==================== block 1
<file path="src/rtl/cpu_pipe_pkg.sv">
// Shared types and defaults for the CPU pipeline sequencing logic.
// Covers the hazard controller FSM states and the register-index type.
package cpu_pipe_pkg;

  localparam int WB_DEPTH_DEF     = 3;
  localparam int CTRL_TIMEOUT_DEF = 15;
  localparam int NREG_DEF         = 32;
  localparam int REG_W            = $clog2(NREG_DEF);

  typedef logic [REG_W-1:0] reg_idx_t;

  localparam reg_idx_t REG_ZERO = '0;

  typedef enum logic [1:0] {
    ST_RUN       = 2'd0,
    ST_DSTALL    = 2'd1,
    ST_CTRL_WAIT = 2'd2,
    ST_FLUSH     = 2'd3
  } state_t;

endpackage

</file>
<file path="src/rtl/pipe_hazard_ctrl_if.sv">
// Decode-side bundle between the ID stage and the hazard controller.
// The master is the pipeline (ID fields, PC-update, memory stall); the slave is the controller.
interface pipe_hazard_ctrl_if import cpu_pipe_pkg::*; ();

  logic     id_valid;
  reg_idx_t id_rs1;
  reg_idx_t id_rs2;
  logic     id_rs1_used;
  logic     id_rs2_used;
  reg_idx_t id_rd;
  logic     id_reg_write;
  logic     id_ctrl;
  logic     pc_update;
  logic     mem_busy;

  logic     pc_stall;
  logic     ifid_stall;
  logic     idex_bubble;
  logic     ifid_flush;
  logic     ctrl_pending;
  logic     ctrl_err;

  modport master (
    output id_valid, id_rs1, id_rs2, id_rs1_used, id_rs2_used,
           id_rd, id_reg_write, id_ctrl, pc_update, mem_busy,
    input  pc_stall, ifid_stall, idex_bubble, ifid_flush, ctrl_pending, ctrl_err
  );

  modport slave (
    input  id_valid, id_rs1, id_rs2, id_rs1_used, id_rs2_used,
           id_rd, id_reg_write, id_ctrl, pc_update, mem_busy,
    output pc_stall, ifid_stall, idex_bubble, ifid_flush, ctrl_pending, ctrl_err
  );

endinterface

</file>
<file path="src/rtl/reg_scoreboard.sv">
// Per-register countdown scoreboard: a register stays busy until its in-flight
// write has reached writeback. Two read ports serve the ID source operands.
module reg_scoreboard #(
  parameter int WB_DEPTH = 3,
  parameter int NREG     = 32
) (
  input  logic                    clk,
  input  logic                    rst,
  input  logic                    hold,
  input  logic                    load_en,
  input  logic [$clog2(NREG)-1:0] load_idx,
  input  logic [$clog2(NREG)-1:0] rd_idx_a,
  input  logic [$clog2(NREG)-1:0] rd_idx_b,
  output logic                    busy_a,
  output logic                    busy_b
);

  localparam int CW = $clog2(WB_DEPTH + 1);
  localparam int IW = $clog2(NREG);

  logic [CW-1:0]   cnt [NREG];
  logic [NREG-1:0] busy_vec;

  // NOTE: the counters are reset even though they form a register array; stale
  // non-zero values would raise phantom hazards straight out of reset.
  always_ff @(posedge clk) begin
    if (rst) begin
      for (int i = 0; i < NREG; i++) cnt[i] <= '0;
    end else if (!hold) begin
      for (int i = 0; i < NREG; i++) begin
        // Register 0 is hardwired, so it is never loaded and never busy.
        if (load_en && load_idx == IW'(i) && i != 0) cnt[i] <= CW'(WB_DEPTH);
        else if (cnt[i] != '0)                      cnt[i] <= cnt[i] - CW'(1);
      end
    end
  end

  always_comb begin
    for (int i = 0; i < NREG; i++) busy_vec[i] = (cnt[i] != '0);
  end

  assign busy_a = busy_vec[rd_idx_a];
  assign busy_b = busy_vec[rd_idx_b];

endmodule

</file>
<file path="src/rtl/pipe_hazard_ctrl.sv">
// Decode-side sequencing controller: stalls ID on RAW hazards, freezes fetch
// around call/ret/branch until the PC-update logic reports, then flushes IF/ID.
module pipe_hazard_ctrl import cpu_pipe_pkg::*; #(
  parameter int WB_DEPTH     = WB_DEPTH_DEF,
  parameter int CTRL_TIMEOUT = CTRL_TIMEOUT_DEF,
  parameter int NREG         = NREG_DEF
) (
  input  logic               clk,
  input  logic               rst,
  pipe_hazard_ctrl_if.slave  bus
);

  localparam int TW = $clog2(CTRL_TIMEOUT + 1);

  state_t        state;
  logic [TW-1:0] timer;
  logic          err_q;
  logic          upd_pend;

  logic busy_rs1;
  logic busy_rs2;
  logic hz;
  logic run_like;
  logic issue;
  logic load_en;

  assign hz = bus.id_valid &
              ((bus.id_rs1_used & busy_rs1) | (bus.id_rs2_used & busy_rs2));

  // The cycle DSTALL sees its hazard clear behaves exactly like RUN.
  assign run_like = (state == ST_RUN) || (state == ST_DSTALL);
  assign issue    = run_like & bus.id_valid & ~hz & ~bus.mem_busy;
  assign load_en  = issue & bus.id_reg_write & (bus.id_rd != REG_ZERO);

  reg_scoreboard #(
    .WB_DEPTH (WB_DEPTH),
    .NREG     (NREG)
  ) u_sb (
    .clk      (clk),
    .rst      (rst),
    .hold     (bus.mem_busy),
    .load_en  (load_en),
    .load_idx (bus.id_rd),
    .rd_idx_a (bus.id_rs1),
    .rd_idx_b (bus.id_rs2),
    .busy_a   (busy_rs1),
    .busy_b   (busy_rs2)
  );

  // NOTE: state registers use non-blocking assignments so every flop samples
  // the pre-edge values, independent of statement order.
  always_ff @(posedge clk) begin
    if (rst) begin
      state    <= ST_RUN;
      timer    <= '0;
      err_q    <= 1'b0;
      upd_pend <= 1'b0;
    end else if (bus.mem_busy) begin
      // Frozen pipeline: remember a PC-update so it is not lost.
      if (state == ST_CTRL_WAIT && bus.pc_update) upd_pend <= 1'b1;
    end else begin
      case (state)
        ST_RUN, ST_DSTALL: begin
          if (hz) begin
            state <= ST_DSTALL;
          end else if (issue && bus.id_ctrl) begin
            state <= ST_CTRL_WAIT;
            timer <= '0;
          end else begin
            state <= ST_RUN;
          end
        end
        ST_CTRL_WAIT: begin
          timer    <= timer + TW'(1);
          upd_pend <= 1'b0;
          if (bus.pc_update || upd_pend) begin
            state <= ST_FLUSH;
          end else if (timer == TW'(CTRL_TIMEOUT - 1)) begin
            err_q <= 1'b1;
            state <= ST_FLUSH;
          end
        end
        ST_FLUSH: state <= ST_RUN;
        default:  state <= ST_RUN;
      endcase
    end
  end

  // NOTE: every output gets a default before the case so no latch is inferred.
  always_comb begin
    bus.pc_stall    = 1'b0;
    bus.ifid_stall  = 1'b0;
    bus.idex_bubble = 1'b0;
    bus.ifid_flush  = 1'b0;
    if (bus.mem_busy) begin
      bus.pc_stall   = 1'b1;
      bus.ifid_stall = 1'b1;
    end else begin
      case (state)
        ST_RUN, ST_DSTALL: begin
          bus.pc_stall    = hz;
          bus.ifid_stall  = hz;
          bus.idex_bubble = hz;
        end
        ST_CTRL_WAIT: begin
          bus.pc_stall    = 1'b1;
          bus.ifid_stall  = 1'b1;
          bus.idex_bubble = 1'b1;
        end
        ST_FLUSH: bus.ifid_flush = 1'b1;
        default: ;
      endcase
    end
  end

  assign bus.ctrl_pending = (state == ST_CTRL_WAIT) || (state == ST_FLUSH);
  assign bus.ctrl_err     = err_q;

endmodule

</file>
<file path="src/flat_wrapper.sv">
// flat-port wrapper written by rule: the top's interface ports become plain ports
module pipe_hazard_ctrl_flat import cpu_pipe_pkg::*;
#(
  parameter int WB_DEPTH     = WB_DEPTH_DEF,
  parameter int CTRL_TIMEOUT = CTRL_TIMEOUT_DEF,
  parameter int NREG         = NREG_DEF
)
  (clk, rst, bus_id_valid, bus_id_rs1, bus_id_rs2, bus_id_rs1_used, bus_id_rs2_used, bus_id_rd, bus_id_reg_write, bus_id_ctrl, bus_pc_update, bus_mem_busy, bus_pc_stall, bus_ifid_stall, bus_idex_bubble, bus_ifid_flush, bus_ctrl_pending, bus_ctrl_err);
  pipe_hazard_ctrl_if bus_i ();
  input  logic clk;
  input  logic rst;
  input wire logic [$bits(bus_i.id_valid)-1:0] bus_id_valid;
  input wire logic [$bits(bus_i.id_rs1)-1:0] bus_id_rs1;
  input wire logic [$bits(bus_i.id_rs2)-1:0] bus_id_rs2;
  input wire logic [$bits(bus_i.id_rs1_used)-1:0] bus_id_rs1_used;
  input wire logic [$bits(bus_i.id_rs2_used)-1:0] bus_id_rs2_used;
  input wire logic [$bits(bus_i.id_rd)-1:0] bus_id_rd;
  input wire logic [$bits(bus_i.id_reg_write)-1:0] bus_id_reg_write;
  input wire logic [$bits(bus_i.id_ctrl)-1:0] bus_id_ctrl;
  input wire logic [$bits(bus_i.pc_update)-1:0] bus_pc_update;
  input wire logic [$bits(bus_i.mem_busy)-1:0] bus_mem_busy;
  output wire logic [$bits(bus_i.pc_stall)-1:0] bus_pc_stall;
  output wire logic [$bits(bus_i.ifid_stall)-1:0] bus_ifid_stall;
  output wire logic [$bits(bus_i.idex_bubble)-1:0] bus_idex_bubble;
  output wire logic [$bits(bus_i.ifid_flush)-1:0] bus_ifid_flush;
  output wire logic [$bits(bus_i.ctrl_pending)-1:0] bus_ctrl_pending;
  output wire logic [$bits(bus_i.ctrl_err)-1:0] bus_ctrl_err;
  assign bus_i.id_valid = bus_id_valid;
  assign bus_i.id_rs1 = bus_id_rs1;
  assign bus_i.id_rs2 = bus_id_rs2;
  assign bus_i.id_rs1_used = bus_id_rs1_used;
  assign bus_i.id_rs2_used = bus_id_rs2_used;
  assign bus_i.id_rd = bus_id_rd;
  assign bus_i.id_reg_write = bus_id_reg_write;
  assign bus_i.id_ctrl = bus_id_ctrl;
  assign bus_i.pc_update = bus_pc_update;
  assign bus_i.mem_busy = bus_mem_busy;
  assign bus_pc_stall = bus_i.pc_stall;
  assign bus_ifid_stall = bus_i.ifid_stall;
  assign bus_idex_bubble = bus_i.idex_bubble;
  assign bus_ifid_flush = bus_i.ifid_flush;
  assign bus_ctrl_pending = bus_i.ctrl_pending;
  assign bus_ctrl_err = bus_i.ctrl_err;
  pipe_hazard_ctrl #(.WB_DEPTH(WB_DEPTH), .CTRL_TIMEOUT(CTRL_TIMEOUT), .NREG(NREG)) u_core (.clk(clk), .rst(rst), .bus(bus_i));
endmodule
</file>
<file path="config.mk">
export PLATFORM = sky130hd
export DESIGN_NAME = pipe_hazard_ctrl_flat
export DESIGN_NICKNAME = d
export VERILOG_FILES = /design/src/rtl/cpu_pipe_pkg.sv /design/src/rtl/pipe_hazard_ctrl_if.sv /design/src/rtl/reg_scoreboard.sv /design/src/rtl/pipe_hazard_ctrl.sv /design/src/flat_wrapper.sv
export SDC_FILE = /design/constraint.sdc
export NUM_CORES = 1
export LEC_CHECK = 0
export ABC_AREA = 1
export CAP_MARGIN = 20
export CORE_UTILIZATION = 60
export DETAILED_ROUTE_END_ITERATION = 7
export PLACE_DENSITY = 0.8
export SLEW_MARGIN = 5
export SYNTH_ARGS = -nofsm -noshare
export SYNTH_HDL_FRONTEND = slang
export SYNTH_HIERARCHICAL = 1
export SYNTH_SLANG_ARGS = --single-unit
</file>
<file path="constraint.sdc">
create_clock -name clk -period 9.5 [get_ports clk]
set_input_delay 1.9 -clock clk [delete_from_list [all_inputs] [get_ports clk]]
set_output_delay 1.9 -clock clk [all_outputs]
set_load 0.02 [all_outputs]
</file>
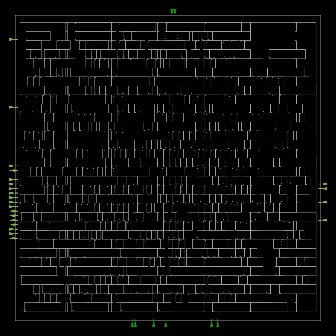
Fig. 1. Placement view (block 1).
non-filler cells, final: 758
Tap Count: 102
Seq/total area: 0.3850
Core Rows: 32

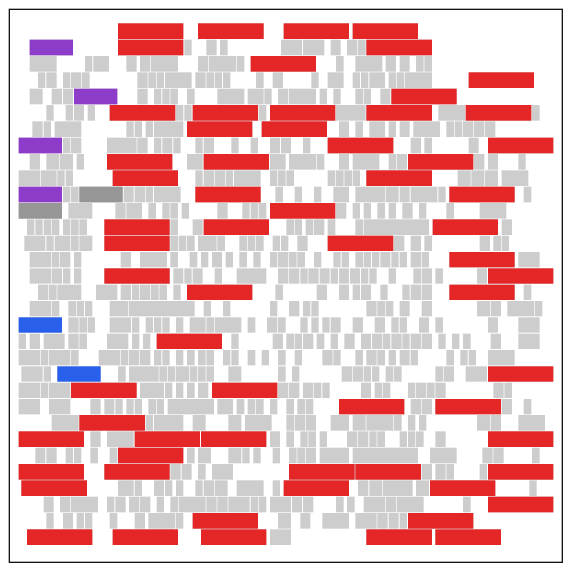
Fig. 2. Where the registers sit (block 1).
Drawn at 6 px/um.
u_core/u_sb/cnt: in red, sequential cells 64, where all over the die. u_core/state: in blue, sequential cells 2. u_core/timer: in purple, sequential cells 4, where north-west.
Another 2 sequential cells are not colored.

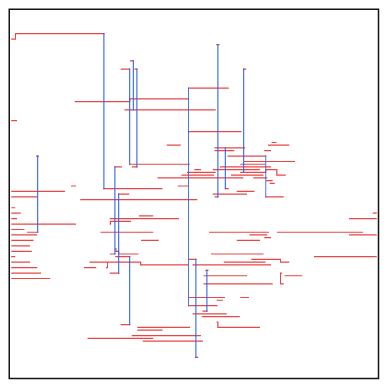
Fig. 3. Routed metal, one color a layer (block 1).
Drawn at 4 px/um. Two of the layers only.
metal 4: in blue, wire length 350 um. metal 3: in red, wire length 791 um.

==> metrics.csv <==
stage,metric,value,unit
outcome,status,finished clean,
logic_synthesis,cell with the most instances after synthesis,nand2_1,
setup_path,endpoint arrival time on the critical path,4.93,ns
setup_path,CP peak stage delay,0.87,ns
layout,share of cells above drive strength 1,0.05030,
setup_path,most frequent CP cell,nand2_1,
pwr,internal power,0.6113,mW
logic_synthesis,Commonest cells post-synth,"149 x nand2_1, 110 x inv_1, 75 x nand3_1",
logic_synthesis,post-synth top area cell,edfxtp_1,
logic_synthesis,"Distinct cells, synth",30,
placement,global placement routability congestion,0.8987,
setup_path,Reg2Reg Setup Slack,6.19,ns
grt,GR Util All Layers,0.2881,
grt,GR peak layer,met2,
logic_synthesis,ys flops,72,
clock_network,Max clock buf depth,2,
placement,DP Cell Count,742,
pwr,pwr dens,155.7,nW/um^2
logic_synthesis,yosys warns,6,
run,Log Warnings,27,
logic_synthesis,syn avg cell area,7.716,sq um
layout,fin nets,709,
sta,crit path time final,6.830,ns
layout,comb_multi_in,421,
placement,placed inst area,5172,sq um
grt,met2 Use GR,0.4720,
sta,setup TNS,0,ns
layout,design area,5408,sq um
layout,n_diodes,0,
pwr,leakage power,2.456,nW
layout,ClkCell Share,0.04350,
setup_path,"Largest delay share family, worst path",buffers and inverters,
pwr,Seq group,0.388,mW
grt,initial antenna violation count,0,
layout,non-clock inverter total of the final layout,115,
logic_synthesis,aoi share,0.1026,
placement,port bufs,29,
logic_synthesis,sequential area share after synthesis,0.4290,
setup_path,CP bufs+invs,3,
clock_network,CTS tree,built,
grt,met1 usage,0.3598,
route,DRT antenna net count,0,
pwr,P_clk,0.293,mW
clock_network,number of CTS-inserted buffers,9,
setup_path,Setup crit start kind,input port,
logic_synthesis,"Adder Share, Synth",0.08765,
pwr,clock power share,0.348,
layout,fillers,658,
setup_path,WP depth,15,
route,DRT iter0 DRCs,351,
setup_path,Crit. Startpoint,bus_id_rs2[0],
layout,register area,2082,sq um
logic_synthesis,"mux frac, synth",0,
setup_path,crit path capture type,output port,
sta,Setup Skew,0.007680,ns
sta,final hold vios,0,
sta,Peak Freq,146.4,MHz
layout,Final Util,0.6962,
layout,clk_buf instances,10,
sta,Fin Hold WS,0.4810,ns
sta,relative slew slack,0.5801,
route,drt drc,0,
route,vias per cell,5.657,
sta,max-slew violation count,0,
clock_network,clk latency late pin,0.35,ns
logic_synthesis,Top-area cell share,0.3960,
grt,vias in the first global route,4062,

==================== block 2
Fig. 4: block 2, where the registers sit
Drawn at 6 px/um.
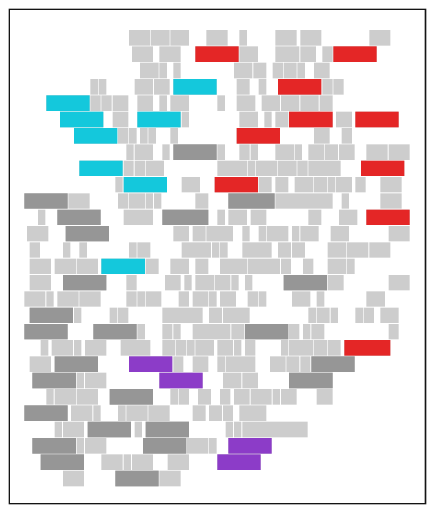
Fig. 5: block 2, nets reached from selected ports
Drawn at 6 px/um.
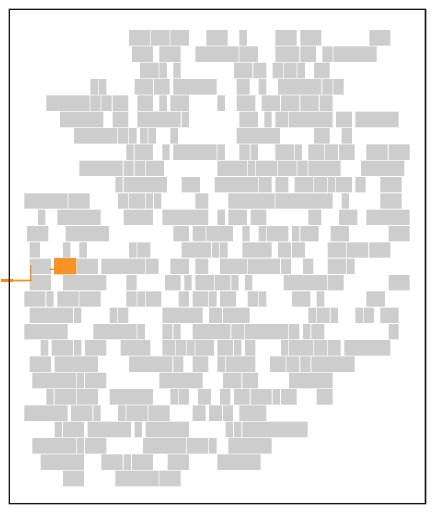
## config.mk

```make
export PLATFORM = sky130hd
export DESIGN_NAME = pacman_spi_frame_tx
export DESIGN_NICKNAME = d
export VERILOG_FILES = /design/src/rtl/pacman_spi_frame_tx.sv
export SDC_FILE = /design/constraint.sdc
export NUM_CORES = 1
export LEC_CHECK = 0
export CORE_ASPECT_RATIO = 1.2
export CORE_MARGIN = 2
export CORE_UTILIZATION = 45
export CTS_CLUSTER_DIAMETER = 80
export DETAILED_ROUTE_END_ITERATION = 12
export GPL_TIMING_DRIVEN = 0
export PLACE_DENSITY = 0.7
export SLEW_MARGIN = 20
export SYNTH_ARGS = -nofsm -noshare
export SYNTH_HDL_FRONTEND = slang
export SYNTH_SLANG_ARGS = --single-unit
```

## constraint.sdc

```tcl
create_clock -name clk -period 1.9 [get_ports clk]
set_input_delay 0.285 -clock clk [delete_from_list [all_inputs] [get_ports clk]]
set_output_delay 0.285 -clock clk [all_outputs]
set_load 0.02 [all_outputs]
```

## src/rtl/pacman_spi_frame_tx.sv

```systemverilog
// SPI mode-0 master: streams a frame of 3-bit tile codes as ASCII bytes, MSB first,
// and captures the byte clocked back on miso. One byte every 17*CLK_DIV+2 cycles.
module pacman_spi_frame_tx #(
  parameter int CLK_DIV  = 4,
  parameter int N_PIXELS = 1024,
  parameter int ADDR_W   = 10
) (
  input  logic              clk,
  input  logic              reset,
  input  logic              start,
  output logic              busy,
  output logic              done,
  output logic [ADDR_W-1:0] rd_addr,
  input  logic [2:0]        rd_data,
  output logic              sck,
  output logic              mosi,
  output logic              cs_n,
  input  logic              miso,
  output logic [7:0]        rx_byte,
  output logic              bad_code
);

  localparam int DW = $clog2(CLK_DIV + 1);
  localparam logic [DW-1:0]     DIV_LAST = DW'(CLK_DIV - 1);
  localparam logic [DW-1:0]     DIV_HOLD = DW'(CLK_DIV);
  localparam logic [ADDR_W-1:0] PIX_LAST = ADDR_W'(N_PIXELS - 1);

  typedef enum logic [2:0] {
    S_IDLE, S_FETCH, S_LOAD, S_SHIFT, S_GAP, S_DONE
  } state_t;

  state_t            state, state_nxt;
  logic [DW-1:0]     div_cnt;
  logic [3:0]        half_cnt;
  logic [ADDR_W-1:0] pix;
  logic [7:0]        tx_sr;
  logic [7:0]        rx_sr;
  logic [7:0]        enc_byte;
  logic              enc_bad;
  logic              half_end;
  logic              last_pix;
  logic              gap_end;

  always_comb begin
    enc_bad = 1'b0;
    case (rd_data)
      3'b100:  enc_byte = 8'h57;
      3'b010:  enc_byte = 8'h46;
      3'b001:  enc_byte = 8'h49;
      3'b111:  enc_byte = 8'h4F;
      default: begin
        enc_byte = 8'h20;
        enc_bad  = 1'b1;
      end
    endcase
  end

  assign half_end = (div_cnt == DIV_LAST);
  assign last_pix = (pix == PIX_LAST);
  // The final gap holds cs_n low one extra cycle before the frame is released.
  assign gap_end  = (div_cnt == (last_pix ? DIV_HOLD : DIV_LAST));

  always_ff @(posedge clk) begin
    if (reset) state <= S_IDLE;
    else       state <= state_nxt;
  end

  always_comb begin
    state_nxt = state;
    case (state)
      S_IDLE:  if (start) state_nxt = S_FETCH;
      S_FETCH: state_nxt = S_LOAD;
      S_LOAD:  state_nxt = S_SHIFT;
      S_SHIFT: if (half_end && half_cnt == 4'd15) state_nxt = S_GAP;
      S_GAP:   if (gap_end) state_nxt = last_pix ? S_DONE : S_FETCH;
      S_DONE:  state_nxt = S_IDLE;
      default: state_nxt = S_IDLE;
    endcase
  end

  always_ff @(posedge clk) begin
    if (reset) begin
      pix      <= '0;
      div_cnt  <= '0;
      half_cnt <= '0;
      sck      <= 1'b0;
      tx_sr    <= '0;
      rx_sr    <= '0;
      rx_byte  <= '0;
      bad_code <= 1'b0;
    end else begin
      case (state)
        S_IDLE: if (start) begin
          pix      <= '0;
          bad_code <= 1'b0;
        end
        S_LOAD: begin
          tx_sr    <= enc_byte;
          div_cnt  <= '0;
          half_cnt <= '0;
          if (enc_bad) bad_code <= 1'b1;
        end
        S_SHIFT: begin
          if (half_end) begin
            div_cnt  <= '0;
            half_cnt <= half_cnt + 4'd1;
            if (!half_cnt[0]) begin
              sck   <= 1'b1;
              rx_sr <= {rx_sr[6:0], miso};
            end else begin
              sck   <= 1'b0;
              tx_sr <= {tx_sr[6:0], 1'b0};
              if (half_cnt == 4'd15) rx_byte <= rx_sr;
            end
          end else begin
            div_cnt <= div_cnt + DW'(1);
          end
        end
        S_GAP: begin
          if (gap_end) begin
            div_cnt <= '0;
            if (!last_pix) pix <= pix + ADDR_W'(1);
          end else begin
            div_cnt <= div_cnt + DW'(1);
          end
        end
        default: ;
      endcase
    end
  end

  assign rd_addr = pix;

  always_comb begin
    busy = (state != S_IDLE);
    done = (state == S_DONE);
    cs_n = (state == S_IDLE) || (state == S_DONE);
    mosi = 1'b0;
    if (state == S_LOAD)       mosi = enc_byte[7];
    else if (state == S_SHIFT) mosi = tx_sr[7];
  end

endmodule
```

==> metrics.csv <==
stage,metric,value,unit
layout,"non-filler cells, final",359,
pwr,leakage power,1.018,nW
sta,worst slew pin tran,0.5332,ns
sta,Peak Freq,559.2,MHz
logic_synthesis,syn avg cell area,8.778,sq um
sta,crit path time final,1.788,ns
layout,share of cells above drive strength 1,0.1271,
logic_synthesis,aoi share,0.1901,
floorplan,Core Util at FP,0.4671,
layout,"Area growth, synth to finish",22.34,%
logic_synthesis,# Cells Yosys,261,
logic_synthesis,cell with the most instances after synthesis,dfxtp_1,
grt,GR Util All Layers,0.1749,
clock_network,clk sinks,46,
sta,relative slew slack,0.6445,
sta,Final Cycle Share,0.9412,
floorplan,Std-Cell Core Area,4905,sq um
layout,n_diodes,0,
route,DR pass1 iterations,4,
setup_path,WP depth,6,
layout,max reg flops,10,
layout,Seq/total area,0.3299,
layout,flop count,46,
logic_synthesis,sequential area share after synthesis,0.4020,
route,Max Used Layer,met4,
logic_synthesis,Commonest cells post-synth,"46 x dfxtp_1, 30 x nor2_1, 28 x nand2_1",
setup_path,Crit. Startpoint,rd_addr[1]$_SDFFE_PP0P_,
clock_network,clk latency late pin,0.30,ns
route,DR WL/cell,13.93,um
setup_path,most frequent CP cell,and4_1,
setup_path,critical path class,flip-flop to flip-flop,
logic_synthesis,Basic Gates by Area,0.2441,
placement,DP Cell Count,350,
clock_network,Setup Buffers After CTS,0,
clock_network,Max clock buf depth,2,
logic_synthesis,syn_nets,273,
layout,fillers,445,
route,DRT iter0 DRCs,126,
clock_network,number of CTS-inserted buffers,5,
grt,initial antenna violation count,0,
grt,met3 Usage GRT,0.03641,
layout,fin nets,310,
clock_network,clock transition at the registers of the reported paths,0.09,ns
grt,met2 Use GR,0.2904,
floorplan,Tap Count,60,
sta,final hold vios,0,
setup_path,CP endpoint,rd_addr[0]$_SDFFE_PP0P_,
sta,Finish-stage setup viols,0,
route,routed vias,2044,
layout,Top Layout Cells,"43 x dfxtp_1, 30 x nor2_1, 28 x nand2_1, 25 x clkdlybuf4s50_1, 18 x mux2i_1",
floorplan,Horiz. Die Dim,69.14,um
layout,Repair and plain buffers,47,
layout,register area,924.6,sq um
logic_synthesis,"Adder Share, Synth",0.02731,
grt,vias in the first global route,1733,
min_path,hold endpoint,tx_sr[7]$_SDFFE_PP0P_,
floorplan,Core Rows,28,
setup_path,CP bufs+invs,1,
logic_synthesis,mapped cell area,2291,sq um
outcome,status,finished clean,
route,Routed met1 length,2377,um
sta,Setup Skew,0.008491,ns
placement,global placement routability congestion,0.8433,
setup_path,"Slowest-stage cell, CP",dfxtp_1,
pwr,Sw Share,0.2909,
sta,Final WS setup,0.1116,ns
logic_synthesis,yosys synthesis chip area,2291,sq um
pwr,clock power share,0.331,
setup_path,"Max FO, Critical Path",10,
grt,met1 usage,0.2246,
About Fig. 4:
half_cnt: in purple, sequential cells 4, where south. tx_sr: in cyan, sequential cells 8, where north-west. rd_addr: in red, sequential cells 10.

About Fig. 5:
miso: in orange, bits 1, direction input, edge west, end cells 1, buffers 1, wire 7.40 um.


==================== block 3
Fig. 6: block 3, placement view
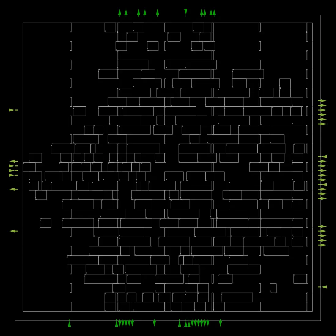
Fig. 7: block 3, nets reached from selected ports
Drawn at 6 px/um.
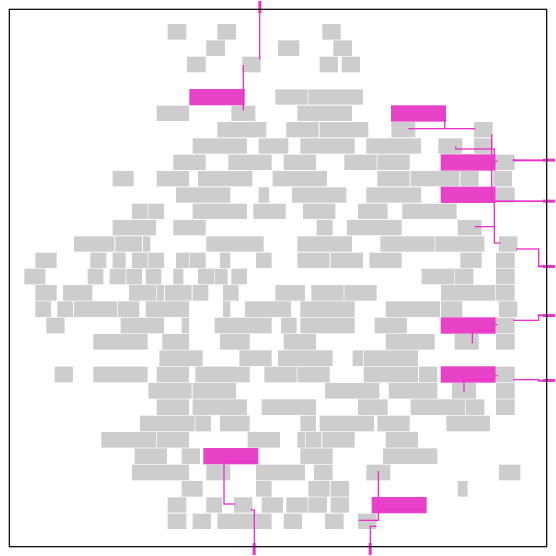
## src/rtl/i2c_reg_bank.sv

```systemverilog
// i2c_reg_bank
// Small register file sitting behind an I2C slave front end. The shift
// register presents a byte/word on data_i together with one command strobe;
// the bank keeps an auto-incrementing register pointer so multi-byte bursts
// land in consecutive registers.
//
// Parameters
//   DATA_W    register / data bus width (8..32)
//   NUM_REGS  number of registers (2..16)
//   WRAP      1: pointer wraps to 0 after the last register,
//             0: pointer saturates at the last register and flags err
//   RO_MASK   bit k = 1 makes register k read-only from the bus
//   RST_VAL   reset value of every register
//
// Ports
//   SCL       clock, rising edge active
//   rst_n     asynchronous active-low reset
//   data_i    word from the shift register
//   ptr_load  load the pointer from data_i
//   wr_en     write data_i to reg[ptr], then advance the pointer
//   rd_en     fetch reg[ptr] into data_o, then advance the pointer
//   data_o    registered read data
//   regs_o    flat register contents, register k at [k*DATA_W +: DATA_W]
//   ptr_o     current pointer
//   wr_ack    one-cycle pulse per committed write
//   err       sticky error flag (bad pointer, read-only write, saturation,
//             write/read collision)
module i2c_reg_bank #(
  parameter int                  DATA_W   = 8,
  parameter int                  NUM_REGS = 4,
  parameter int                  WRAP     = 1,
  parameter logic [NUM_REGS-1:0] RO_MASK  = '0,
  parameter logic [DATA_W-1:0]   RST_VAL  = '0,
  localparam int                 ADDR_W   = (NUM_REGS > 2) ? $clog2(NUM_REGS) : 1
) (
  input  logic                         SCL,
  input  logic                         rst_n,
  input  logic [DATA_W-1:0]            data_i,
  input  logic                         ptr_load,
  input  logic                         wr_en,
  input  logic                         rd_en,
  output logic [DATA_W-1:0]            data_o,
  output logic [NUM_REGS*DATA_W-1:0]   regs_o,
  output logic [ADDR_W-1:0]            ptr_o,
  output logic                         wr_ack,
  output logic                         err
);

  logic [DATA_W-1:0] regs [NUM_REGS];
  logic [ADDR_W-1:0] ptr;

  logic [ADDR_W-1:0] ptr_next;
  logic              sat_hit;
  logic              ptr_ok;
  logic              target_ro;

  // Pointer advance used by both wr_en and rd_en. At the last register the
  // pointer either wraps or stays put; staying put is reported as an error
  // but the access itself still goes ahead.
  always_comb begin
    ptr_next  = ptr + ADDR_W'(1);
    sat_hit   = 1'b0;
    if (ptr == ADDR_W'(NUM_REGS - 1)) begin
      if (WRAP != 0) begin
        ptr_next = '0;
      end else begin
        ptr_next = ptr;
        sat_hit  = 1'b1;
      end
    end
    ptr_ok    = (data_i < DATA_W'(NUM_REGS));
    target_ro = RO_MASK[ptr];
  end

  // Command execution. ptr_load beats wr_en beats rd_en; a simultaneous
  // wr_en + rd_en performs only the write (single advance) and flags err.
  always_ff @(posedge SCL or negedge rst_n) begin
    if (!rst_n) begin
      for (int k = 0; k < NUM_REGS; k++) begin
        regs[k] <= RST_VAL;
      end
      ptr    <= '0;
      data_o <= '0;
      wr_ack <= 1'b0;
      err    <= 1'b0;
    end else begin
      wr_ack <= 1'b0;
      if (ptr_load) begin
        if (ptr_ok) begin
          ptr <= data_i[ADDR_W-1:0];
        end else begin
          err <= 1'b1;
        end
      end else if (wr_en) begin
        if (!target_ro) begin
          regs[ptr] <= data_i;
          wr_ack    <= 1'b1;
        end else begin
          err <= 1'b1;
        end
        ptr <= ptr_next;
        if (sat_hit || rd_en) begin
          err <= 1'b1;
        end
      end else if (rd_en) begin
        data_o <= regs[ptr];
        ptr    <= ptr_next;
        if (sat_hit) begin
          err <= 1'b1;
        end
      end
    end
  end

  for (genvar k = 0; k < NUM_REGS; k++) begin : g_flat
    assign regs_o[k*DATA_W +: DATA_W] = regs[k];
  end

  assign ptr_o = ptr;

endmodule

```

## config.mk

```make
export PLATFORM = sky130hd
export DESIGN_NAME = i2c_reg_bank
export DESIGN_NICKNAME = d
export VERILOG_FILES = /design/src/rtl/i2c_reg_bank.sv
export SDC_FILE = /design/constraint.sdc
export NUM_CORES = 1
export LEC_CHECK = 0
export CAP_MARGIN = 40
export CORE_MARGIN = 2
export CORE_UTILIZATION = 30
export CTS_CLUSTER_DIAMETER = 50
export CTS_CLUSTER_SIZE = 14
export DETAILED_ROUTE_END_ITERATION = 10
export PLACE_DENSITY_LB_ADDON = 0.3
export SLEW_MARGIN = 10
export SYNTH_ARGS = -nofsm -noshare
export SYNTH_HDL_FRONTEND = slang
export SYNTH_SLANG_ARGS = --single-unit
```

## constraint.sdc

```tcl
create_clock -name SCL -period 1.6 [get_ports SCL]
set_input_delay 0.32 -clock SCL [delete_from_list [all_inputs] [get_ports SCL]]
set_output_delay 0.32 -clock SCL [all_outputs]
set_load 0.03 [all_outputs]
```

==> metrics.csv <==
stage,metric,value,unit
setup_path,"Max FO, Critical Path",7,
sta,Setup Skew,0.008465,ns
layout,fin nets,222,
layout,ClkCell Share,0.02997,
layout,Non-clock buffering overhead,0.2357,
outcome,status,finished clean,
setup_path,Reg2Reg Setup Slack,0.06,ns
floorplan,Die Footprint,7976,sq um
layout,design area,3089,sq um
floorplan,Core Util at FP,0.3059,
setup_path,crit path cell chain,buf_4 > mux4_2 > mux2_2,
logic_synthesis,"Adder Share, Synth",0.02292,
layout,register area,1104,sq um
placement,port bufs,56,
grt,GR peak layer,met2,
grt,met2 Use GR,0.2182,
sta,max-slew violation count,0,
sta,Peak Freq,651.0,MHz
pwr,worst vdd ir,0.5106,mV
clock_network,root buf cell,clkbuf_8,
route,met2 WL,2387,um
logic_synthesis,Top-area cell share,0.5043,
setup_path,WP data required,1.78,ns
grt,GR Util All Layers,0.1343,
sta,Final Cycle Share,0.9600,
sta,Fin Hold WS,0.4811,ns
placement,placed inst area,3039,sq um
layout,non-clock inverter total of the final layout,2,
logic_synthesis,cell with the most instances after synthesis,dfrtp_1,
logic_synthesis,yosys warns,0,
clock_network,Max clock buf depth,2,
placement,global placement routability congestion,0.7347,
About Fig. 6:
Std-Cell Core Area: 7137 sq um
fillers: 694
Core Rows: 31
Seq/total area: 0.3572
flop count: 44

About Fig. 7:
data_o: in magenta, bits 8, direction output, edge 5 east, 2 south, 1 north, end cells 8, buffers 8, wire 148 um.


==================== block 4
## src/rtl/vit_3by4_dec_trb_sched_pkg.sv

```systemverilog
// Shared types for the 3/4 Viterbi traceback command scheduler:
// command record, arrival stamp and the wrap-safe age comparison.
package vit_3by4_trb_sched_pkg;

  localparam int ADDR_W   = 8;
  localparam int STATE_W  = 6;
  localparam int QDEPTH_W = 2;
  localparam int STAMP_W  = QDEPTH_W + 2;

  typedef struct packed {
    logic [ADDR_W-1:0]  raddr;
    logic [ADDR_W-1:0]  size_m1;
    logic [STATE_W-1:0] state;
  } trb_cmd_t;

  typedef logic [STAMP_W-1:0] stamp_t;

  typedef enum logic [1:0] {IDLE, ISSUE, HOLD} sched_state_t;

  // True when the regular head is older than or as old as the flush head.
  // Safe across wrap because outstanding entries never span half the stamp range.
  function automatic logic regular_first(stamp_t stamp_s, stamp_t stamp_f);
    stamp_t diff;
    diff = stamp_s - stamp_f;
    return diff[STAMP_W-1] || (diff == '0);
  endfunction

endpackage

```

## src/rtl/vit_trb_cmd_fifo.sv

```systemverilog
// Small register FIFO with first-word-fall-through head; a push onto a full
// queue is only taken when the same cycle also pops.
module vit_trb_cmd_fifo #(
  parameter int pW       = 26,
  parameter int pDEPTH_W = 2
) (
  input  logic          clk,
  input  logic          rst,
  input  logic          ena,
  input  logic          push,
  input  logic          pop,
  input  logic [pW-1:0] din,
  output logic [pW-1:0] dout,
  output logic          full,
  output logic          empty,
  output logic          accept,
  output logic          pending
);

  localparam int DEPTH = 1 << pDEPTH_W;

  logic [pW-1:0]       mem [DEPTH];
  logic [pDEPTH_W-1:0] wptr;
  logic [pDEPTH_W-1:0] rptr;
  logic [pDEPTH_W:0]   count;
  logic [pDEPTH_W:0]   count_nxt;
  logic                do_pop;

  assign full    = (count == (pDEPTH_W+1)'(DEPTH));
  assign empty   = (count == '0);
  assign do_pop  = ena & pop & ~empty;
  assign accept  = ena & push & (~full | do_pop);
  assign dout    = mem[rptr];
  // pending is the occupancy the queue will have after this edge
  assign pending = (count_nxt != '0);

  always_comb begin
    count_nxt = count + {{pDEPTH_W{1'b0}}, accept} - {{pDEPTH_W{1'b0}}, do_pop};
  end

  always_ff @(posedge clk or posedge rst) begin
    if (rst) begin
      wptr  <= '0;
      rptr  <= '0;
      count <= '0;
    end else begin
      if (accept) wptr <= wptr + 1'b1;
      if (do_pop) rptr <= rptr + 1'b1;
      count <= count_nxt;
    end
  end

  always_ff @(posedge clk) begin
    if (accept) mem[wptr] <= din;
  end

endmodule

```

## src/rtl/vit_3by4_dec_trb_sched.sv

```systemverilog
// Traceback command scheduler: queues regular and flush requests separately
// and issues them to the traceback engine one at a time in arrival order.
module vit_3by4_dec_trb_sched
  import vit_3by4_trb_sched_pkg::*;
#(
  parameter int pADDR_W   = 8,
  parameter int pSTATE_W  = 6,
  parameter int pQDEPTH_W = 2,
  parameter int pHOLDOFF  = 2
) (
  input  logic                iclk,
  input  logic                ireset,
  input  logic                iclkena,
  input  logic                istart,
  input  logic [pADDR_W-1:0]  iraddr,
  input  logic [pADDR_W-1:0]  isize_m1,
  input  logic [pSTATE_W-1:0] istate,
  input  logic                iflush,
  input  logic [pADDR_W-1:0]  ifraddr,
  input  logic [pADDR_W-1:0]  ifsize_m1,
  input  logic [pSTATE_W-1:0] ifstate,
  input  logic                iengine_rdy,
  output logic                ostart,
  output logic                oflush,
  output logic [pADDR_W-1:0]  oraddr,
  output logic [pADDR_W-1:0]  osize_m1,
  output logic [pSTATE_W-1:0] ostate,
  output logic                obusy,
  output logic                ooverflow
);

  localparam int EW  = $bits(trb_cmd_t) + STAMP_W;
  localparam int HCW = (pHOLDOFF > 2) ? $clog2(pHOLDOFF) : 1;

  sched_state_t   state;
  stamp_t         stamp;
  stamp_t         s_stamp, f_stamp;
  trb_cmd_t       s_cmd, f_cmd, s_head, f_head;
  logic [EW-1:0]  s_din, f_din, s_dout, f_dout;
  logic           s_full, f_full, s_empty, f_empty;
  logic           s_acc, f_acc, s_pend, f_pend;
  logic           s_pop, f_pop;
  logic           can_issue, sel_s, q_pend;
  logic [HCW-1:0] hold_cnt;

  // Both requests of a same-cycle pair carry the current stamp
  assign s_cmd = {iraddr, isize_m1, istate};
  assign f_cmd = {ifraddr, ifsize_m1, ifstate};
  assign s_din = {s_cmd, stamp};
  assign f_din = {f_cmd, stamp};
  assign {s_head, s_stamp} = s_dout;
  assign {f_head, f_stamp} = f_dout;

  assign can_issue = iclkena & (state == IDLE) & iengine_rdy & (~s_empty | ~f_empty);
  assign sel_s     = ~s_empty & (f_empty | regular_first(s_stamp, f_stamp));
  assign s_pop     = can_issue & sel_s;
  assign f_pop     = can_issue & ~sel_s;
  assign q_pend    = s_pend | f_pend;

  vit_trb_cmd_fifo #(.pW(EW), .pDEPTH_W(pQDEPTH_W)) u_reg_q (
    .clk(iclk), .rst(ireset), .ena(iclkena), .push(istart), .pop(s_pop),
    .din(s_din), .dout(s_dout), .full(s_full), .empty(s_empty),
    .accept(s_acc), .pending(s_pend)
  );

  vit_trb_cmd_fifo #(.pW(EW), .pDEPTH_W(pQDEPTH_W)) u_flush_q (
    .clk(iclk), .rst(ireset), .ena(iclkena), .push(iflush), .pop(f_pop),
    .din(f_din), .dout(f_dout), .full(f_full), .empty(f_empty),
    .accept(f_acc), .pending(f_pend)
  );

  always_ff @(posedge iclk or posedge ireset) begin
    if (ireset) begin
      state     <= IDLE;
      stamp     <= '0;
      hold_cnt  <= '0;
      ostart    <= 1'b0;
      oflush    <= 1'b0;
      oraddr    <= '0;
      osize_m1  <= '0;
      ostate    <= '0;
      obusy     <= 1'b0;
      ooverflow <= 1'b0;
    end else if (iclkena) begin
      if (s_acc | f_acc) stamp <= stamp + 1'b1;
      if ((istart & s_full & ~s_pop) | (iflush & f_full & ~f_pop)) ooverflow <= 1'b1;
      ostart <= 1'b0;
      oflush <= 1'b0;
      // obusy is loaded with the occupancy/state that holds after this edge
      case (state)
        IDLE: begin
          if (can_issue) begin
            ostart <= sel_s;
            oflush <= ~sel_s;
            {oraddr, osize_m1, ostate} <= sel_s ? s_head : f_head;
            state  <= ISSUE;
            obusy  <= 1'b1;
          end else begin
            obusy <= q_pend;
          end
        end
        ISSUE: begin
          if (pHOLDOFF > 1) begin
            state    <= HOLD;
            hold_cnt <= HCW'(pHOLDOFF - 2);
            obusy    <= 1'b1;
          end else begin
            state <= IDLE;
            obusy <= q_pend;
          end
        end
        HOLD: begin
          if (hold_cnt == '0) begin
            state <= IDLE;
            obusy <= q_pend;
          end else begin
            hold_cnt <= hold_cnt - 1'b1;
            obusy    <= 1'b1;
          end
        end
        default: begin
          state <= IDLE;
          obusy <= q_pend;
        end
      endcase
    end
  end

endmodule
```

## config.mk

```make
export PLATFORM = sky130hd
export DESIGN_NAME = vit_3by4_dec_trb_sched
export DESIGN_NICKNAME = d
export VERILOG_FILES = /design/src/rtl/vit_3by4_dec_trb_sched_pkg.sv /design/src/rtl/vit_trb_cmd_fifo.sv /design/src/rtl/vit_3by4_dec_trb_sched.sv
export SDC_FILE = /design/constraint.sdc
export NUM_CORES = 1
export LEC_CHECK = 0
export ABC_AREA = 1
export CAP_MARGIN = 0
export CORE_MARGIN = 2
export CORE_UTILIZATION = 50
export CTS_CLUSTER_DIAMETER = 80
export CTS_CLUSTER_SIZE = 24
export DETAILED_ROUTE_END_ITERATION = 10
export GPL_ROUTABILITY_DRIVEN = 0
export PLACE_DENSITY = 0.74
export SLEW_MARGIN = 10
export SYNTH_ARGS = -nofsm -noshare
export SYNTH_HDL_FRONTEND = slang
export SYNTH_SLANG_ARGS = --single-unit
```

## constraint.sdc

```tcl
create_clock -name iclk -period 5.4 [get_ports iclk]
set_input_delay 1.08 -clock iclk [delete_from_list [all_inputs] [get_ports iclk]]
set_output_delay 1.08 -clock iclk [all_outputs]
set_load 0.01 [all_outputs]
```

==> metrics.csv <==
stage,metric,value,unit
logic_synthesis,Commonest cells post-synth,"208 x edfxtp_1, 120 x nand2_1, 110 x nor2_1",
setup_path,"Largest delay share family, worst path",adder cells,
floorplan,I/O pin count,76,
floorplan,Core Util at FP,0.5064,
pwr,Tot Pwr,5.821,mW
layout,"non-filler cells, final",1153,
placement,placed inst area,11170,sq um
pwr,leakage power,4.190,nW
logic_synthesis,Logic family by area,simple AND/OR/NAND/NOR gates,
sta,Setup Skew,0.01192,ns
setup_path,crit path capture type,flip-flop,
layout,Non-clock buffering overhead,0.07323,
setup_path,CP peak stage delay,0.68,ns
layout,n_diodes,0,
pwr,worst vdd ir,0.2570,mV
clock_network,root buf cell,clkbuf_16,
clock_network,Setup Buffers After CTS,0,
sta,Final Cycle Share,0.8662,
setup_path,crit path cell chain,inv_4 > o21ai_0 > o22ai_1 > ha_1 > inv_1 > fa_1 > nand3b_1 > o21ai_0 > inv_1 > nand3_2 > nand2_1 > nand2_2 > inv_2 > ha_1 > inv_1 > ha_1 > fa_1 > or2_2 > nor4_1 > a41oi_1,
grt,GR Util All Layers,0.1901,
floorplan,Die Footprint,21520,sq um
layout,Largest cell class,sequential cells,
pwr,total net switching power,2.083,mW
setup_path,"Slowest-stage cell, CP",dfrtp_1,
logic_synthesis,post-synthesis xor/xnor area fraction,0.007742,
layout,"Area growth, synth to finish",13.79,%
clock_network,clk latency late pin,0.48,ns
layout,Seq/total area,0.6385,
sta,setup TNS,0,ns
route,DR pass1 iterations,6,
floorplan,Tap Count,270,
route,DRT antenna net count,0,
outcome,status,finished clean,
pwr,pwr dens,502.5,nW/um^2
logic_synthesis,Top-area cell share,0.6135,
grt,first-pass GRT wire length,32280,um
logic_synthesis,cell with the most instances after synthesis,edfxtp_1,
route,Routed met1 length,8370,um
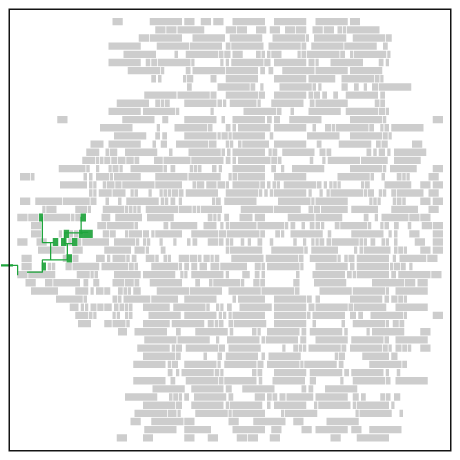
Fig. 8. Nets reached from selected ports (block 4).
Drawn at 3 px/um.
iclkena: in green, bits 1, direction input, edge west, end cells 10, buffers 1, wire 66.3 um.


==================== block 5
Fig. 9: block 5, nets reached from selected ports
Drawn at 4 px/um.
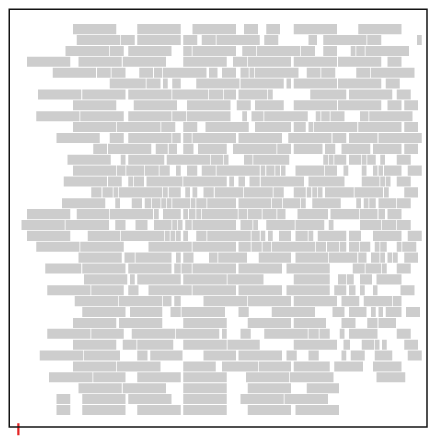
Fig. 10: block 5, wiring heat map
Drawn at 4 px/um. The die is cut into 21 by 21 equal tiles; dark blue is low, red is high, scaled to the fullest tile. Values are wire area over tile area, all layers added.
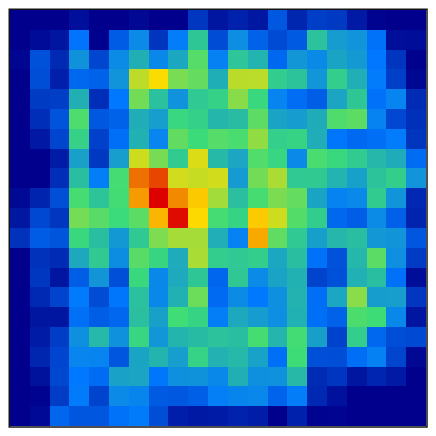
===== src/rtl/uart_pkg.sv =====
// Shared constants and intake FSM encoding for the UART receive buffer.
package uart_pkg;
   localparam int UART_DATA_W = 8;

   typedef enum logic [1:0] {
      ST_IDLE    = 2'd0,
      ST_CAPTURE = 2'd1,
      ST_CLEAR   = 2'd2
   } rx_state_t;
endpackage


===== src/rtl/uart_fifo_ram.sv =====
// Byte storage: one synchronous write port, one registered read port.
// The array itself is never reset; only the read register is.
module uart_fifo_ram
   import uart_pkg::*;
#(
   parameter int DEPTH = 16
) (
   input  logic                       clk,
   input  logic                       rst,
   input  logic                       we,
   input  logic [$clog2(DEPTH)-1:0]   waddr,
   input  logic [UART_DATA_W-1:0]     wdata,
   input  logic                       re,
   input  logic [$clog2(DEPTH)-1:0]   raddr,
   output logic [UART_DATA_W-1:0]     rdata
);
   logic [UART_DATA_W-1:0] r_mem [DEPTH];
   logic [UART_DATA_W-1:0] r_rdata;

   always_ff @(posedge clk) begin
      if (we) r_mem[waddr] <= wdata;
   end

   // Read-before-write: a same-address write lands after the old byte is taken.
   always_ff @(posedge clk) begin
      if (rst)     r_rdata <= '0;
      else if (re) r_rdata <= r_mem[raddr];
   end

   assign rdata = r_rdata;
endmodule


===== src/rtl/uart_rx_fifo.sv =====
// UART receive buffer: handshake intake FSM feeding a DEPTH-byte FIFO.
// Optional sticky drop flag enabled by macro UART_RX_FIFO_OVERFLOW_EN.
module uart_rx_fifo
   import uart_pkg::*;
#(
   parameter int DEPTH = 16
) (
   input  logic                        full_clk,
   input  logic                        rst,
   input  logic [UART_DATA_W-1:0]      recv_out,
   input  logic                        get_recv,
   output logic                        set_recv_clear,
   input  logic                        rd_en,
   output logic [UART_DATA_W-1:0]      data_out,
   output logic                        rd_valid,
   output logic                        empty,
   output logic                        full,
   output logic [$clog2(DEPTH):0]      count,
   output logic                        overflow,
   input  logic                        clr_overflow
);
   localparam int AW = $clog2(DEPTH);
   localparam int CW = AW + 1;

   rx_state_t      r_state;
   logic           r_clear;
   logic           r_rd_valid;
   logic [AW-1:0]  r_wr_ptr;
   logic [AW-1:0]  r_rd_ptr;
   logic [CW-1:0]  r_count;

   logic w_rd;
   logic w_capture;
   logic w_wr;
   logic w_drop;

   assign empty     = (r_count == '0);
   assign full      = (r_count == CW'(DEPTH));
   assign w_rd      = rd_en & ~empty;
   assign w_capture = (r_state == ST_CAPTURE);
   // A read in the capture cycle frees a slot, so a full buffer still accepts.
   assign w_wr      = w_capture & (~full | w_rd);
   assign w_drop    = w_capture & ~w_wr;

   always_ff @(posedge full_clk) begin
      if (rst) begin
         r_state <= ST_IDLE;
         r_clear <= 1'b0;
      end else begin
         case (r_state)
            ST_IDLE: begin
               r_clear <= 1'b0;
               if (get_recv) r_state <= ST_CAPTURE;
            end
            ST_CAPTURE: begin
               r_clear <= get_recv;
               r_state <= ST_CLEAR;
            end
            ST_CLEAR: begin
               if (get_recv) begin
                  r_clear <= 1'b1;
               end else begin
                  r_clear <= 1'b0;
                  r_state <= ST_IDLE;
               end
            end
            default: begin
               r_clear <= 1'b0;
               r_state <= ST_IDLE;
            end
         endcase
      end
   end

   always_ff @(posedge full_clk) begin
      if (rst) begin
         r_wr_ptr   <= '0;
         r_rd_ptr   <= '0;
         r_count    <= '0;
         r_rd_valid <= 1'b0;
      end else begin
         r_rd_valid <= w_rd;
         if (w_wr) r_wr_ptr <= r_wr_ptr + 1'b1;
         if (w_rd) r_rd_ptr <= r_rd_ptr + 1'b1;
         case ({w_wr, w_rd})
            2'b10:   r_count <= r_count + 1'b1;
            2'b01:   r_count <= r_count - 1'b1;
            default: r_count <= r_count;
         endcase
      end
   end

   uart_fifo_ram #(.DEPTH(DEPTH)) u_ram (
      .clk   (full_clk),
      .rst   (rst),
      .we    (w_wr),
      .waddr (r_wr_ptr),
      .wdata (recv_out),
      .re    (w_rd),
      .raddr (r_rd_ptr),
      .rdata (data_out)
   );

`ifdef UART_RX_FIFO_OVERFLOW_EN
   logic r_overflow;

   // A new drop takes priority over a same-cycle clear.
   always_ff @(posedge full_clk) begin
      if (rst)               r_overflow <= 1'b0;
      else if (w_drop)       r_overflow <= 1'b1;
      else if (clr_overflow) r_overflow <= 1'b0;
   end

   assign overflow = r_overflow;
`else
   logic w_unused;
   assign w_unused = clr_overflow ^ w_drop;
   assign overflow = 1'b0;
`endif

   assign set_recv_clear = r_clear;
   assign rd_valid       = r_rd_valid;
   assign count          = r_count;
endmodule


===== config.mk =====
export PLATFORM = sky130hd
export DESIGN_NAME = uart_rx_fifo
export DESIGN_NICKNAME = d
export VERILOG_FILES = /design/src/rtl/uart_pkg.sv /design/src/rtl/uart_fifo_ram.sv /design/src/rtl/uart_rx_fifo.sv
export SDC_FILE = /design/constraint.sdc
export NUM_CORES = 1
export LEC_CHECK = 0
export CAP_MARGIN = 25
export CORE_UTILIZATION = 59
export CTS_BUF_LIST = sky130_fd_sc_hd__clkbuf_16
export DETAILED_ROUTE_END_ITERATION = 7
export PLACE_DENSITY = 0.78
export SLEW_MARGIN = 0
export SYNTH_ARGS = -nofsm -noshare
export SYNTH_HDL_FRONTEND = slang
export SYNTH_SLANG_ARGS = --single-unit

===== constraint.sdc =====
create_clock -name full_clk -period 3.2 [get_ports full_clk]
set_input_delay 0.64 -clock full_clk [delete_from_list [all_inputs] [get_ports full_clk]]
set_output_delay 0.64 -clock full_clk [all_outputs]
set_load 0.02 [all_outputs]

==> metrics.csv <==
stage,metric,value,unit
outcome,status,finished clean,
logic_synthesis,aoi share,0.05679,
pwr,Seq group,2.41,mW
floorplan,Std-Cell Core Area,9955,sq um
route,Routed met1 length,5250,um
logic_synthesis,post-synth top area cell,edfxtp_1,
run,Log Warnings,33,
route,vias per cell,6.036,
logic_synthesis,# Cells Yosys,385,
sta,Finish-stage setup viols,0,
sta,setup TNS,0,ns
layout,Logic area,1672,sq um
floorplan,Die Footprint,10830,sq um
clock_network,number of CTS-inserted buffers,17,
sta,crit path time final,2.784,ns
clock_network,# hold bufs at CTS,0,
pwr,internal power,4.456,mW
route,met3 wire len,802,um
layout,n_diodes,0,
logic_synthesis,yosys synthesis chip area,6147,sq um
clock_network,clock transition at the registers of the reported paths,0.06,ns
logic_synthesis,mapped cell area,6147,sq um
sta,worst slew pin tran,0.9749,ns
layout,clk_buf instances,17,
setup_path,"Largest delay share family, worst path",simple AND/OR/NAND/NOR gates,
layout,share of cells above drive strength 1,0.1603,
pwr,total net switching power,1.626,mW
setup_path,Reg2Reg Setup Slack,0.44,ns
setup_path,CP endpoint,full,
logic_synthesis,Cell area leaders,"edfxtp_1 63%, dfxtp_1 8.1%, mux2i_1 5.9%",
floorplan,Horiz. Die Dim,104.1,um
min_path,hold path cells,2,
route,DR pass1 iterations,5,
clock_network,H-tree levels,4,
logic_synthesis,cell with the most instances after synthesis,edfxtp_1,
setup_path,"Slowest-stage cell, CP",clkdlybuf4s50_1,
grt,largest net degree at the start of global routing,33,
logic_synthesis,sequential area share after synthesis,0.7067,
logic_synthesis,Top-area cell share,0.6253,
grt,met3 Usage GRT,0.06266,
pwr,Flop pwr share,0.396,
pwr,Logic pwr share,0.229,
Notes on Fig. 9 above:
clr_overflow: in red, bits 1, direction input, edge south, end cells 0, buffers 0.

Notes on Fig. 10 above:
The mean over all tiles is 0.19. 15% of the tiles are over half the peak. The densest ninth of the die: center.


==================== block 6
===== config.mk =====
export PLATFORM = sky130hd
export DESIGN_NAME = prog_rom_seq_flat
export DESIGN_NICKNAME = d
export VERILOG_FILES = /design/src/rtl/prog_rom_seq_if.sv /design/src/rtl/prog_rom_seq.sv /design/src/flat_wrapper.sv
export SDC_FILE = /design/constraint.sdc
export NUM_CORES = 1
export LEC_CHECK = 0
export CORE_ASPECT_RATIO = 0.6
export CORE_MARGIN = 2
export CORE_UTILIZATION = 64
export CTS_CLUSTER_DIAMETER = 50
export CTS_CLUSTER_SIZE = 8
export DETAILED_ROUTE_END_ITERATION = 7
export PLACE_DENSITY = 0.83
export SKIP_LAST_GASP = 1
export SLEW_MARGIN = 40
export SYNTH_ARGS = -nofsm -noshare
export SYNTH_HDL_FRONTEND = slang
export SYNTH_SLANG_ARGS = --single-unit

===== constraint.sdc =====
create_clock -name clk -period 7.5 [get_ports clk]
set_input_delay 0.75 -clock clk [delete_from_list [all_inputs] [get_ports clk]]
set_output_delay 0.75 -clock clk [all_outputs]
set_load 0.005 [all_outputs]

===== src/rtl/prog_rom_seq_if.sv =====
// Bus bundle for the program ROM sequencer: fetch control, program-load
// port and the registered fetch/status outputs. The master side drives
// control and load signals; the slave side is the sequencer itself.
interface prog_rom_seq_if #(
  parameter int DATA_W = 8,
  parameter int ADDR_W = 4
);
  logic              run;
  logic              jump;
  logic [ADDR_W-1:0] jump_addr;
  logic              prog_we;
  logic [ADDR_W-1:0] prog_addr;
  logic [DATA_W-1:0] prog_data;
  logic [DATA_W-1:0] instr;
  logic [ADDR_W-1:0] instr_addr;
  logic              instr_valid;
  logic [ADDR_W-1:0] pc;
  logic              halted;
  logic              wrap;
  logic              write_err;

  modport master (
    output run, jump, jump_addr, prog_we, prog_addr, prog_data,
    input  instr, instr_addr, instr_valid, pc, halted, wrap, write_err
  );

  modport slave (
    input  run, jump, jump_addr, prog_we, prog_addr, prog_data,
    output instr, instr_addr, instr_valid, pc, halted, wrap, write_err
  );
endinterface


===== src/rtl/prog_rom_seq.sv =====
// Program ROM sequencer: a small loadable instruction store fetched one
// word per cycle. The PC advances with wrap-around, can be redirected by a
// jump, and stops on a configurable halt word until the next jump.
module prog_rom_seq #(
  parameter int                 DATA_W    = 8,
  parameter int                 ADDR_W    = 4,
  parameter bit                 HALT_EN   = 1'b1,
  parameter logic [DATA_W-1:0]  HALT_WORD = '0
) (
  input  logic           clk,
  input  logic           reset,
  prog_rom_seq_if.slave  bus
);
  localparam int                DEPTH = 2 ** ADDR_W;
  localparam logic [ADDR_W-1:0] LAST  = ADDR_W'(DEPTH - 1);

  typedef enum logic {RUN, HALTED} state_t;

  state_t            state;
  logic [DATA_W-1:0] mem [DEPTH];
  logic [ADDR_W-1:0] pc_q;
  logic [DATA_W-1:0] instr_q;
  logic [ADDR_W-1:0] instr_addr_q;
  logic              instr_valid_q;
  logic              wrap_q;
  logic              write_err_q;

  logic [DATA_W-1:0] rd_word;
  logic              fetch;
  logic              is_halt;
  logic              load_ok;

  assign rd_word = mem[pc_q];
  assign fetch   = (state == RUN) && bus.run;
  assign is_halt = HALT_EN && (rd_word == HALT_WORD);
  assign load_ok = bus.prog_we && !bus.run;

  // Program store: written only through the load port while fetch is idle.
  // NOTE: the store is cleared by reset, so it is built from flops rather than a RAM macro.
  always_ff @(posedge clk or posedge reset) begin
    if (reset) begin
      for (int i = 0; i < DEPTH; i++) mem[i] <= '0;
    end else if (load_ok) begin
      mem[bus.prog_addr] <= bus.prog_data;
    end
  end

  // Sequencer FSM: fetch register, PC update, halt state and event pulses.
  // NOTE: every register here uses <= so all updates see pre-edge values.
  always_ff @(posedge clk or posedge reset) begin
    if (reset) begin
      state         <= RUN;
      pc_q          <= '0;
      instr_q       <= '0;
      instr_addr_q  <= '0;
      instr_valid_q <= 1'b0;
      wrap_q        <= 1'b0;
      write_err_q   <= 1'b0;
    end else begin
      instr_valid_q <= fetch;
      wrap_q        <= 1'b0;
      write_err_q   <= bus.prog_we && bus.run;

      if (fetch) begin
        instr_q      <= rd_word;
        instr_addr_q <= pc_q;
      end

      if (bus.jump) begin
        pc_q  <= bus.jump_addr;
        state <= RUN;
      end else if (fetch) begin
        if (is_halt) begin
          state <= HALTED;
        end else begin
          pc_q   <= pc_q + 1'b1;
          wrap_q <= (pc_q == LAST);
        end
      end
    end
  end

  assign bus.pc          = pc_q;
  assign bus.instr       = instr_q;
  assign bus.instr_addr  = instr_addr_q;
  assign bus.instr_valid = instr_valid_q;
  assign bus.halted      = (state == HALTED);
  assign bus.wrap        = wrap_q;
  assign bus.write_err   = write_err_q;
endmodule


===== src/flat_wrapper.sv =====
// flat-port wrapper written by rule: the top's interface ports become plain ports
module prog_rom_seq_flat 
#(
  parameter int                 DATA_W    = 8,
  parameter int                 ADDR_W    = 4,
  parameter bit                 HALT_EN   = 1'b1,
  parameter logic [DATA_W-1:0]  HALT_WORD = '0
)
  (clk, reset, bus_run, bus_jump, bus_jump_addr, bus_prog_we, bus_prog_addr, bus_prog_data, bus_instr, bus_instr_addr, bus_instr_valid, bus_pc, bus_halted, bus_wrap, bus_write_err);
  prog_rom_seq_if #(.DATA_W(DATA_W), .ADDR_W(ADDR_W)) bus_i ();
  input  logic clk;
  input  logic reset;
  input wire logic [$bits(bus_i.run)-1:0] bus_run;
  input wire logic [$bits(bus_i.jump)-1:0] bus_jump;
  input wire logic [$bits(bus_i.jump_addr)-1:0] bus_jump_addr;
  input wire logic [$bits(bus_i.prog_we)-1:0] bus_prog_we;
  input wire logic [$bits(bus_i.prog_addr)-1:0] bus_prog_addr;
  input wire logic [$bits(bus_i.prog_data)-1:0] bus_prog_data;
  output wire logic [$bits(bus_i.instr)-1:0] bus_instr;
  output wire logic [$bits(bus_i.instr_addr)-1:0] bus_instr_addr;
  output wire logic [$bits(bus_i.instr_valid)-1:0] bus_instr_valid;
  output wire logic [$bits(bus_i.pc)-1:0] bus_pc;
  output wire logic [$bits(bus_i.halted)-1:0] bus_halted;
  output wire logic [$bits(bus_i.wrap)-1:0] bus_wrap;
  output wire logic [$bits(bus_i.write_err)-1:0] bus_write_err;
  assign bus_i.run = bus_run;
  assign bus_i.jump = bus_jump;
  assign bus_i.jump_addr = bus_jump_addr;
  assign bus_i.prog_we = bus_prog_we;
  assign bus_i.prog_addr = bus_prog_addr;
  assign bus_i.prog_data = bus_prog_data;
  assign bus_instr = bus_i.instr;
  assign bus_instr_addr = bus_i.instr_addr;
  assign bus_instr_valid = bus_i.instr_valid;
  assign bus_pc = bus_i.pc;
  assign bus_halted = bus_i.halted;
  assign bus_wrap = bus_i.wrap;
  assign bus_write_err = bus_i.write_err;
  prog_rom_seq #(.DATA_W(DATA_W), .ADDR_W(ADDR_W), .HALT_EN(HALT_EN), .HALT_WORD(HALT_WORD)) u_core (.clk(clk), .reset(reset), .bus(bus_i));
endmodule

==> metrics.csv <==
stage,metric,value,unit
pwr,Top pwr grp,registers,
layout,Repair and plain buffers,44,
logic_synthesis,"Adder Share, Synth",0.001844,
logic_synthesis,"Distinct cells, synth",43,
clock_network,number of CTS-inserted buffers,17,
sta,Final WS setup,4.314,ns
grt,GR Util All Layers,0.3056,
grt,met3 Usage GRT,0.07954,
layout,Logic area,2939,sq um
logic_synthesis,cell with the most instances after synthesis,dfrtp_1,
min_path,hold endpoint,u_core.bus.instr_addr[3]$_DFFE_PP0P_,
logic_synthesis,"EDFF count, synth",0,
run,max_cap viols,0,
sta,RSZ-0062 raised after global routing,false,
placement,port bufs,40,
layout,design area,7930,sq um
logic_synthesis,yosys synthesis chip area,6785,sq um
setup_path,crit path capture type,flip-flop,
clock_network,H-tree levels,4,
setup_path,Register-to-Register Path Depth,6,
floorplan,Std-Cell Core Area,10450,sq um
sta,setup TNS,0,ns
placement,DP Cell Count,626,
layout,clk_buf instances,23,
pwr,leakage power,3.504,nW
layout,Comb/total area,0.3706,
outcome,status,finished clean,
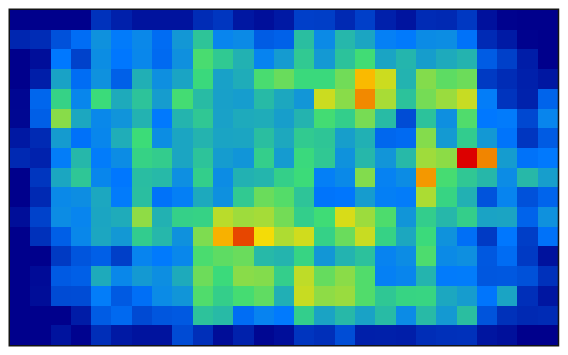
Fig. 11. Wiring heat map (block 6).
Drawn at 4 px/um. The die is cut into 27 by 17 equal tiles; dark blue is low, red is high, scaled to the fullest tile. Values are wire area over tile area, all layers added.
The fullest tile reaches 0.73. 6.5% of the tiles are nearly empty. The mean over all tiles is 0.23.


==================== block 7
--- config.mk ---
export PLATFORM = sky130hd
export DESIGN_NAME = clock_gated_mult_seq
export DESIGN_NICKNAME = d
export VERILOG_FILES = /design/src/rtl/clock_gated_mult_seq.sv
export SDC_FILE = /design/constraint.sdc
export NUM_CORES = 1
export LEC_CHECK = 0
export CORE_ASPECT_RATIO = 1.25
export CORE_MARGIN = 2
export CORE_UTILIZATION = 44
export CTS_CLUSTER_SIZE = 25
export DETAILED_ROUTE_END_ITERATION = 10
export HOLD_SLACK_MARGIN = 0.03
export PLACE_DENSITY = 0.66
export SLEW_MARGIN = 5
export SYNTH_ARGS = -nofsm -noshare
export SYNTH_HDL_FRONTEND = slang
export SYNTH_SLANG_ARGS = --single-unit
--- constraint.sdc ---
create_clock -name clk -period 10.7 [get_ports clk]
set_clock_uncertainty 0.1 [all_clocks]
set_input_delay 1.605 -clock clk [delete_from_list [all_inputs] [get_ports clk]]
set_output_delay 1.605 -clock clk [all_outputs]
set_load 0.02 [all_outputs]
--- src/rtl/clock_gated_mult_seq.sv ---
// Sequential shift-add multiplier (one multiplier bit per enabled cycle) with a clock-gate enable.
// Define APPROX_MODE_EN to add the approx port: partial products then lose their low TRUNC bits.
module clock_gated_mult_seq #(
  parameter int unsigned WIDTH = 8,
  parameter int unsigned TRUNC = 4
) (
  input  logic               clk,
  input  logic               rst,
  input  logic               en,
  input  logic               start,
  input  logic [WIDTH-1:0]   A,
  input  logic [WIDTH-1:0]   B,
`ifdef APPROX_MODE_EN
  input  logic               approx,
`endif
  output logic               busy,
  output logic               done,
  output logic [2*WIDTH-1:0] Y
);

  localparam int unsigned PW   = 2 * WIDTH;
  localparam int unsigned CntW = (WIDTH > 1) ? $clog2(WIDTH) : 1;

  typedef enum logic [0:0] {StIdle, StRun} state_e;

  state_e          state_q;
  logic [CntW-1:0] cnt_q;
  logic [PW-1:0]   acc_q;
  logic [WIDTH-1:0] a_q;
  logic [WIDTH-1:0] b_q;
  logic [PW-1:0]   y_q;
  logic            busy_q;
  logic            done_q;
`ifdef APPROX_MODE_EN
  logic            approx_q;
`endif

  logic [PW-1:0] shifted;
  logic [PW-1:0] pp;
  logic [PW-1:0] sum;

  always_comb begin
    shifted = {{WIDTH{1'b0}}, a_q} << cnt_q;
    pp      = b_q[cnt_q] ? shifted : '0;
`ifdef APPROX_MODE_EN
    if (approx_q) pp = pp & ({PW{1'b1}} << TRUNC);
`endif
    // Operands fit in PW bits, so the carry out of the top bit is never needed.
    sum = acc_q + pp;
  end

  always_ff @(posedge clk) begin
    if (!rst) begin
      state_q  <= StIdle;
      cnt_q    <= '0;
      acc_q    <= '0;
      a_q      <= '0;
      b_q      <= '0;
      y_q      <= '0;
      busy_q   <= 1'b0;
      done_q   <= 1'b0;
`ifdef APPROX_MODE_EN
      approx_q <= 1'b0;
`endif
    end else if (en) begin
      done_q <= 1'b0;
      unique case (state_q)
        StIdle: begin
          if (start) begin
            a_q      <= A;
            b_q      <= B;
`ifdef APPROX_MODE_EN
            approx_q <= approx;
`endif
            acc_q    <= '0;
            cnt_q    <= '0;
            busy_q   <= 1'b1;
            state_q  <= StRun;
          end
        end
        StRun: begin
          acc_q <= sum;
          cnt_q <= cnt_q + CntW'(1);
          if (cnt_q == CntW'(WIDTH - 1)) begin
            y_q     <= sum;
            done_q  <= 1'b1;
            busy_q  <= 1'b0;
            state_q <= StIdle;
          end
        end
        default: state_q <= StIdle;
      endcase
    end
  end

  assign busy = busy_q;
  assign done = done_q;
  assign Y    = y_q;

endmodule
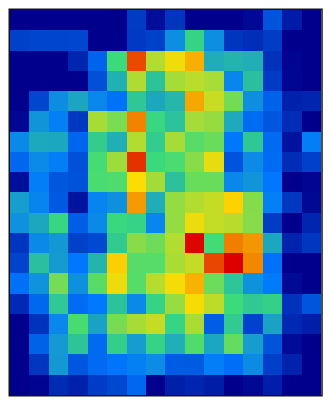
Fig. 12. Wiring heat map (block 7).
Drawn at 4 px/um. The die is cut into 16 by 19 equal tiles; dark blue is low, red is high, scaled to the fullest tile. Values are wire area over tile area, all layers added.
The mean over all tiles is 0.13. 16% of the tiles are nearly empty. The fullest tile reaches 0.41. The densest ninth of the die: center. The emptiest ninth of the die: north-west. 25% of the tiles are over half the peak.

==> metrics.csv <==
stage,metric,value,unit
clock_network,Max clock buf depth,2,
pwr,total net switching power,0.08758,mW
placement,Place WS,6.435,ns
floorplan,Die Footprint,7487,sq um
logic_synthesis,Synth Instances,354,
outcome,status,finished clean,
route,DR WL/cell,13.35,um
sta,Fin Hold WS,0.3572,ns
setup_path,Setup crit start kind,input port,
layout,most frequent logic cell in the layout,nand2_1,
min_path,hold_sp,b_q[7]$_SDFFE_PN0P_,
logic_synthesis,Cell area leaders,"dfxtp_1 36%, nand2_1 7.1%, ha_1 7.1%",
logic_synthesis,sequential area share after synthesis,0.3609,
sta,worst slew pin tran,0.9435,ns
floorplan,Core Rows,33,
route,met3 wire len,183,um
logic_synthesis,"Distinct cells, synth",48,
grt,largest net degree at the start of global routing,34,
placement,global placement routability congestion,0.8069,
grt,met1 usage,0.2166,
logic_synthesis,aoi share,0.2652,
floorplan,Tap Count,87,
logic_synthesis,cell with the most instances after synthesis,nand2_1,
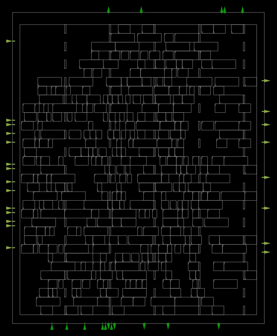
Fig. 13. Placement view (block 7).
Std-Cell Core Area: 6565 sq um
flop count: 54
Final Util: 0.5315
non-filler cells, final: 467
fillers: 630


==================== block 8
Fig. 14: block 8, nets reached from selected ports
Drawn at 4 px/um.
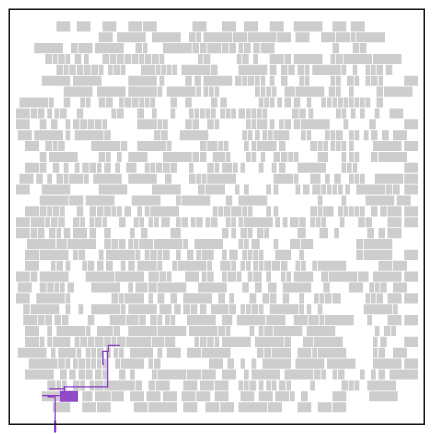
Fig. 15: block 8, routed metal, one color a layer
Drawn at 4 px/um. Two of the layers only.
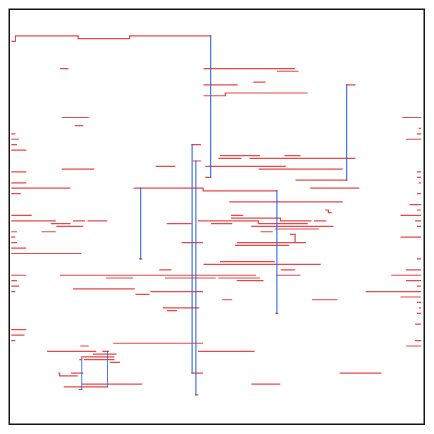
[src/rtl/fetch_pc_unit_pkg.sv]
// Shared core defines for the RV32I front end.
// Contents:
//   branch_type_e   - branch comparison codes (funct3 of the B-type opcodes)
//   fetch_state_e   - fetch PC unit state encodings (2 bits)
//   DEFAULT_RESET_PC, PC_STEP - reset vector and sequential fetch increment
//   pc_misaligned() - true when an address is not word-aligned
package fetch_pc_unit_pkg;

  typedef enum logic [2:0] {
    BR_EQ  = 3'b000,
    BR_NE  = 3'b001,
    BR_LT  = 3'b100,
    BR_GE  = 3'b101,
    BR_LTU = 3'b110,
    BR_GEU = 3'b111
  } branch_type_e;

  typedef enum logic [1:0] {
    FETCH_BOOT  = 2'd0,
    FETCH_RUN   = 2'd1,
    FETCH_DRAIN = 2'd2,
    FETCH_HALT  = 2'd3
  } fetch_state_e;

  localparam logic [31:0] DEFAULT_RESET_PC = 32'h0000_0000;
  localparam logic [31:0] PC_STEP          = 32'd4;

  function automatic logic pc_misaligned(input logic [31:0] addr);
    return addr[1:0] != 2'b00;
  endfunction

endpackage

[src/rtl/fetch_pc_unit.sv]
// Instruction-fetch PC unit of the RV32I core.
// Holds the PC, issues word fetches over a valid/ready handshake, applies EX-stage redirects
// and pulses flush to squash wrong-path instructions.
// Ports:
//   clk, rst       - clock; synchronous active-high reset
//   stall          - hazard unit: hold IF output and PC
//   branch_signal  - EX stage taken branch/jump this cycle
//   branch_target  - redirect address (valid with branch_signal)
//   imem_req/addr  - fetch request valid / word address (decoded from state and pc only)
//   imem_ready     - memory accepts the request and returns data this cycle
//   pc_if/pc_valid - PC handed to IF/ID and its valid flag (0 = bubble)
//   flush          - one-cycle squash pulse following an accepted redirect
//   misalign_err   - sticky: a redirect target was not word-aligned
module fetch_pc_unit
  import fetch_pc_unit_pkg::*;
#(
  parameter logic [31:0] RESET_PC = DEFAULT_RESET_PC
) (
  input  logic        clk,
  input  logic        rst,
  input  logic        stall,
  input  logic        branch_signal,
  input  logic [31:0] branch_target,
  output logic        imem_req,
  output logic [31:0] imem_addr,
  input  logic        imem_ready,
  output logic [31:0] pc_if,
  output logic        pc_valid,
  output logic        flush,
  output logic        misalign_err
);

  fetch_state_e r_state;
  logic [31:0]  r_pc;
  logic [31:0]  r_redirect;
  logic [31:0]  r_pc_if;
  logic         r_pc_valid;
  logic         r_flush;
  logic         r_misalign;

  logic         w_tgt_bad;
  logic [31:0]  w_pc_next_seq;
  logic [31:0]  w_drain_target;

  assign w_tgt_bad      = pc_misaligned(branch_target);
  assign w_pc_next_seq  = r_pc + PC_STEP;  // wraps modulo 2^32
  // A redirect arriving in the same cycle the drained request completes wins.
  assign w_drain_target = branch_signal ? branch_target : r_redirect;

  always_ff @(posedge clk) begin
    if (rst) begin
      r_state    <= FETCH_BOOT;
      r_pc       <= RESET_PC;
      r_redirect <= '0;
      r_pc_if    <= '0;
      r_pc_valid <= 1'b0;
      r_flush    <= 1'b0;
      r_misalign <= 1'b0;
    end else begin
      r_flush <= 1'b0;
      case (r_state)
        FETCH_BOOT: begin
          r_state <= FETCH_RUN;
        end

        FETCH_RUN: begin
          if (branch_signal) begin
            // Redirect beats stall; any data returned this cycle is wrong-path.
            r_flush    <= 1'b1;
            r_pc_valid <= 1'b0;
            if (w_tgt_bad) begin
              r_misalign <= 1'b1;
              r_state    <= FETCH_HALT;
            end else if (imem_ready) begin
              r_pc <= branch_target;
            end else begin
              // Request still outstanding: address must stay put until accepted.
              r_redirect <= branch_target;
              r_state    <= FETCH_DRAIN;
            end
          end else if (imem_ready) begin
            if (!stall) begin
              r_pc_if    <= r_pc;
              r_pc_valid <= 1'b1;
              r_pc       <= w_pc_next_seq;
            end
          end else if (!stall) begin
            r_pc_valid <= 1'b0;
          end
        end

        FETCH_DRAIN: begin
          if (branch_signal) begin
            r_flush <= 1'b1;
            if (w_tgt_bad) begin
              r_misalign <= 1'b1;
              r_state    <= FETCH_HALT;
            end else begin
              r_redirect <= branch_target;
            end
          end
          if (imem_ready && !(branch_signal && w_tgt_bad)) begin
            r_pc    <= w_drain_target;
            r_state <= FETCH_RUN;
          end
        end

        FETCH_HALT: begin
          r_pc_valid <= 1'b0;
        end

        default: begin
          r_state <= FETCH_HALT;
        end
      endcase
    end
  end

  assign imem_req     = (r_state == FETCH_RUN) || (r_state == FETCH_DRAIN);
  assign imem_addr    = r_pc;
  assign pc_if        = r_pc_if;
  assign pc_valid     = r_pc_valid;
  assign flush        = r_flush;
  assign misalign_err = r_misalign;

endmodule

[config.mk]
export PLATFORM = sky130hd
export DESIGN_NAME = fetch_pc_unit
export DESIGN_NICKNAME = d
export VERILOG_FILES = /design/src/rtl/fetch_pc_unit_pkg.sv /design/src/rtl/fetch_pc_unit.sv
export SDC_FILE = /design/constraint.sdc
export NUM_CORES = 1
export LEC_CHECK = 0
export ABC_AREA = 1
export CORE_UTILIZATION = 50
export CTS_CLUSTER_SIZE = 20
export DETAILED_ROUTE_END_ITERATION = 10
export PLACE_DENSITY = 0.78
export SLEW_MARGIN = 10
export SYNTH_ARGS = -nofsm -noshare
export SYNTH_HDL_FRONTEND = slang
export SYNTH_SLANG_ARGS = --single-unit
[constraint.sdc]
create_clock -name clk -period 2.35 [get_ports clk]
set_clock_uncertainty 0.2 [all_clocks]
set_input_delay 0.235 -clock clk [delete_from_list [all_inputs] [get_ports clk]]
set_output_delay 0.235 -clock clk [all_outputs]
set_load 0.03 [all_outputs]
==> metrics.csv <==
stage,metric,value,unit
setup_path,CP peak stage delay,0.36,ns
logic_synthesis,cell with the most instances after synthesis,nand2_1,
placement,DP Cell Count,988,
run,Log Warnings,29,
sta,crit path time final,2.171,ns
floorplan,Core Rows,36,
placement,placed inst area,6356,sq um
logic_synthesis,Synth Instances,774,
setup_path,Register-to-Register Path Depth,9,
logic_synthesis,yosys synthesis chip area,5139,sq um
placement,Place WS,0.05689,ns
logic_synthesis,Synth Flop Type,dfxtp_1,
grt,met3 Usage GRT,0.03898,
logic_synthesis,mapped cell area,5139,sq um
setup_path,"Max FO, Critical Path",24,
run,max_cap viols,0,
floorplan,Die Y,103.4,um
setup_path,CP bufs+invs,4,
pwr,pwr dens,1131,nW/um^2
grt,GR Util All Layers,0.2835,
logic_synthesis,post-synth top area cell,dfxtp_1,
grt,largest net degree at the start of global routing,65,
logic_synthesis,Basic Gates by Area,0.2820,
floorplan,Std-Cell Core Area,9864,sq um
floorplan,Horiz. Die Dim,103.4,um
layout,Seq/total area,0.3085,
logic_synthesis,sequential area share after synthesis,0.3935,
logic_synthesis,Cell area leaders,"dfxtp_1 39%, o21ai_0 11%, nand2_1 11%",
clock_network,clock transition at the registers of the reported paths,0.11,ns
layout,flop count,101,
logic_synthesis,ys async rst share,0,
pwr,P_clk,1.09,mW
route,Total Wirelength,14800,um
floorplan,Die Footprint,10690,sq um
logic_synthesis,yosys warns,0,
logic_synthesis,Commonest cells post-synth,"152 x nand2_1, 117 x nor2_1, 116 x o21ai_0",
pwr,Logic pwr share,0.464,
placement,global placement routability congestion,0.9263,
setup_path,"Largest delay share family, worst path",AND-OR/OR-AND gates,
min_path,hold_sp,r_redirect[8]$_SDFFE_PP0P_,
outcome,status,finished clean,
min_path,Hold/Removal Path Class,flip-flop to flip-flop,
setup_path,"Slowest-stage cell, CP",o21ai_0,
grt,met2 Use GR,0.4284,
route,met2 WL,6452,um
sta,Fin Hold WS,0.2532,ns
About Fig. 14:
imem_req: in purple, bits 1, direction output, edge south, end cells 1, buffers 1, wire 47.6 um.

About Fig. 15:
metal 3: in red, wire length 952 um. metal 4: in blue, wire length 239 um.


==================== block 9
<file path="src/rtl/pc_gen_if.sv">
// Redirect/fetch bundle between decode and the next-PC generator.
// Addresses are word addresses, i.e. byte address bits [ADDR_W-1:2].
interface pc_gen_if #(
    parameter int ADDR_W = 32
);
    localparam int PC_W = ADDR_W - 2;

    logic            stall;
    logic            branch;
    logic            zero;
    logic [PC_W-1:0] br_offset;
    logic            jump;
    logic            link;
    logic [25:0]     j_target;
    logic            jr;
    logic            ret;
    logic [PC_W-1:0] jr_target;
    logic            exc;
    logic            eret;
    logic [PC_W-1:0] pc;
    logic [PC_W-1:0] npc;
    logic [PC_W-1:0] epc;
    logic            ras_empty;
    logic            ras_full;

    modport master (
        output stall, branch, zero, br_offset, jump, link, j_target,
               jr, ret, jr_target, exc, eret,
        input  pc, npc, epc, ras_empty, ras_full
    );

    modport slave (
        input  stall, branch, zero, br_offset, jump, link, j_target,
               jr, ret, jr_target, exc, eret,
        output pc, npc, epc, ras_empty, ras_full
    );
endinterface

</file>
<file path="src/rtl/pc_gen.sv">
// Sequential next-PC generator: architectural PC, EPC and a circular
// return-address stack, with exception/eret/stall/jump/return/branch selection.
module pc_gen #(
    parameter int          ADDR_W    = 32,
    parameter logic [31:0] RESET_PC  = 32'h0000_3000,
    parameter logic [31:0] EXC_VEC   = 32'h0000_4180,
    parameter int          RAS_DEPTH = 4
) (
    input  logic     clk,
    input  logic     rst,
    pc_gen_if.slave  bus
);
    localparam int PC_W  = ADDR_W - 2;
    localparam int PTR_W = $clog2(RAS_DEPTH);
    localparam int CNT_W = PTR_W + 1;

    localparam logic [PC_W-1:0]  RESET_WORD = RESET_PC[ADDR_W-1:2];
    localparam logic [PC_W-1:0]  EXC_WORD   = EXC_VEC[ADDR_W-1:2];
    localparam logic [CNT_W-1:0] FULL_CNT   = CNT_W'(RAS_DEPTH);

    logic [PC_W-1:0]  pc_q;
    logic [PC_W-1:0]  epc_q;
    logic [PC_W-1:0]  ras_q [RAS_DEPTH];
    logic [PTR_W-1:0] top_q;
    logic [CNT_W-1:0] cnt_q;

    logic [PC_W-1:0]  npc_d;
    logic [PC_W-1:0]  pc_plus_1;
    logic [PC_W-1:0]  br_addr;
    logic [PC_W-1:0]  j_addr;
    logic [PC_W-1:0]  ras_top;
    logic [PTR_W-1:0] top_inc;
    logic [PTR_W-1:0] top_dec;
    logic             ras_empty;
    logic             ras_full;
    logic             ras_en;
    logic             push;
    logic             pop;

    assign pc_plus_1 = pc_q + PC_W'(1);
    assign br_addr   = pc_plus_1 + bus.br_offset;
    assign j_addr    = {pc_q[PC_W-1:26], bus.j_target};
    assign ras_top   = ras_q[top_q];
    assign top_inc   = top_q + PTR_W'(1);
    assign top_dec   = top_q - PTR_W'(1);
    assign ras_empty = (cnt_q == '0);
    assign ras_full  = (cnt_q == FULL_CNT);

    // Exceptions, erets and stalls freeze the stack; jump outranks jr.
    assign ras_en = !bus.exc && !bus.eret && !bus.stall;
    assign push   = ras_en && bus.jump && bus.link;
    assign pop    = ras_en && !bus.jump && bus.jr && bus.ret && !ras_empty;

    // NOTE: npc_d gets a default before the priority chain so no latch is inferred.
    always_comb begin
        npc_d = pc_plus_1;
        if (bus.exc)                             npc_d = EXC_WORD;
        else if (bus.eret)                       npc_d = epc_q;
        else if (bus.stall)                      npc_d = pc_q;
        else if (bus.jump)                       npc_d = j_addr;
        else if (bus.jr && bus.ret && !ras_empty) npc_d = ras_top;
        else if (bus.jr)                         npc_d = bus.jr_target;
        else if (bus.branch && bus.zero)         npc_d = br_addr;
    end

    // NOTE: state uses non-blocking assignments so every register samples pre-edge values.
    always_ff @(posedge clk) begin
        if (rst) begin
            pc_q  <= RESET_WORD;
            epc_q <= '0;
            top_q <= '0;
            cnt_q <= '0;
            // NOTE: the stack array is reset too, so a stale read can never carry X.
            for (int i = 0; i < RAS_DEPTH; i++) begin
                ras_q[i] <= '0;
            end
        end else begin
            pc_q <= npc_d;
            if (bus.exc) begin
                epc_q <= pc_q;
            end
            // When full, top+1 is the oldest slot, so a push overwrites it.
            if (push) begin
                ras_q[top_inc] <= pc_plus_1;
                top_q          <= top_inc;
                if (!ras_full) begin
                    cnt_q <= cnt_q + CNT_W'(1);
                end
            end else if (pop) begin
                top_q <= top_dec;
                cnt_q <= cnt_q - CNT_W'(1);
            end
        end
    end

    assign bus.pc        = pc_q;
    assign bus.npc       = npc_d;
    assign bus.epc       = epc_q;
    assign bus.ras_empty = ras_empty;
    assign bus.ras_full  = ras_full;
endmodule

</file>
<file path="src/flat_wrapper.sv">
// flat-port wrapper written by rule: the top's interface ports become plain ports
module pc_gen_flat 
#(
    parameter int          ADDR_W    = 32,
    parameter logic [31:0] RESET_PC  = 32'h0000_3000,
    parameter logic [31:0] EXC_VEC   = 32'h0000_4180,
    parameter int          RAS_DEPTH = 4
)
  (clk, rst, bus_stall, bus_branch, bus_zero, bus_br_offset, bus_jump, bus_link, bus_j_target, bus_jr, bus_ret, bus_jr_target, bus_exc, bus_eret, bus_pc, bus_npc, bus_epc, bus_ras_empty, bus_ras_full);
  pc_gen_if #(.ADDR_W(ADDR_W)) bus_i ();
  input  logic clk;
  input  logic rst;
  input wire logic [$bits(bus_i.stall)-1:0] bus_stall;
  input wire logic [$bits(bus_i.branch)-1:0] bus_branch;
  input wire logic [$bits(bus_i.zero)-1:0] bus_zero;
  input wire logic [$bits(bus_i.br_offset)-1:0] bus_br_offset;
  input wire logic [$bits(bus_i.jump)-1:0] bus_jump;
  input wire logic [$bits(bus_i.link)-1:0] bus_link;
  input wire logic [$bits(bus_i.j_target)-1:0] bus_j_target;
  input wire logic [$bits(bus_i.jr)-1:0] bus_jr;
  input wire logic [$bits(bus_i.ret)-1:0] bus_ret;
  input wire logic [$bits(bus_i.jr_target)-1:0] bus_jr_target;
  input wire logic [$bits(bus_i.exc)-1:0] bus_exc;
  input wire logic [$bits(bus_i.eret)-1:0] bus_eret;
  output wire logic [$bits(bus_i.pc)-1:0] bus_pc;
  output wire logic [$bits(bus_i.npc)-1:0] bus_npc;
  output wire logic [$bits(bus_i.epc)-1:0] bus_epc;
  output wire logic [$bits(bus_i.ras_empty)-1:0] bus_ras_empty;
  output wire logic [$bits(bus_i.ras_full)-1:0] bus_ras_full;
  assign bus_i.stall = bus_stall;
  assign bus_i.branch = bus_branch;
  assign bus_i.zero = bus_zero;
  assign bus_i.br_offset = bus_br_offset;
  assign bus_i.jump = bus_jump;
  assign bus_i.link = bus_link;
  assign bus_i.j_target = bus_j_target;
  assign bus_i.jr = bus_jr;
  assign bus_i.ret = bus_ret;
  assign bus_i.jr_target = bus_jr_target;
  assign bus_i.exc = bus_exc;
  assign bus_i.eret = bus_eret;
  assign bus_pc = bus_i.pc;
  assign bus_npc = bus_i.npc;
  assign bus_epc = bus_i.epc;
  assign bus_ras_empty = bus_i.ras_empty;
  assign bus_ras_full = bus_i.ras_full;
  pc_gen #(.ADDR_W(ADDR_W), .RESET_PC(RESET_PC), .EXC_VEC(EXC_VEC), .RAS_DEPTH(RAS_DEPTH)) u_core (.clk(clk), .rst(rst), .bus(bus_i));
endmodule
</file>
<file path="config.mk">
export PLATFORM = sky130hd
export DESIGN_NAME = pc_gen_flat
export DESIGN_NICKNAME = d
export VERILOG_FILES = /design/src/rtl/pc_gen_if.sv /design/src/rtl/pc_gen.sv /design/src/flat_wrapper.sv
export SDC_FILE = /design/constraint.sdc
export NUM_CORES = 1
export LEC_CHECK = 0
export ABC_CLOCK_PERIOD_IN_PS = 4100
export CAP_MARGIN = 20
export CORE_UTILIZATION = 49
export CTS_BUF_LIST = sky130_fd_sc_hd__clkbuf_16
export DETAILED_ROUTE_END_ITERATION = 10
export PLACE_DENSITY = 0.81
export SETUP_SLACK_MARGIN = 0.05
export SKIP_LAST_GASP = 1
export SLEW_MARGIN = 10
export SYNTH_ARGS = -nofsm -noshare
export SYNTH_HDL_FRONTEND = slang
export SYNTH_SLANG_ARGS = --single-unit
</file>
<file path="constraint.sdc">
create_clock -name clk -period 4.1 [get_ports clk]
set_input_delay 0.615 -clock clk [delete_from_list [all_inputs] [get_ports clk]]
set_output_delay 0.615 -clock clk [all_outputs]
set_load 0.05 [all_outputs]
</file>
==> metrics.csv <==
stage,metric,value,unit
logic_synthesis,yosys synthesis chip area,11460,sq um
outcome,status,finished with violations,
pwr,Top pwr grp,registers,
route,met3 wire len,8140,um
layout,fillers,1177,
sta,Final WS setup,-0.9102,ns
pwr,internal power,3.640,mW
layout,Seq/total area,0.2735,
floorplan,Std-Cell Core Area,22780,sq um
pwr,total net switching power,1.773,mW
route,routed vias,13399,
outcome,failing checks,setup timing,
logic_synthesis,sequential area share after synthesis,0.4316,
pwr,pwr dens,295.8,nW/um^2
sta,Finish-stage setup viols,26,
layout,"Area growth, synth to finish",59.70,%
grt,GR peak layer,met2,
setup_path,Register-to-Register Path Depth,30,
sta,setup TNS,-14.63,ns
logic_synthesis,Cell area leaders,"edfxtp_1 31%, dfxtp_1 12%, nor2_1 6.0%",
pwr,Flop pwr share,0.387,
sta,Setup Skew,0.01564,ns
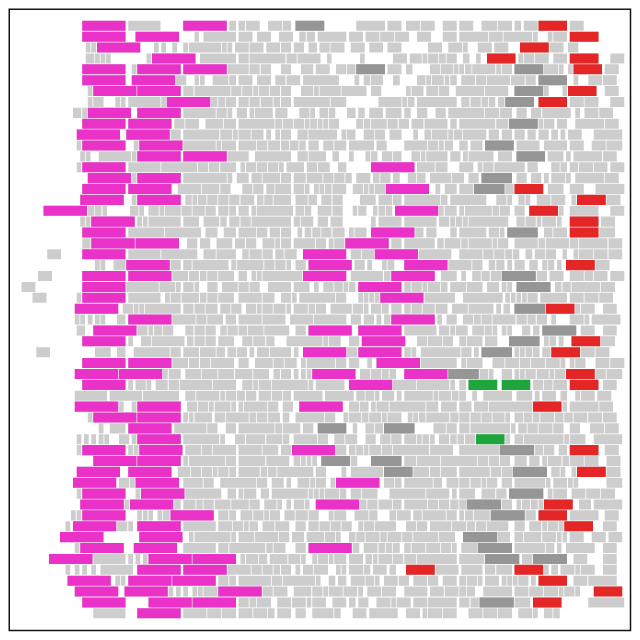
Fig. 16. Where the registers sit (block 9).
Drawn at 4 px/um.
u_core.cnt_q: in green, sequential cells 3. u_core.bus.epc: in red, sequential cells 30, where a column on the right. u_core.ras_q: in magenta, sequential cells 120.
Another 34 sequential cells are not colored.

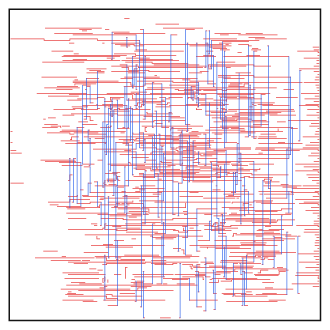
Fig. 17. Routed metal, one color a layer (block 9).
Drawn at 2 px/um. Two of the layers only.
metal 3: in red, wire length 8140 um. metal 4: in blue, wire length 3520 um.

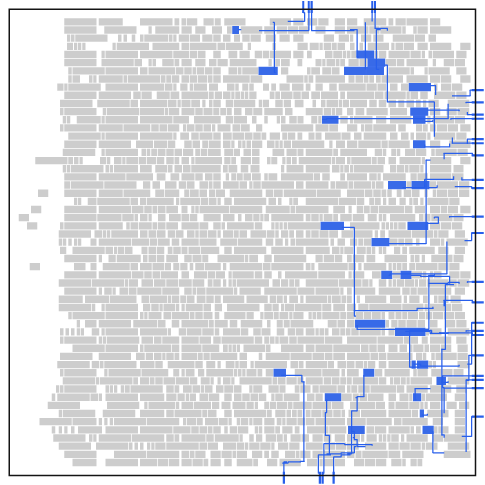
Fig. 18. Nets reached from selected ports (block 9).
Drawn at 3 px/um.
bus_npc: in blue, bits 30, direction output, edge 21 east, 5 north, 4 south, end cells 30, buffers 31, wire 989 um.


==================== block 10
Fig. 19: block 10, routed metal, one color a layer
Drawn at 6 px/um. Two of the layers only.
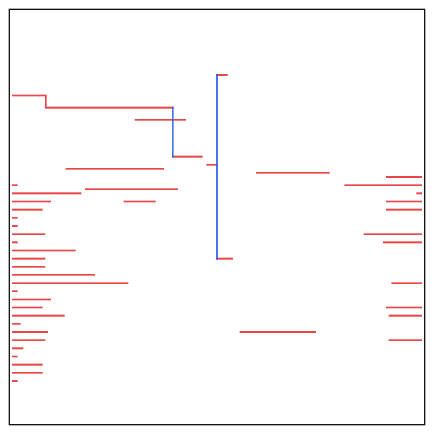
Fig. 20: block 10, wiring heat map
Drawn at 6 px/um. The die is cut into 14 by 14 equal tiles; dark blue is low, red is high, scaled to the fullest tile. Values are wire area over tile area, all layers added.
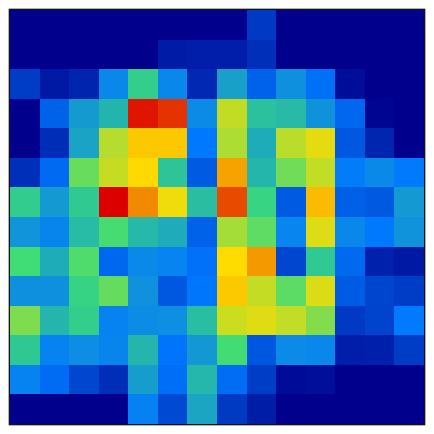
Fig. 21: block 10, nets reached from selected ports
Drawn at 6 px/um.
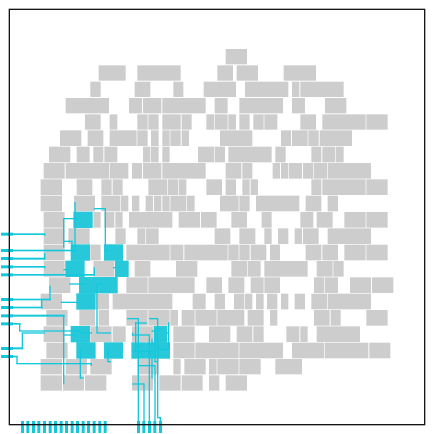
File: src/rtl/pipeline_sequencer.sv
// Hazard and sequencing controller for the 5-stage MIPS pipeline: load-use stalls,
// wrong-path squash on jumps/taken branches, and the syscall drain/handshake FSM.
module pipeline_sequencer #(
  parameter int DRAIN_CYCLES = 3,
  parameter int STALL_W      = 16
) (
  input  logic               clk,
  input  logic               rst,
  input  logic [31:0]        id_instr,
  input  logic               id_syscall,
  input  logic               id_jump,
  input  logic               id_branch_taken,
  input  logic               ex_mem_read,
  input  logic [4:0]         ex_rt,
  input  logic               sys_ack,
  input  logic               sys_exit,
  output logic               pc_write,
  output logic               ifid_write,
  output logic               ifid_flush,
  output logic               idex_bubble,
  output logic               sys_req,
  output logic               halted,
  output logic [2:0]         state,
  output logic [STALL_W-1:0] stall_count
);

  typedef enum logic [2:0] {
    S_RUN     = 3'd0,
    S_DRAIN   = 3'd1,
    S_SYS     = 3'd2,
    S_RELEASE = 3'd3,
    S_HALT    = 3'd4
  } state_e;

  state_e             state_q;
  logic [3:0]         drain_q;
  logic [STALL_W-1:0] stall_q;

  logic [5:0] opcode;
  logic [4:0] id_rs, id_rt;
  logic       uses_rt;
  logic       lu;
  logic       unused_ok;

  assign opcode    = id_instr[31:26];
  assign id_rs     = id_instr[25:21];
  assign id_rt     = id_instr[20:16];
  assign unused_ok = ^id_instr[15:0];

  // R-type, BEQ, BNE and SW read rt as a source; everything else treats rt as a destination.
  always_comb begin
    uses_rt = 1'b0;
    case (opcode)
      6'h00, 6'h04, 6'h05, 6'h2B: uses_rt = 1'b1;
      default:                    uses_rt = 1'b0;
    endcase
  end

  assign lu = ex_mem_read & (ex_rt != 5'd0) &
              ((ex_rt == id_rs) | (uses_rt & (ex_rt == id_rt)));

  always_comb begin
    pc_write    = 1'b0;
    ifid_write  = 1'b0;
    ifid_flush  = 1'b0;
    idex_bubble = 1'b1;
    sys_req     = 1'b0;
    halted      = 1'b0;
    if (!rst) begin
      case (state_q)
        S_RUN: begin
          if (!lu && !id_syscall) begin
            pc_write    = 1'b1;
            ifid_write  = 1'b1;
            ifid_flush  = id_jump | id_branch_taken;
            idex_bubble = 1'b0;
          end
        end
        S_SYS:     sys_req = 1'b1;
        S_RELEASE: begin
          // The syscall still sits in IF/ID; fetch past it and squash it.
          pc_write   = 1'b1;
          ifid_write = 1'b1;
          ifid_flush = 1'b1;
        end
        S_HALT:    halted = 1'b1;
        default:   ;
      endcase
    end
  end

  always_ff @(posedge clk) begin
    if (rst) begin
      state_q <= S_RUN;
      drain_q <= 4'd0;
      stall_q <= '0;
    end else begin
      if (!pc_write && (state_q != S_HALT) && (stall_q != '1))
        stall_q <= stall_q + 1'b1;
      case (state_q)
        S_RUN: begin
          if (!lu && id_syscall) begin
            state_q <= S_DRAIN;
            drain_q <= 4'd0;
          end
        end
        S_DRAIN: begin
          if (drain_q == 4'(DRAIN_CYCLES - 1)) begin
            state_q <= S_SYS;
            drain_q <= 4'd0;
          end else begin
            drain_q <= drain_q + 4'd1;
          end
        end
        S_SYS: begin
          if (sys_ack) state_q <= sys_exit ? S_HALT : S_RELEASE;
        end
        S_RELEASE: state_q <= S_RUN;
        S_HALT:    state_q <= S_HALT;
        default:   state_q <= S_RUN;
      endcase
    end
  end

  assign state       = state_q;
  assign stall_count = stall_q;

endmodule

File: config.mk
export PLATFORM = sky130hd
export DESIGN_NAME = pipeline_sequencer
export DESIGN_NICKNAME = d
export VERILOG_FILES = /design/src/rtl/pipeline_sequencer.sv
export SDC_FILE = /design/constraint.sdc
export NUM_CORES = 1
export LEC_CHECK = 0
export CORE_MARGIN = 5
export CORE_UTILIZATION = 45
export DETAILED_ROUTE_END_ITERATION = 10
export PLACE_DENSITY = 0.86
export SLEW_MARGIN = 25
export SYNTH_ARGS = -nofsm -noshare
export SYNTH_HDL_FRONTEND = slang
export SYNTH_SLANG_ARGS = --single-unit
File: constraint.sdc
create_clock -name clk -period 5.8 [get_ports clk]
set_clock_uncertainty 0.2 [all_clocks]
set_input_delay 1.16 -clock clk [delete_from_list [all_inputs] [get_ports clk]]
set_output_delay 1.16 -clock clk [all_outputs]
set_load 0.02 [all_outputs]
==> metrics.csv <==
stage,metric,value,unit
min_path,hold path cells,2,
placement,placed inst area,2112,sq um
grt,GR peak layer,met2,
logic_synthesis,Synth Flop Type,dfxtp_1,
min_path,Hold/Removal Path Class,flip-flop to flip-flop,
setup_path,"Max FO, Critical Path",3,
clock_network,clock transition at the registers of the reported paths,0.12,ns
logic_synthesis,# Cells Yosys,193,
grt,initial antenna violation count,0,
logic_synthesis,"EDFF count, synth",0,
layout,Logic area,1022,sq um
layout,flop count,23,
clock_network,root buf cell,clkbuf_4,
pwr,Tot Pwr,0.4126,mW
layout,clk_buf instances,3,
setup_path,CP bufs+invs,2,
pwr,worst vdd ir,0.1269,mV
layout,"non-filler cells, final",287,
sta,setup TNS,0,ns
outcome,status,finished clean,
logic_synthesis,yosys warns,0,
pwr,Sw Share,0.3549,
layout,ClkCell Share,0.01287,
pwr,clock power share,0.191,
layout,n_diodes,0,
sta,crit path time final,5.012,ns
floorplan,Core Util at FP,0.4654,
pwr,Logic pwr share,0.358,
logic_synthesis,mapped cell area,1565,sq um
logic_synthesis,sequential area share after synthesis,0.2942,
sta,Peak Freq,199.5,MHz
clock_network,Max clock buf depth,2,
grt,GR Util All Layers,0.1696,
logic_synthesis,yosys synthesis chip area,1565,sq um
sta,relative slew slack,0.5593,
sta,Finish-stage setup viols,0,
run,max_cap viols,0,
logic_synthesis,cell with the most instances after synthesis,dfxtp_1,
setup_path,most frequent CP cell,clkdlybuf4s50_1,
sta,final hold vios,0,
logic_synthesis,Basic Gates by Area,0.3349,
logic_synthesis,post-synthesis xor/xnor area fraction,0.05596,
layout,max reg flops,16,
sta,Fin Hold WS,0.3067,ns
layout,non-clock inverter total of the final layout,5,
logic_synthesis,post-synth top area cell,dfxtp_1,
min_path,hold_sp,stall_count[6]$_SDFFE_PP0P_,
pwr,total net switching power,0.1464,mW
logic_synthesis,Logic family by area,simple AND/OR/NAND/NOR gates,
layout,Final Util,0.6362,
clock_network,H-tree levels,1,
grt,met3 Usage GRT,0.03566,
sta,Final Cycle Share,0.8642,
layout,share of cells above drive strength 1,0.07469,
pwr,leakage power,0.7567,nW
sta,Final WS setup,0.7877,ns
grt,first-pass GRT wire length,6272,um
layout,fin nets,290,
layout,design area,2140,sq um
About Fig. 19:
metal 4: in blue, wire length 38.8 um. metal 3: in red, wire length 305 um.

About Fig. 20:
The fullest tile reaches 0.45. The densest ninth of the die: center. The mean over all tiles is 0.13.

About Fig. 21:
id_instr: in cyan, bits 32, direction input, edge 21 south, 11 west, end cells 14, buffers 16, wire 275 um.


==================== block 11
Fig. 22: block 11, placement view
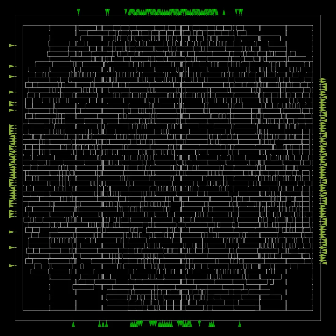
Fig. 23: block 11, routed metal, one color a layer
Drawn at 2 px/um. Two of the layers only.
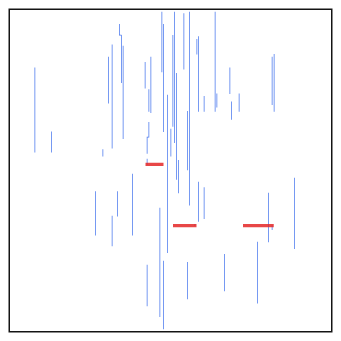
`src/rtl/gcd_pkg.sv`:
```
// Shared types for the GCD core and its stream front-end.
package gcd_pkg;

    typedef enum logic [1:0] {
        IDLE = 2'd0,
        LOAD = 2'd1,
        WAIT = 2'd2,
        RESP = 2'd3
    } gcd_adp_state_t;

endpackage

```
`src/rtl/gcd_req_fifo.sv`:
```
// Synchronous request FIFO; pointers wrap modulo DEPTH (power of 2).
module gcd_req_fifo #(
    parameter int unsigned DEPTH = 4,
    parameter int unsigned WIDTH = 68
) (
    input  logic                   clk,
    input  logic                   resetn,
    input  logic                   push_i,
    input  logic [WIDTH-1:0]       wdata_i,
    input  logic                   pop_i,
    output logic [WIDTH-1:0]       rdata_o,
    output logic                   full_o,
    output logic                   empty_o,
    output logic [$clog2(DEPTH):0] count_o
);

    localparam int unsigned AW = $clog2(DEPTH);
    localparam int unsigned CW = AW + 1;

    logic [WIDTH-1:0] mem [DEPTH];
    logic [AW-1:0]    wr_ptr;
    logic [AW-1:0]    rd_ptr;
    logic [CW-1:0]    count;
    logic             push_ok;
    logic             pop_ok;

    assign full_o  = (count == CW'(DEPTH));
    assign empty_o = (count == '0);
    assign push_ok = push_i && !full_o;
    assign pop_ok  = pop_i && !empty_o;
    assign rdata_o = mem[rd_ptr];
    assign count_o = count;

    always_ff @(posedge clk or negedge resetn) begin
        if (!resetn) begin
            wr_ptr <= '0;
            rd_ptr <= '0;
            count  <= '0;
        end else begin
            if (push_ok) wr_ptr <= wr_ptr + AW'(1);
            if (pop_ok)  rd_ptr <= rd_ptr + AW'(1);
            case ({push_ok, pop_ok})
                2'b10:   count <= count + CW'(1);
                2'b01:   count <= count - CW'(1);
                default: count <= count;
            endcase
        end
    end

    // Storage needs no reset: entries are only read while count is non-zero.
    always_ff @(posedge clk) begin
        if (push_ok) mem[wr_ptr] <= wdata_i;
    end

endmodule

```
`src/rtl/gcd_stream_adapter.sv`:
```
// Stream front-end for the GCD core: queues tagged operand pairs, drives the core
// one request at a time and returns tagged results in order.
module gcd_stream_adapter
    import gcd_pkg::*;
#(
    parameter int unsigned XLEN  = 32,
    parameter int unsigned DEPTH = 4,
    parameter int unsigned TAG_W = 4
) (
    input  logic                   clk,
    input  logic                   resetn,
    input  logic                   req_valid_i,
    output logic                   req_ready_o,
    input  logic [XLEN-1:0]        req_a_i,
    input  logic [XLEN-1:0]        req_b_i,
    input  logic [TAG_W-1:0]       req_tag_i,
    output logic                   core_ld_o,
    output logic [XLEN-1:0]        core_a_o,
    output logic [XLEN-1:0]        core_b_o,
    input  logic                   core_done_i,
    input  logic [XLEN-1:0]        core_gcd_i,
    output logic                   rsp_valid_o,
    input  logic                   rsp_ready_i,
    output logic [XLEN-1:0]        rsp_gcd_o,
    output logic [TAG_W-1:0]       rsp_tag_o,
    output logic                   busy_o,
    output logic [$clog2(DEPTH):0] count_o
);

    typedef struct packed {
        logic [TAG_W-1:0] tag;
        logic [XLEN-1:0]  a;
        logic [XLEN-1:0]  b;
    } gcd_req_t;

    gcd_req_t         req_in;
    gcd_req_t         head;
    logic             fifo_push;
    logic             fifo_pop;
    logic             fifo_full;
    logic             fifo_empty;
    logic             head_zero;
    gcd_adp_state_t   state;
    logic [TAG_W-1:0] tag_r;
    logic [XLEN-1:0]  rsp_gcd_r;
    logic [TAG_W-1:0] rsp_tag_r;

    always_comb begin
        req_in.tag = req_tag_i;
        req_in.a   = req_a_i;
        req_in.b   = req_b_i;
    end

    assign req_ready_o = !fifo_full;
    assign fifo_push   = req_valid_i && !fifo_full;
    assign head_zero   = (head.a == '0) || (head.b == '0);
    // Zero-operand heads leave straight from IDLE; all others leave during LOAD.
    assign fifo_pop    = (state == LOAD) || ((state == IDLE) && !fifo_empty && head_zero);

    gcd_req_fifo #(
        .DEPTH (DEPTH),
        .WIDTH ($bits(gcd_req_t))
    ) u_req_fifo (
        .clk     (clk),
        .resetn  (resetn),
        .push_i  (fifo_push),
        .wdata_i (req_in),
        .pop_i   (fifo_pop),
        .rdata_o (head),
        .full_o  (fifo_full),
        .empty_o (fifo_empty),
        .count_o (count_o)
    );

    always_ff @(posedge clk or negedge resetn) begin
        if (!resetn) begin
            state     <= IDLE;
            tag_r     <= '0;
            rsp_gcd_r <= '0;
            rsp_tag_r <= '0;
        end else begin
            unique case (state)
                IDLE: begin
                    if (!fifo_empty) begin
                        if (head_zero) begin
                            rsp_gcd_r <= head.a | head.b;
                            rsp_tag_r <= head.tag;
                            state     <= RESP;
                        end else begin
                            state <= LOAD;
                        end
                    end
                end
                LOAD: begin
                    tag_r <= head.tag;
                    state <= WAIT;
                end
                WAIT: begin
                    if (core_done_i) begin
                        rsp_gcd_r <= core_gcd_i;
                        rsp_tag_r <= tag_r;
                        state     <= RESP;
                    end
                end
                RESP: begin
                    if (rsp_ready_i) state <= IDLE;
                end
                default: state <= IDLE;
            endcase
        end
    end

    assign core_ld_o   = (state == LOAD);
    assign core_a_o    = core_ld_o ? head.a : '0;
    assign core_b_o    = core_ld_o ? head.b : '0;
    assign rsp_valid_o = (state == RESP);
    assign rsp_gcd_o   = rsp_gcd_r;
    assign rsp_tag_o   = rsp_tag_r;
    assign busy_o      = (state != IDLE) || !fifo_empty;

endmodule
```
`config.mk`:
```
export PLATFORM = sky130hd
export DESIGN_NAME = gcd_stream_adapter
export DESIGN_NICKNAME = d
export VERILOG_FILES = /design/src/rtl/gcd_pkg.sv /design/src/rtl/gcd_req_fifo.sv /design/src/rtl/gcd_stream_adapter.sv
export SDC_FILE = /design/constraint.sdc
export NUM_CORES = 1
export LEC_CHECK = 0
export ABC_AREA = 1
export CORE_MARGIN = 4
export CORE_UTILIZATION = 58
export CTS_CLUSTER_SIZE = 10
export DETAILED_ROUTE_END_ITERATION = 7
export PLACE_DENSITY = 0.86
export SYNTH_ARGS = -nofsm -noshare
export SYNTH_HDL_FRONTEND = slang
export SYNTH_SLANG_ARGS = --single-unit
```
`constraint.sdc`:
```
create_clock -name clk -period 6.8 [get_ports clk]
set_clock_uncertainty 0.15 [all_clocks]
set_input_delay 2.04 -clock clk [delete_from_list [all_inputs] [get_ports clk]]
set_output_delay 2.04 -clock clk [all_outputs]
set_load 0.05 [all_outputs]
```
==> metrics.csv <==
stage,metric,value,unit
clock_network,root buf cell,clkbuf_16,
layout,"non-filler cells, final",1784,
logic_synthesis,aoi share,0.04090,
sta,worst slew pin tran,1.100,ns
logic_synthesis,syn avg cell area,10.87,sq um
pwr,P_clk,1.86,mW
placement,hpwl dp,24380,um
run,max_cap viols,0,
placement,Place WS,1.526,ns
setup_path,WP depth,7,
sta,Final Cycle Share,0.8636,
grt,vias in the first global route,10285,
floorplan,Core Util at FP,0.5923,
sta,relative slew slack,0.2667,
floorplan,I/O pin count,212,
outcome,status,finished clean,
grt,global route overflow,0,
run,Log Warnings,33,
grt,GR Util All Layers,0.2957,
route,Max Used Layer,met5,
setup_path,"Max FO, Critical Path",66,
sta,crit path time final,5.872,ns
route,drt drc,0,
grt,met1 usage,0.3878,
route,vias per cell,5.823,
pwr,Seq group,2.91,mW
logic_synthesis,Cell area leaders,"edfxtp_1 61%, nand2_1 13%, dfrtp_1 9.1%",
logic_synthesis,Top-area cell share,0.6055,
layout,clk_buf instances,66,
pwr,internal power,5.020,mW
route,DR WL/cell,21.76,um
floorplan,Core Rows,55,
pwr,Logic pwr share,0.479,
grt,initial antenna violation count,6,
route,Routed met1 length,14210,um
pwr,Tot Pwr,9.168,mW
pwr,pwr dens,540.5,nW/um^2
sta,setup TNS,0,ns
setup_path,Crit. Startpoint,u_req_fifo.rd_ptr[0]$_DFFE_PN0P_,
sta,Peak Freq,170.3,MHz
pwr,leakage power,6.653,nW
grt,largest net degree at the start of global routing,79,
pwr,worst vdd ir,0.3606,mV
setup_path,"Largest delay share family, worst path",buffers and inverters,
setup_path,crit path capture type,output port,
logic_synthesis,post-synth top area cell,edfxtp_1,
route,met2 WL,19130,um
clock_network,clk sinks,321,
pwr,total net switching power,4.148,mW
layout,fin nets,1556,
logic_synthesis,"Distinct cells, synth",25,
placement,placed inst area,15810,sq um
grt,GR peak layer,met2,
grt,met2 Use GR,0.4956,
logic_synthesis,Synth Instances,1241,
route,Total Wirelength,38820,um
layout,share of cells above drive strength 1,0.05112,
logic_synthesis,# Cells Yosys,1241,
placement,DP Cell Count,1713,
Notes on Fig. 22 above:
fillers: 1467
Final Util: 0.7447
flop count: 321
Std-Cell Core Area: 22780 sq um

Notes on Fig. 23 above:
metal 4: in blue, wire length 1330 um. metal 5: in red, wire length 31.3 um.


==================== block 12
Fig. 24: block 12, where the registers sit
Drawn at 3 px/um.
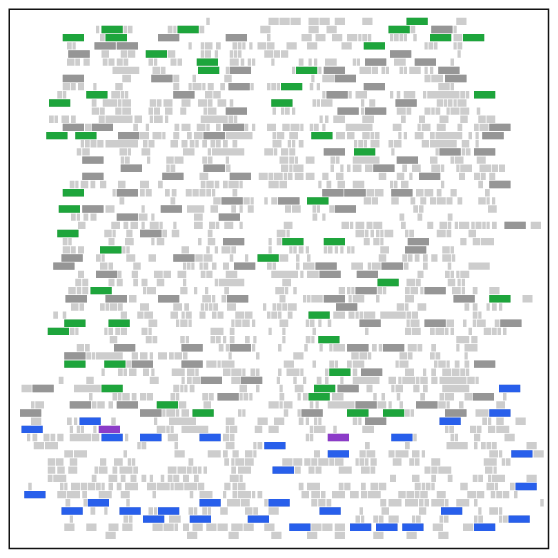
Fig. 25: block 12, placement view
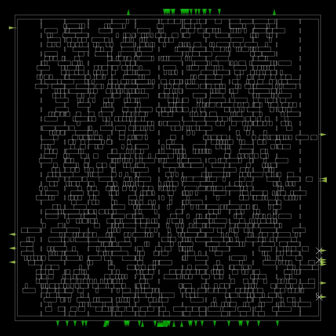
[src/rtl/encoder_emu_mc.sv]
// Multi-channel wheel-encoder emulator. Each channel produces a step
// every `period` clock cycles, advances a 2-bit Gray phase that drives
// the A/B lines, and tracks a signed, wrapping position count. A
// reconfiguration of a running channel is held in a shadow copy until
// the next step boundary, so the output pulses are never cut short or
// stretched.
module encoder_emu_mc #(
    parameter int NCH   = 2,
    parameter int CNT_W = 24,
    parameter int POS_W = 16,
    parameter int QUAD  = 0,
    localparam int CH_W = (NCH > 1) ? $clog2(NCH) : 1
) (
    input  logic                 Clk,
    input  logic                 Rst,
    input  logic                 cfg_we,
    input  logic [CH_W-1:0]      cfg_ch,
    input  logic [CNT_W-1:0]     cfg_period,
    input  logic                 cfg_dir,
    input  logic                 cfg_en,
    output logic [NCH-1:0]       evnt_a,
    output logic [NCH-1:0]       evnt_b,
    output logic [NCH-1:0]       step_stb,
    output logic [NCH*POS_W-1:0] pos
);

    typedef enum logic [1:0] {
        PH_00 = 2'b00,
        PH_01 = 2'b01,
        PH_11 = 2'b11,
        PH_10 = 2'b10
    } phase_t;

    for (genvar i = 0; i < NCH; i++) begin : g_ch
        logic [CNT_W-1:0] sh_period;
        logic [CNT_W-1:0] ac_period;
        logic [CNT_W-1:0] cnt;
        logic             sh_dir;
        logic             sh_en;
        logic             ac_dir;
        logic             ac_en;
        phase_t           ph;
        phase_t           ph_nxt;
        logic [POS_W-1:0] pos_q;
        logic             stb_q;
        logic             idle;
        logic             boundary;
        logic             wr_hit;

        assign wr_hit   = cfg_we && (cfg_ch == CH_W'(i));
        assign idle     = !ac_en || (ac_period == '0);
        assign boundary = !idle && (cnt == '0);

        // Next Gray phase: full quadrature cycle, or a plain A toggle in single-line mode.
        always_comb begin
            ph_nxt = ph;
            if (QUAD != 0) begin
                case (ph)
                    PH_00:   ph_nxt = ac_dir ? PH_10 : PH_01;
                    PH_01:   ph_nxt = ac_dir ? PH_00 : PH_11;
                    PH_11:   ph_nxt = ac_dir ? PH_01 : PH_10;
                    PH_10:   ph_nxt = ac_dir ? PH_11 : PH_00;
                    default: ph_nxt = PH_00;
                endcase
            end else begin
                ph_nxt = (ph == PH_00) ? PH_10 : PH_00;
            end
        end

        // Channel state: step counting, boundary-aligned config hand-over, position.
        always_ff @(posedge Clk) begin
            if (Rst) begin
                sh_period <= '0;
                sh_dir    <= 1'b0;
                sh_en     <= 1'b0;
                ac_period <= '0;
                ac_dir    <= 1'b0;
                ac_en     <= 1'b0;
                cnt       <= '0;
                ph        <= PH_00;
                pos_q     <= '0;
                stb_q     <= 1'b0;
            end else begin
                stb_q <= boundary;
                if (boundary) begin
                    // The shadow is always current, so loading it unconditionally
                    // is the same as loading it only when it differs.
                    cnt       <= sh_period - CNT_W'(1);
                    ac_period <= sh_period;
                    ac_dir    <= sh_dir;
                    ac_en     <= sh_en;
                    ph        <= ph_nxt;
                    pos_q     <= ac_dir ? (pos_q - POS_W'(1)) : (pos_q + POS_W'(1));
                end else if (!idle) begin
                    cnt <= cnt - CNT_W'(1);
                end
                if (wr_hit) begin
                    sh_period <= cfg_period;
                    sh_dir    <= cfg_dir;
                    sh_en     <= cfg_en;
                    // An idle channel has no step in flight, so it starts at once.
                    if (idle) begin
                        ac_period <= cfg_period;
                        ac_dir    <= cfg_dir;
                        ac_en     <= cfg_en;
                        cnt       <= cfg_period - CNT_W'(1);
                    end
                end
            end
        end

        assign evnt_a[i]                = ph[1];
        assign evnt_b[i]                = (QUAD != 0) ? ph[0] : 1'b0;
        assign step_stb[i]              = stb_q;
        assign pos[i*POS_W +: POS_W]    = pos_q;
    end

endmodule

[config.mk]
export PLATFORM = sky130hd
export DESIGN_NAME = encoder_emu_mc
export DESIGN_NICKNAME = d
export VERILOG_FILES = /design/src/rtl/encoder_emu_mc.sv
export SDC_FILE = /design/constraint.sdc
export NUM_CORES = 1
export LEC_CHECK = 0
export CAP_MARGIN = 30
export CORE_UTILIZATION = 35
export CTS_BUF_LIST = sky130_fd_sc_hd__clkbuf_8 sky130_fd_sc_hd__clkbuf_16
export DETAILED_ROUTE_END_ITERATION = 10
export PLACE_DENSITY_LB_ADDON = 0.08
export SLEW_MARGIN = 25
export SYNTH_ARGS = -nofsm -noshare
export SYNTH_HDL_FRONTEND = slang
export SYNTH_SLANG_ARGS = --single-unit
[constraint.sdc]
create_clock -name Clk -period 6 [get_ports Clk]
set_input_delay 1.5 -clock Clk [delete_from_list [all_inputs] [get_ports Clk]]
set_output_delay 1.5 -clock Clk [all_outputs]
set_load 0.01 [all_outputs]
==> metrics.csv <==
stage,metric,value,unit
placement,Place WS,1.930,ns
layout,Seq/total area,0.3004,
sta,Final Cycle Share,0.6379,
logic_synthesis,ys flops,188,
floorplan,Core Rows,64,
logic_synthesis,Basic Gates by Area,0.2855,
layout,fin nets,1516,
logic_synthesis,syn avg cell area,7.650,sq um
grt,initial antenna violation count,0,
route,DRT antenna net count,0,
clock_network,CTS tree,built,
outcome,status,finished with violations,
logic_synthesis,"EDFF count, synth",0,
layout,design area,12530,sq um
sta,final hold vios,0,
setup_path,Reg-to-Reg Start,g_ch[0].ac_period[1]$_SDFF_PP0_,
logic_synthesis,sequential area share after synthesis,0.3424,
layout,fillers,3159,
route,Max Used Layer,met4,
route,drt drc,6,
setup_path,reg2reg end,g_ch[0].ac_period[1]$_SDFF_PP0_,
setup_path,"Largest delay share family, worst path",simple AND/OR/NAND/NOR gates,
logic_synthesis,ys async rst share,0,
clock_network,H-tree levels,4,
layout,Comb/total area,0.5414,
placement,DP Cell Count,1824,
min_path,hold_sp,g_ch[1].sh_en$_SDFFE_PP0P_,
grt,first-pass GRT wire length,54090,um
logic_synthesis,Synth Instances,1437,
floorplan,Horiz. Die Dim,179.2,um
logic_synthesis,mapped cell area,10990,sq um
route,DR WL/cell,18.39,um
layout,Largest regs,"g_ch.ac_period (48), g_ch.cnt (48), g_ch.sh_period (48)",
sta,Final WS setup,2.172,ns
logic_synthesis,yosys warns,0,
pwr,leakage power,4.687,nW
outcome,failing checks,DRC,
min_path,hold path cells,2,
setup_path,"Slowest-stage cell, CP",o21ai_4,
sta,crit path time final,3.828,ns
setup_path,CP bufs+invs,1,
grt,GR Util All Layers,0.2182,
grt,global route overflow,0,
setup_path,"Max FO, Critical Path",31,
route,met2 WL,15060,um
run,Log Warnings,30,
setup_path,endpoint arrival time on the critical path,4.17,ns
pwr,Top pwr grp,registers,
route,DRT iter0 DRCs,740,
About Fig. 24:
g_ch.ac_dir: in purple, sequential cells 2. g_ch.sh_period: in green, sequential cells 48, where all over the die. g_ch.pos_q: in blue, sequential cells 32, where a band across the bottom.
Another 106 sequential cells are not colored.

About Fig. 25:
Tap Count: 396
Final Util: 0.4074


==================== block 13
===== src/rtl/cam_match_encoder.sv =====
// CAM match-line post-processor: keeps the per-entry valid vector, gates raw
// match lines with it and encodes the lowest hit index, hit count and
// multi-hit flag through a two-stage valid/ready pipeline.
module cam_match_encoder #(
  parameter int unsigned ADDR_WIDTH = 5,
  parameter int unsigned DEPTH      = (1 << ADDR_WIDTH)
) (
  input  logic                  clk_i,
  input  logic                  reset_i,
  // search request from the CAM array
  input  logic                  match_valid_i,
  input  logic [DEPTH-1:0]      match_i,
  output logic                  match_ready_o,
  // valid-bit maintenance
  input  logic                  set_valid_i,
  input  logic [ADDR_WIDTH-1:0] set_index_i,
  input  logic                  clear_valid_i,
  input  logic [ADDR_WIDTH-1:0] clear_index_i,
  input  logic                  clear_all_i,
  output logic [DEPTH-1:0]      valid_bits_o,
  // search result
  output logic                  result_valid_o,
  input  logic                  result_ready_i,
  output logic                  hit_o,
  output logic [ADDR_WIDTH-1:0] index_o,
  output logic [ADDR_WIDTH:0]   hit_count_o,
  output logic                  multi_hit_o
);

  localparam int unsigned CntW = ADDR_WIDTH + 1;

  // Entry valid vector
  logic [DEPTH-1:0]      valid_q, valid_d;

  // Stage 1: gated match vector
  logic                  s1_valid_q, s1_valid_d;
  logic [DEPTH-1:0]      s1_vec_q, s1_vec_d;

  // Stage 2: encoded result
  logic                  s2_valid_q, s2_valid_d;
  logic                  s2_hit_q, s2_hit_d;
  logic [ADDR_WIDTH-1:0] s2_index_q, s2_index_d;
  logic [CntW-1:0]       s2_count_q, s2_count_d;
  logic                  s2_multi_q, s2_multi_d;

  // Encoder outputs computed from S1
  logic                  enc_hit;
  logic [ADDR_WIDTH-1:0] enc_index;
  logic [CntW-1:0]       enc_count;

  logic                  s2_load;
  logic                  accept;

  // S2 can take a new entry when empty or when its result leaves this cycle.
  assign s2_load       = !s2_valid_q || result_ready_i;
  // S1 advances whenever S2 can load, so S1 has room if empty or advancing.
  assign match_ready_o = !s1_valid_q || s2_load;
  assign accept        = match_valid_i && match_ready_o;

  // Valid-bit next state: clear_all beats clear beats set.
  always_comb begin
    valid_d = valid_q;
    if (set_valid_i) begin
      valid_d[set_index_i] = 1'b1;
    end
    if (clear_valid_i) begin
      valid_d[clear_index_i] = 1'b0;
    end
    if (clear_all_i) begin
      valid_d = '0;
    end
  end

  // Lowest-index priority encode plus population count of the S1 vector.
  always_comb begin
    enc_hit   = 1'b0;
    enc_index = '0;
    enc_count = '0;
    // Scan downwards so the last assignment wins for the lowest set bit.
    for (int i = int'(DEPTH) - 1; i >= 0; i--) begin
      if (s1_vec_q[i]) begin
        enc_hit   = 1'b1;
        enc_index = ADDR_WIDTH'(i);
        enc_count = enc_count + CntW'(1);
      end
    end
  end

  // Pipeline next state for both stages.
  always_comb begin
    s1_valid_d = s1_valid_q;
    s1_vec_d   = s1_vec_q;
    s2_valid_d = s2_valid_q;
    s2_hit_d   = s2_hit_q;
    s2_index_d = s2_index_q;
    s2_count_d = s2_count_q;
    s2_multi_d = s2_multi_q;

    if (match_ready_o) begin
      s1_valid_d = match_valid_i;
    end
    // Gate with the pre-update valid vector so same-cycle set/clear is not seen.
    if (accept) begin
      s1_vec_d = match_i & valid_q;
    end

    if (s2_load) begin
      s2_valid_d = s1_valid_q;
      if (s1_valid_q) begin
        s2_hit_d   = enc_hit;
        s2_index_d = enc_index;
        s2_count_d = enc_count;
        s2_multi_d = (enc_count >= CntW'(2));
      end
    end
  end

  // State registers with synchronous reset; reset discards in-flight results.
  always_ff @(posedge clk_i) begin
    if (reset_i) begin
      valid_q    <= '0;
      s1_valid_q <= 1'b0;
      s1_vec_q   <= '0;
      s2_valid_q <= 1'b0;
      s2_hit_q   <= 1'b0;
      s2_index_q <= '0;
      s2_count_q <= '0;
      s2_multi_q <= 1'b0;
    end else begin
      valid_q    <= valid_d;
      s1_valid_q <= s1_valid_d;
      s1_vec_q   <= s1_vec_d;
      s2_valid_q <= s2_valid_d;
      s2_hit_q   <= s2_hit_d;
      s2_index_q <= s2_index_d;
      s2_count_q <= s2_count_d;
      s2_multi_q <= s2_multi_d;
    end
  end

  assign valid_bits_o   = valid_q;
  assign result_valid_o = s2_valid_q;
  assign hit_o          = s2_hit_q;
  assign index_o        = s2_index_q;
  assign hit_count_o    = s2_count_q;
  assign multi_hit_o    = s2_multi_q;

endmodule


===== config.mk =====
export PLATFORM = sky130hd
export DESIGN_NAME = cam_match_encoder
export DESIGN_NICKNAME = d
export VERILOG_FILES = /design/src/rtl/cam_match_encoder.sv
export SDC_FILE = /design/constraint.sdc
export NUM_CORES = 1
export LEC_CHECK = 0
export CORE_ASPECT_RATIO = 1.5
export CORE_UTILIZATION = 45
export CTS_CLUSTER_SIZE = 10
export DETAILED_ROUTE_END_ITERATION = 6
export GPL_TIMING_DRIVEN = 0
export PLACE_DENSITY = 0.78
export SETUP_SLACK_MARGIN = 0.3
export SYNTH_ARGS = -nofsm -noshare
export SYNTH_HDL_FRONTEND = slang
export SYNTH_SLANG_ARGS = --single-unit

===== constraint.sdc =====
create_clock -name clk_i -period 20.4 [get_ports clk_i]
set_clock_uncertainty 0.05 [all_clocks]
set_input_delay 4.08 -clock clk_i [delete_from_list [all_inputs] [get_ports clk_i]]
set_output_delay 4.08 -clock clk_i [all_outputs]
set_load 0.1 [all_outputs]

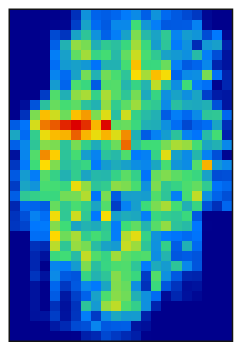
Fig. 26. Wiring heat map (block 13).
Drawn at 2 px/um. The die is cut into 22 by 33 equal tiles; dark blue is low, red is high, scaled to the fullest tile. Values are wire area over tile area, all layers added.
The emptiest ninth of the die: south-east. The fullest tile reaches 0.69. 22% of the tiles are over half the peak. The mean over all tiles is 0.21. 20% of the tiles are nearly empty.

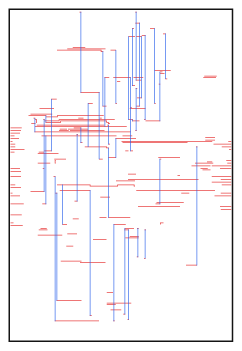
Fig. 27. Routed metal, one color a layer (block 13).
Drawn at 2 px/um. Two of the layers only.
metal 3: in red, wire length 1200 um. metal 4: in blue, wire length 1190 um.

==> metrics.csv <==
stage,metric,value,unit
outcome,status,finished clean,
setup_path,crit path capture type,flip-flop,
setup_path,"Largest delay share family, worst path",AND-OR/OR-AND gates,
sta,worst slew pin tran,1.126,ns
pwr,P_clk,0.174,mW
layout,fin nets,1225,
layout,Seq/total area,0.1658,
sta,final hold vios,0,
run,Log Warnings,30,
placement,Place WS,2.549,ns
sta,Peak Freq,54.39,MHz
grt,GR peak layer,met2,
pwr,leakage power,3.606,nW
layout,ClkCell Share,0.03266,
setup_path,"Slowest-stage cell, CP",o21ai_0,
layout,"Area growth, synth to finish",19.24,%
pwr,pwr dens,39.36,nW/um^2
setup_path,CP peak stage delay,0.55,ns
setup_path,WP depth,91,
run,max_cap viols,0,
floorplan,Core Rows,59,
layout,design area,9539,sq um
route,Routed met1 length,9116,um
route,DRT iter0 DRCs,462,
setup_path,reg2reg end,multi_hit_o$_SDFFE_PP0P_,
floorplan,Horiz. Die Dim,110.9,um
clock_network,root buf cell,clkbuf_16,
setup_path,Reg-to-Reg Start,s1_vec_q[29]$_SDFFE_PP0P_,
setup_path,most frequent CP cell,ha_1,
sta,RSZ-0062 raised after global routing,false,
min_path,Hold/Removal Path Class,flip-flop to flip-flop,
grt,first-pass GRT wire length,37620,um
grt,largest net degree at the start of global routing,17,
logic_synthesis,"Distinct cells, synth",81,
logic_synthesis,syn avg cell area,7.722,sq um
setup_path,WP data required,20.57,ns
route,routed vias,8059,
layout,Repair and plain buffers,153,
floorplan,Die Footprint,18330,sq um
sta,max-slew violation count,0,
pwr,Sw Share,0.2812,
setup_path,"Max FO, Critical Path",10,
pwr,Tot Pwr,0.3754,mW
pwr,total net switching power,0.1056,mW
layout,Largest cell class,logic gates,
layout,Non-clock buffering overhead,0.1243,
grt,met2 Use GR,0.4760,
floorplan,Std-Cell Core Area,17350,sq um
logic_synthesis,# Cells Yosys,1036,
logic_synthesis,Commonest cells post-synth,"127 x nand2_1, 100 x a21oi_1, 84 x xnor2_1",
logic_synthesis,post-synth top area cell,dfxtp_1,
layout,register area,1582,sq um
logic_synthesis,cell with the most instances after synthesis,nand2_1,
layout,Final Util,0.5499,
pwr,worst vdd ir,0.03750,mV
clock_network,# hold bufs at CTS,0,
sta,setup TNS,0,ns
logic_synthesis,yosys synthesis chip area,8000,sq um
route,met2 WL,12140,um
layout,Top Layout Cells,"127 x nand2_1, 100 x a21oi_1, 95 x clkdlybuf4s50_1, 84 x xnor2_1, 79 x dfxtp_1",
logic_synthesis,Synth Flop Type,dfxtp_1,


## Gallery

Placement view.
image #1
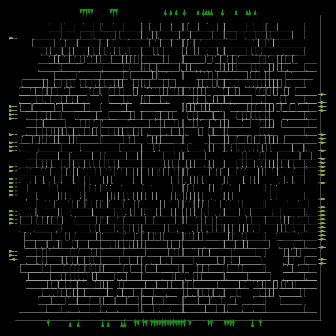
image #2
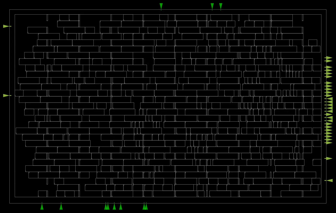
image #3
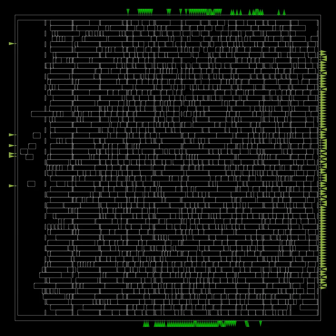
image #4
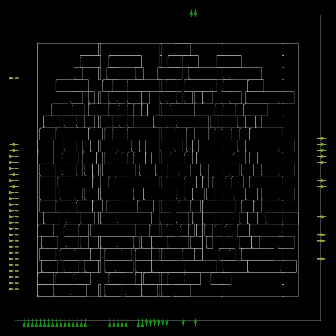
image #5
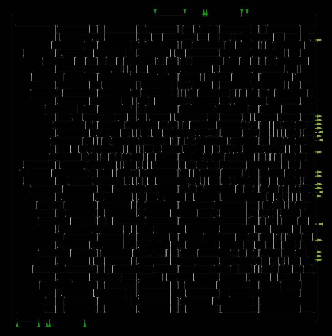
image #6
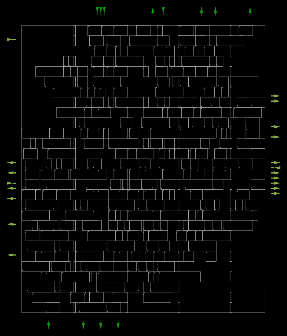
Image #6 is block 2.
Image #3 is block 9.
Image #1 is block 8.
Image #2 is block 6.
Image #4 is block 10.
Image #5 is block 5.
- fewest sequential cells: image #4
- most sequential cells: image #3


## Gallery

Wiring heat map.
panel A
Drawn at 4 px/um. The die is cut into 18 by 18 equal tiles; dark blue is low, red is high, scaled to the fullest tile. Values are wire area over tile area, all layers added.
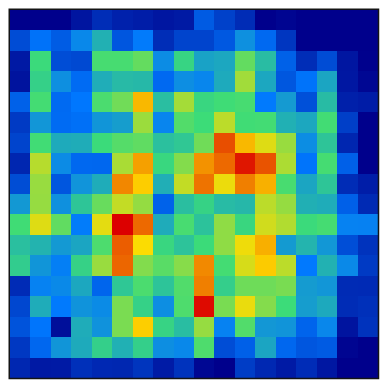
panel B
Drawn at 4 px/um. The die is cut into 14 by 16 equal tiles; dark blue is low, red is high, scaled to the fullest tile. Values are wire area over tile area, all layers added.
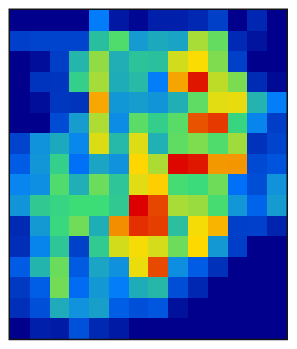
panel C
Drawn at 2 px/um. The die is cut into 31 by 31 equal tiles; dark blue is low, red is high, scaled to the fullest tile. Values are wire area over tile area, all layers added.
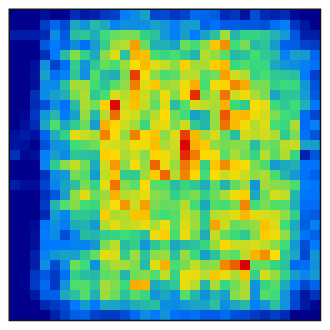
panel D
Drawn at 4 px/um. The die is cut into 21 by 21 equal tiles; dark blue is low, red is high, scaled to the fullest tile. Values are wire area over tile area, all layers added.
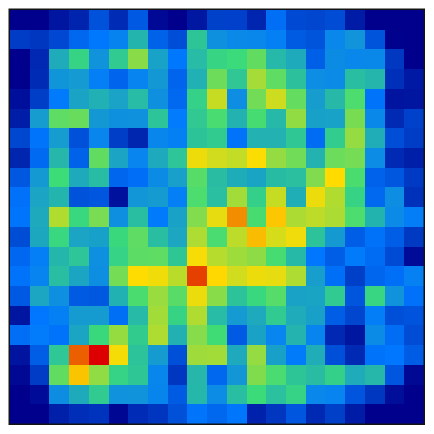
panel E
Drawn at 4 px/um. The die is cut into 18 by 18 equal tiles; dark blue is low, red is high, scaled to the fullest tile. Values are wire area over tile area, all layers added.
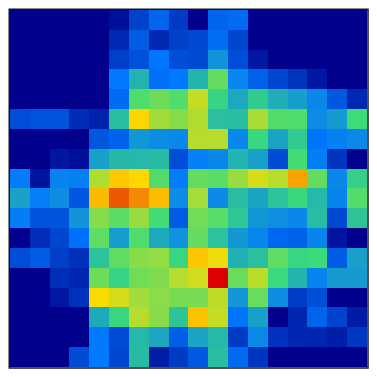
panel F
Drawn at 2 px/um. The die is cut into 29 by 29 equal tiles; dark blue is low, red is high, scaled to the fullest tile. Values are wire area over tile area, all layers added.
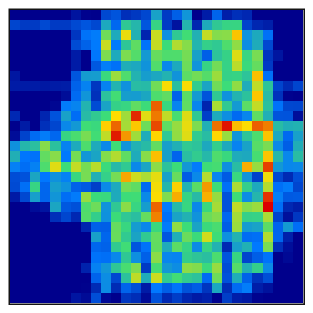
- panel D = block 8
- panel E = block 3
- panel A = block 1
- panel B = block 2
- panel C = block 9
- panel F = block 4

No activity file was given, so power comes from the tool's default toggle rates.
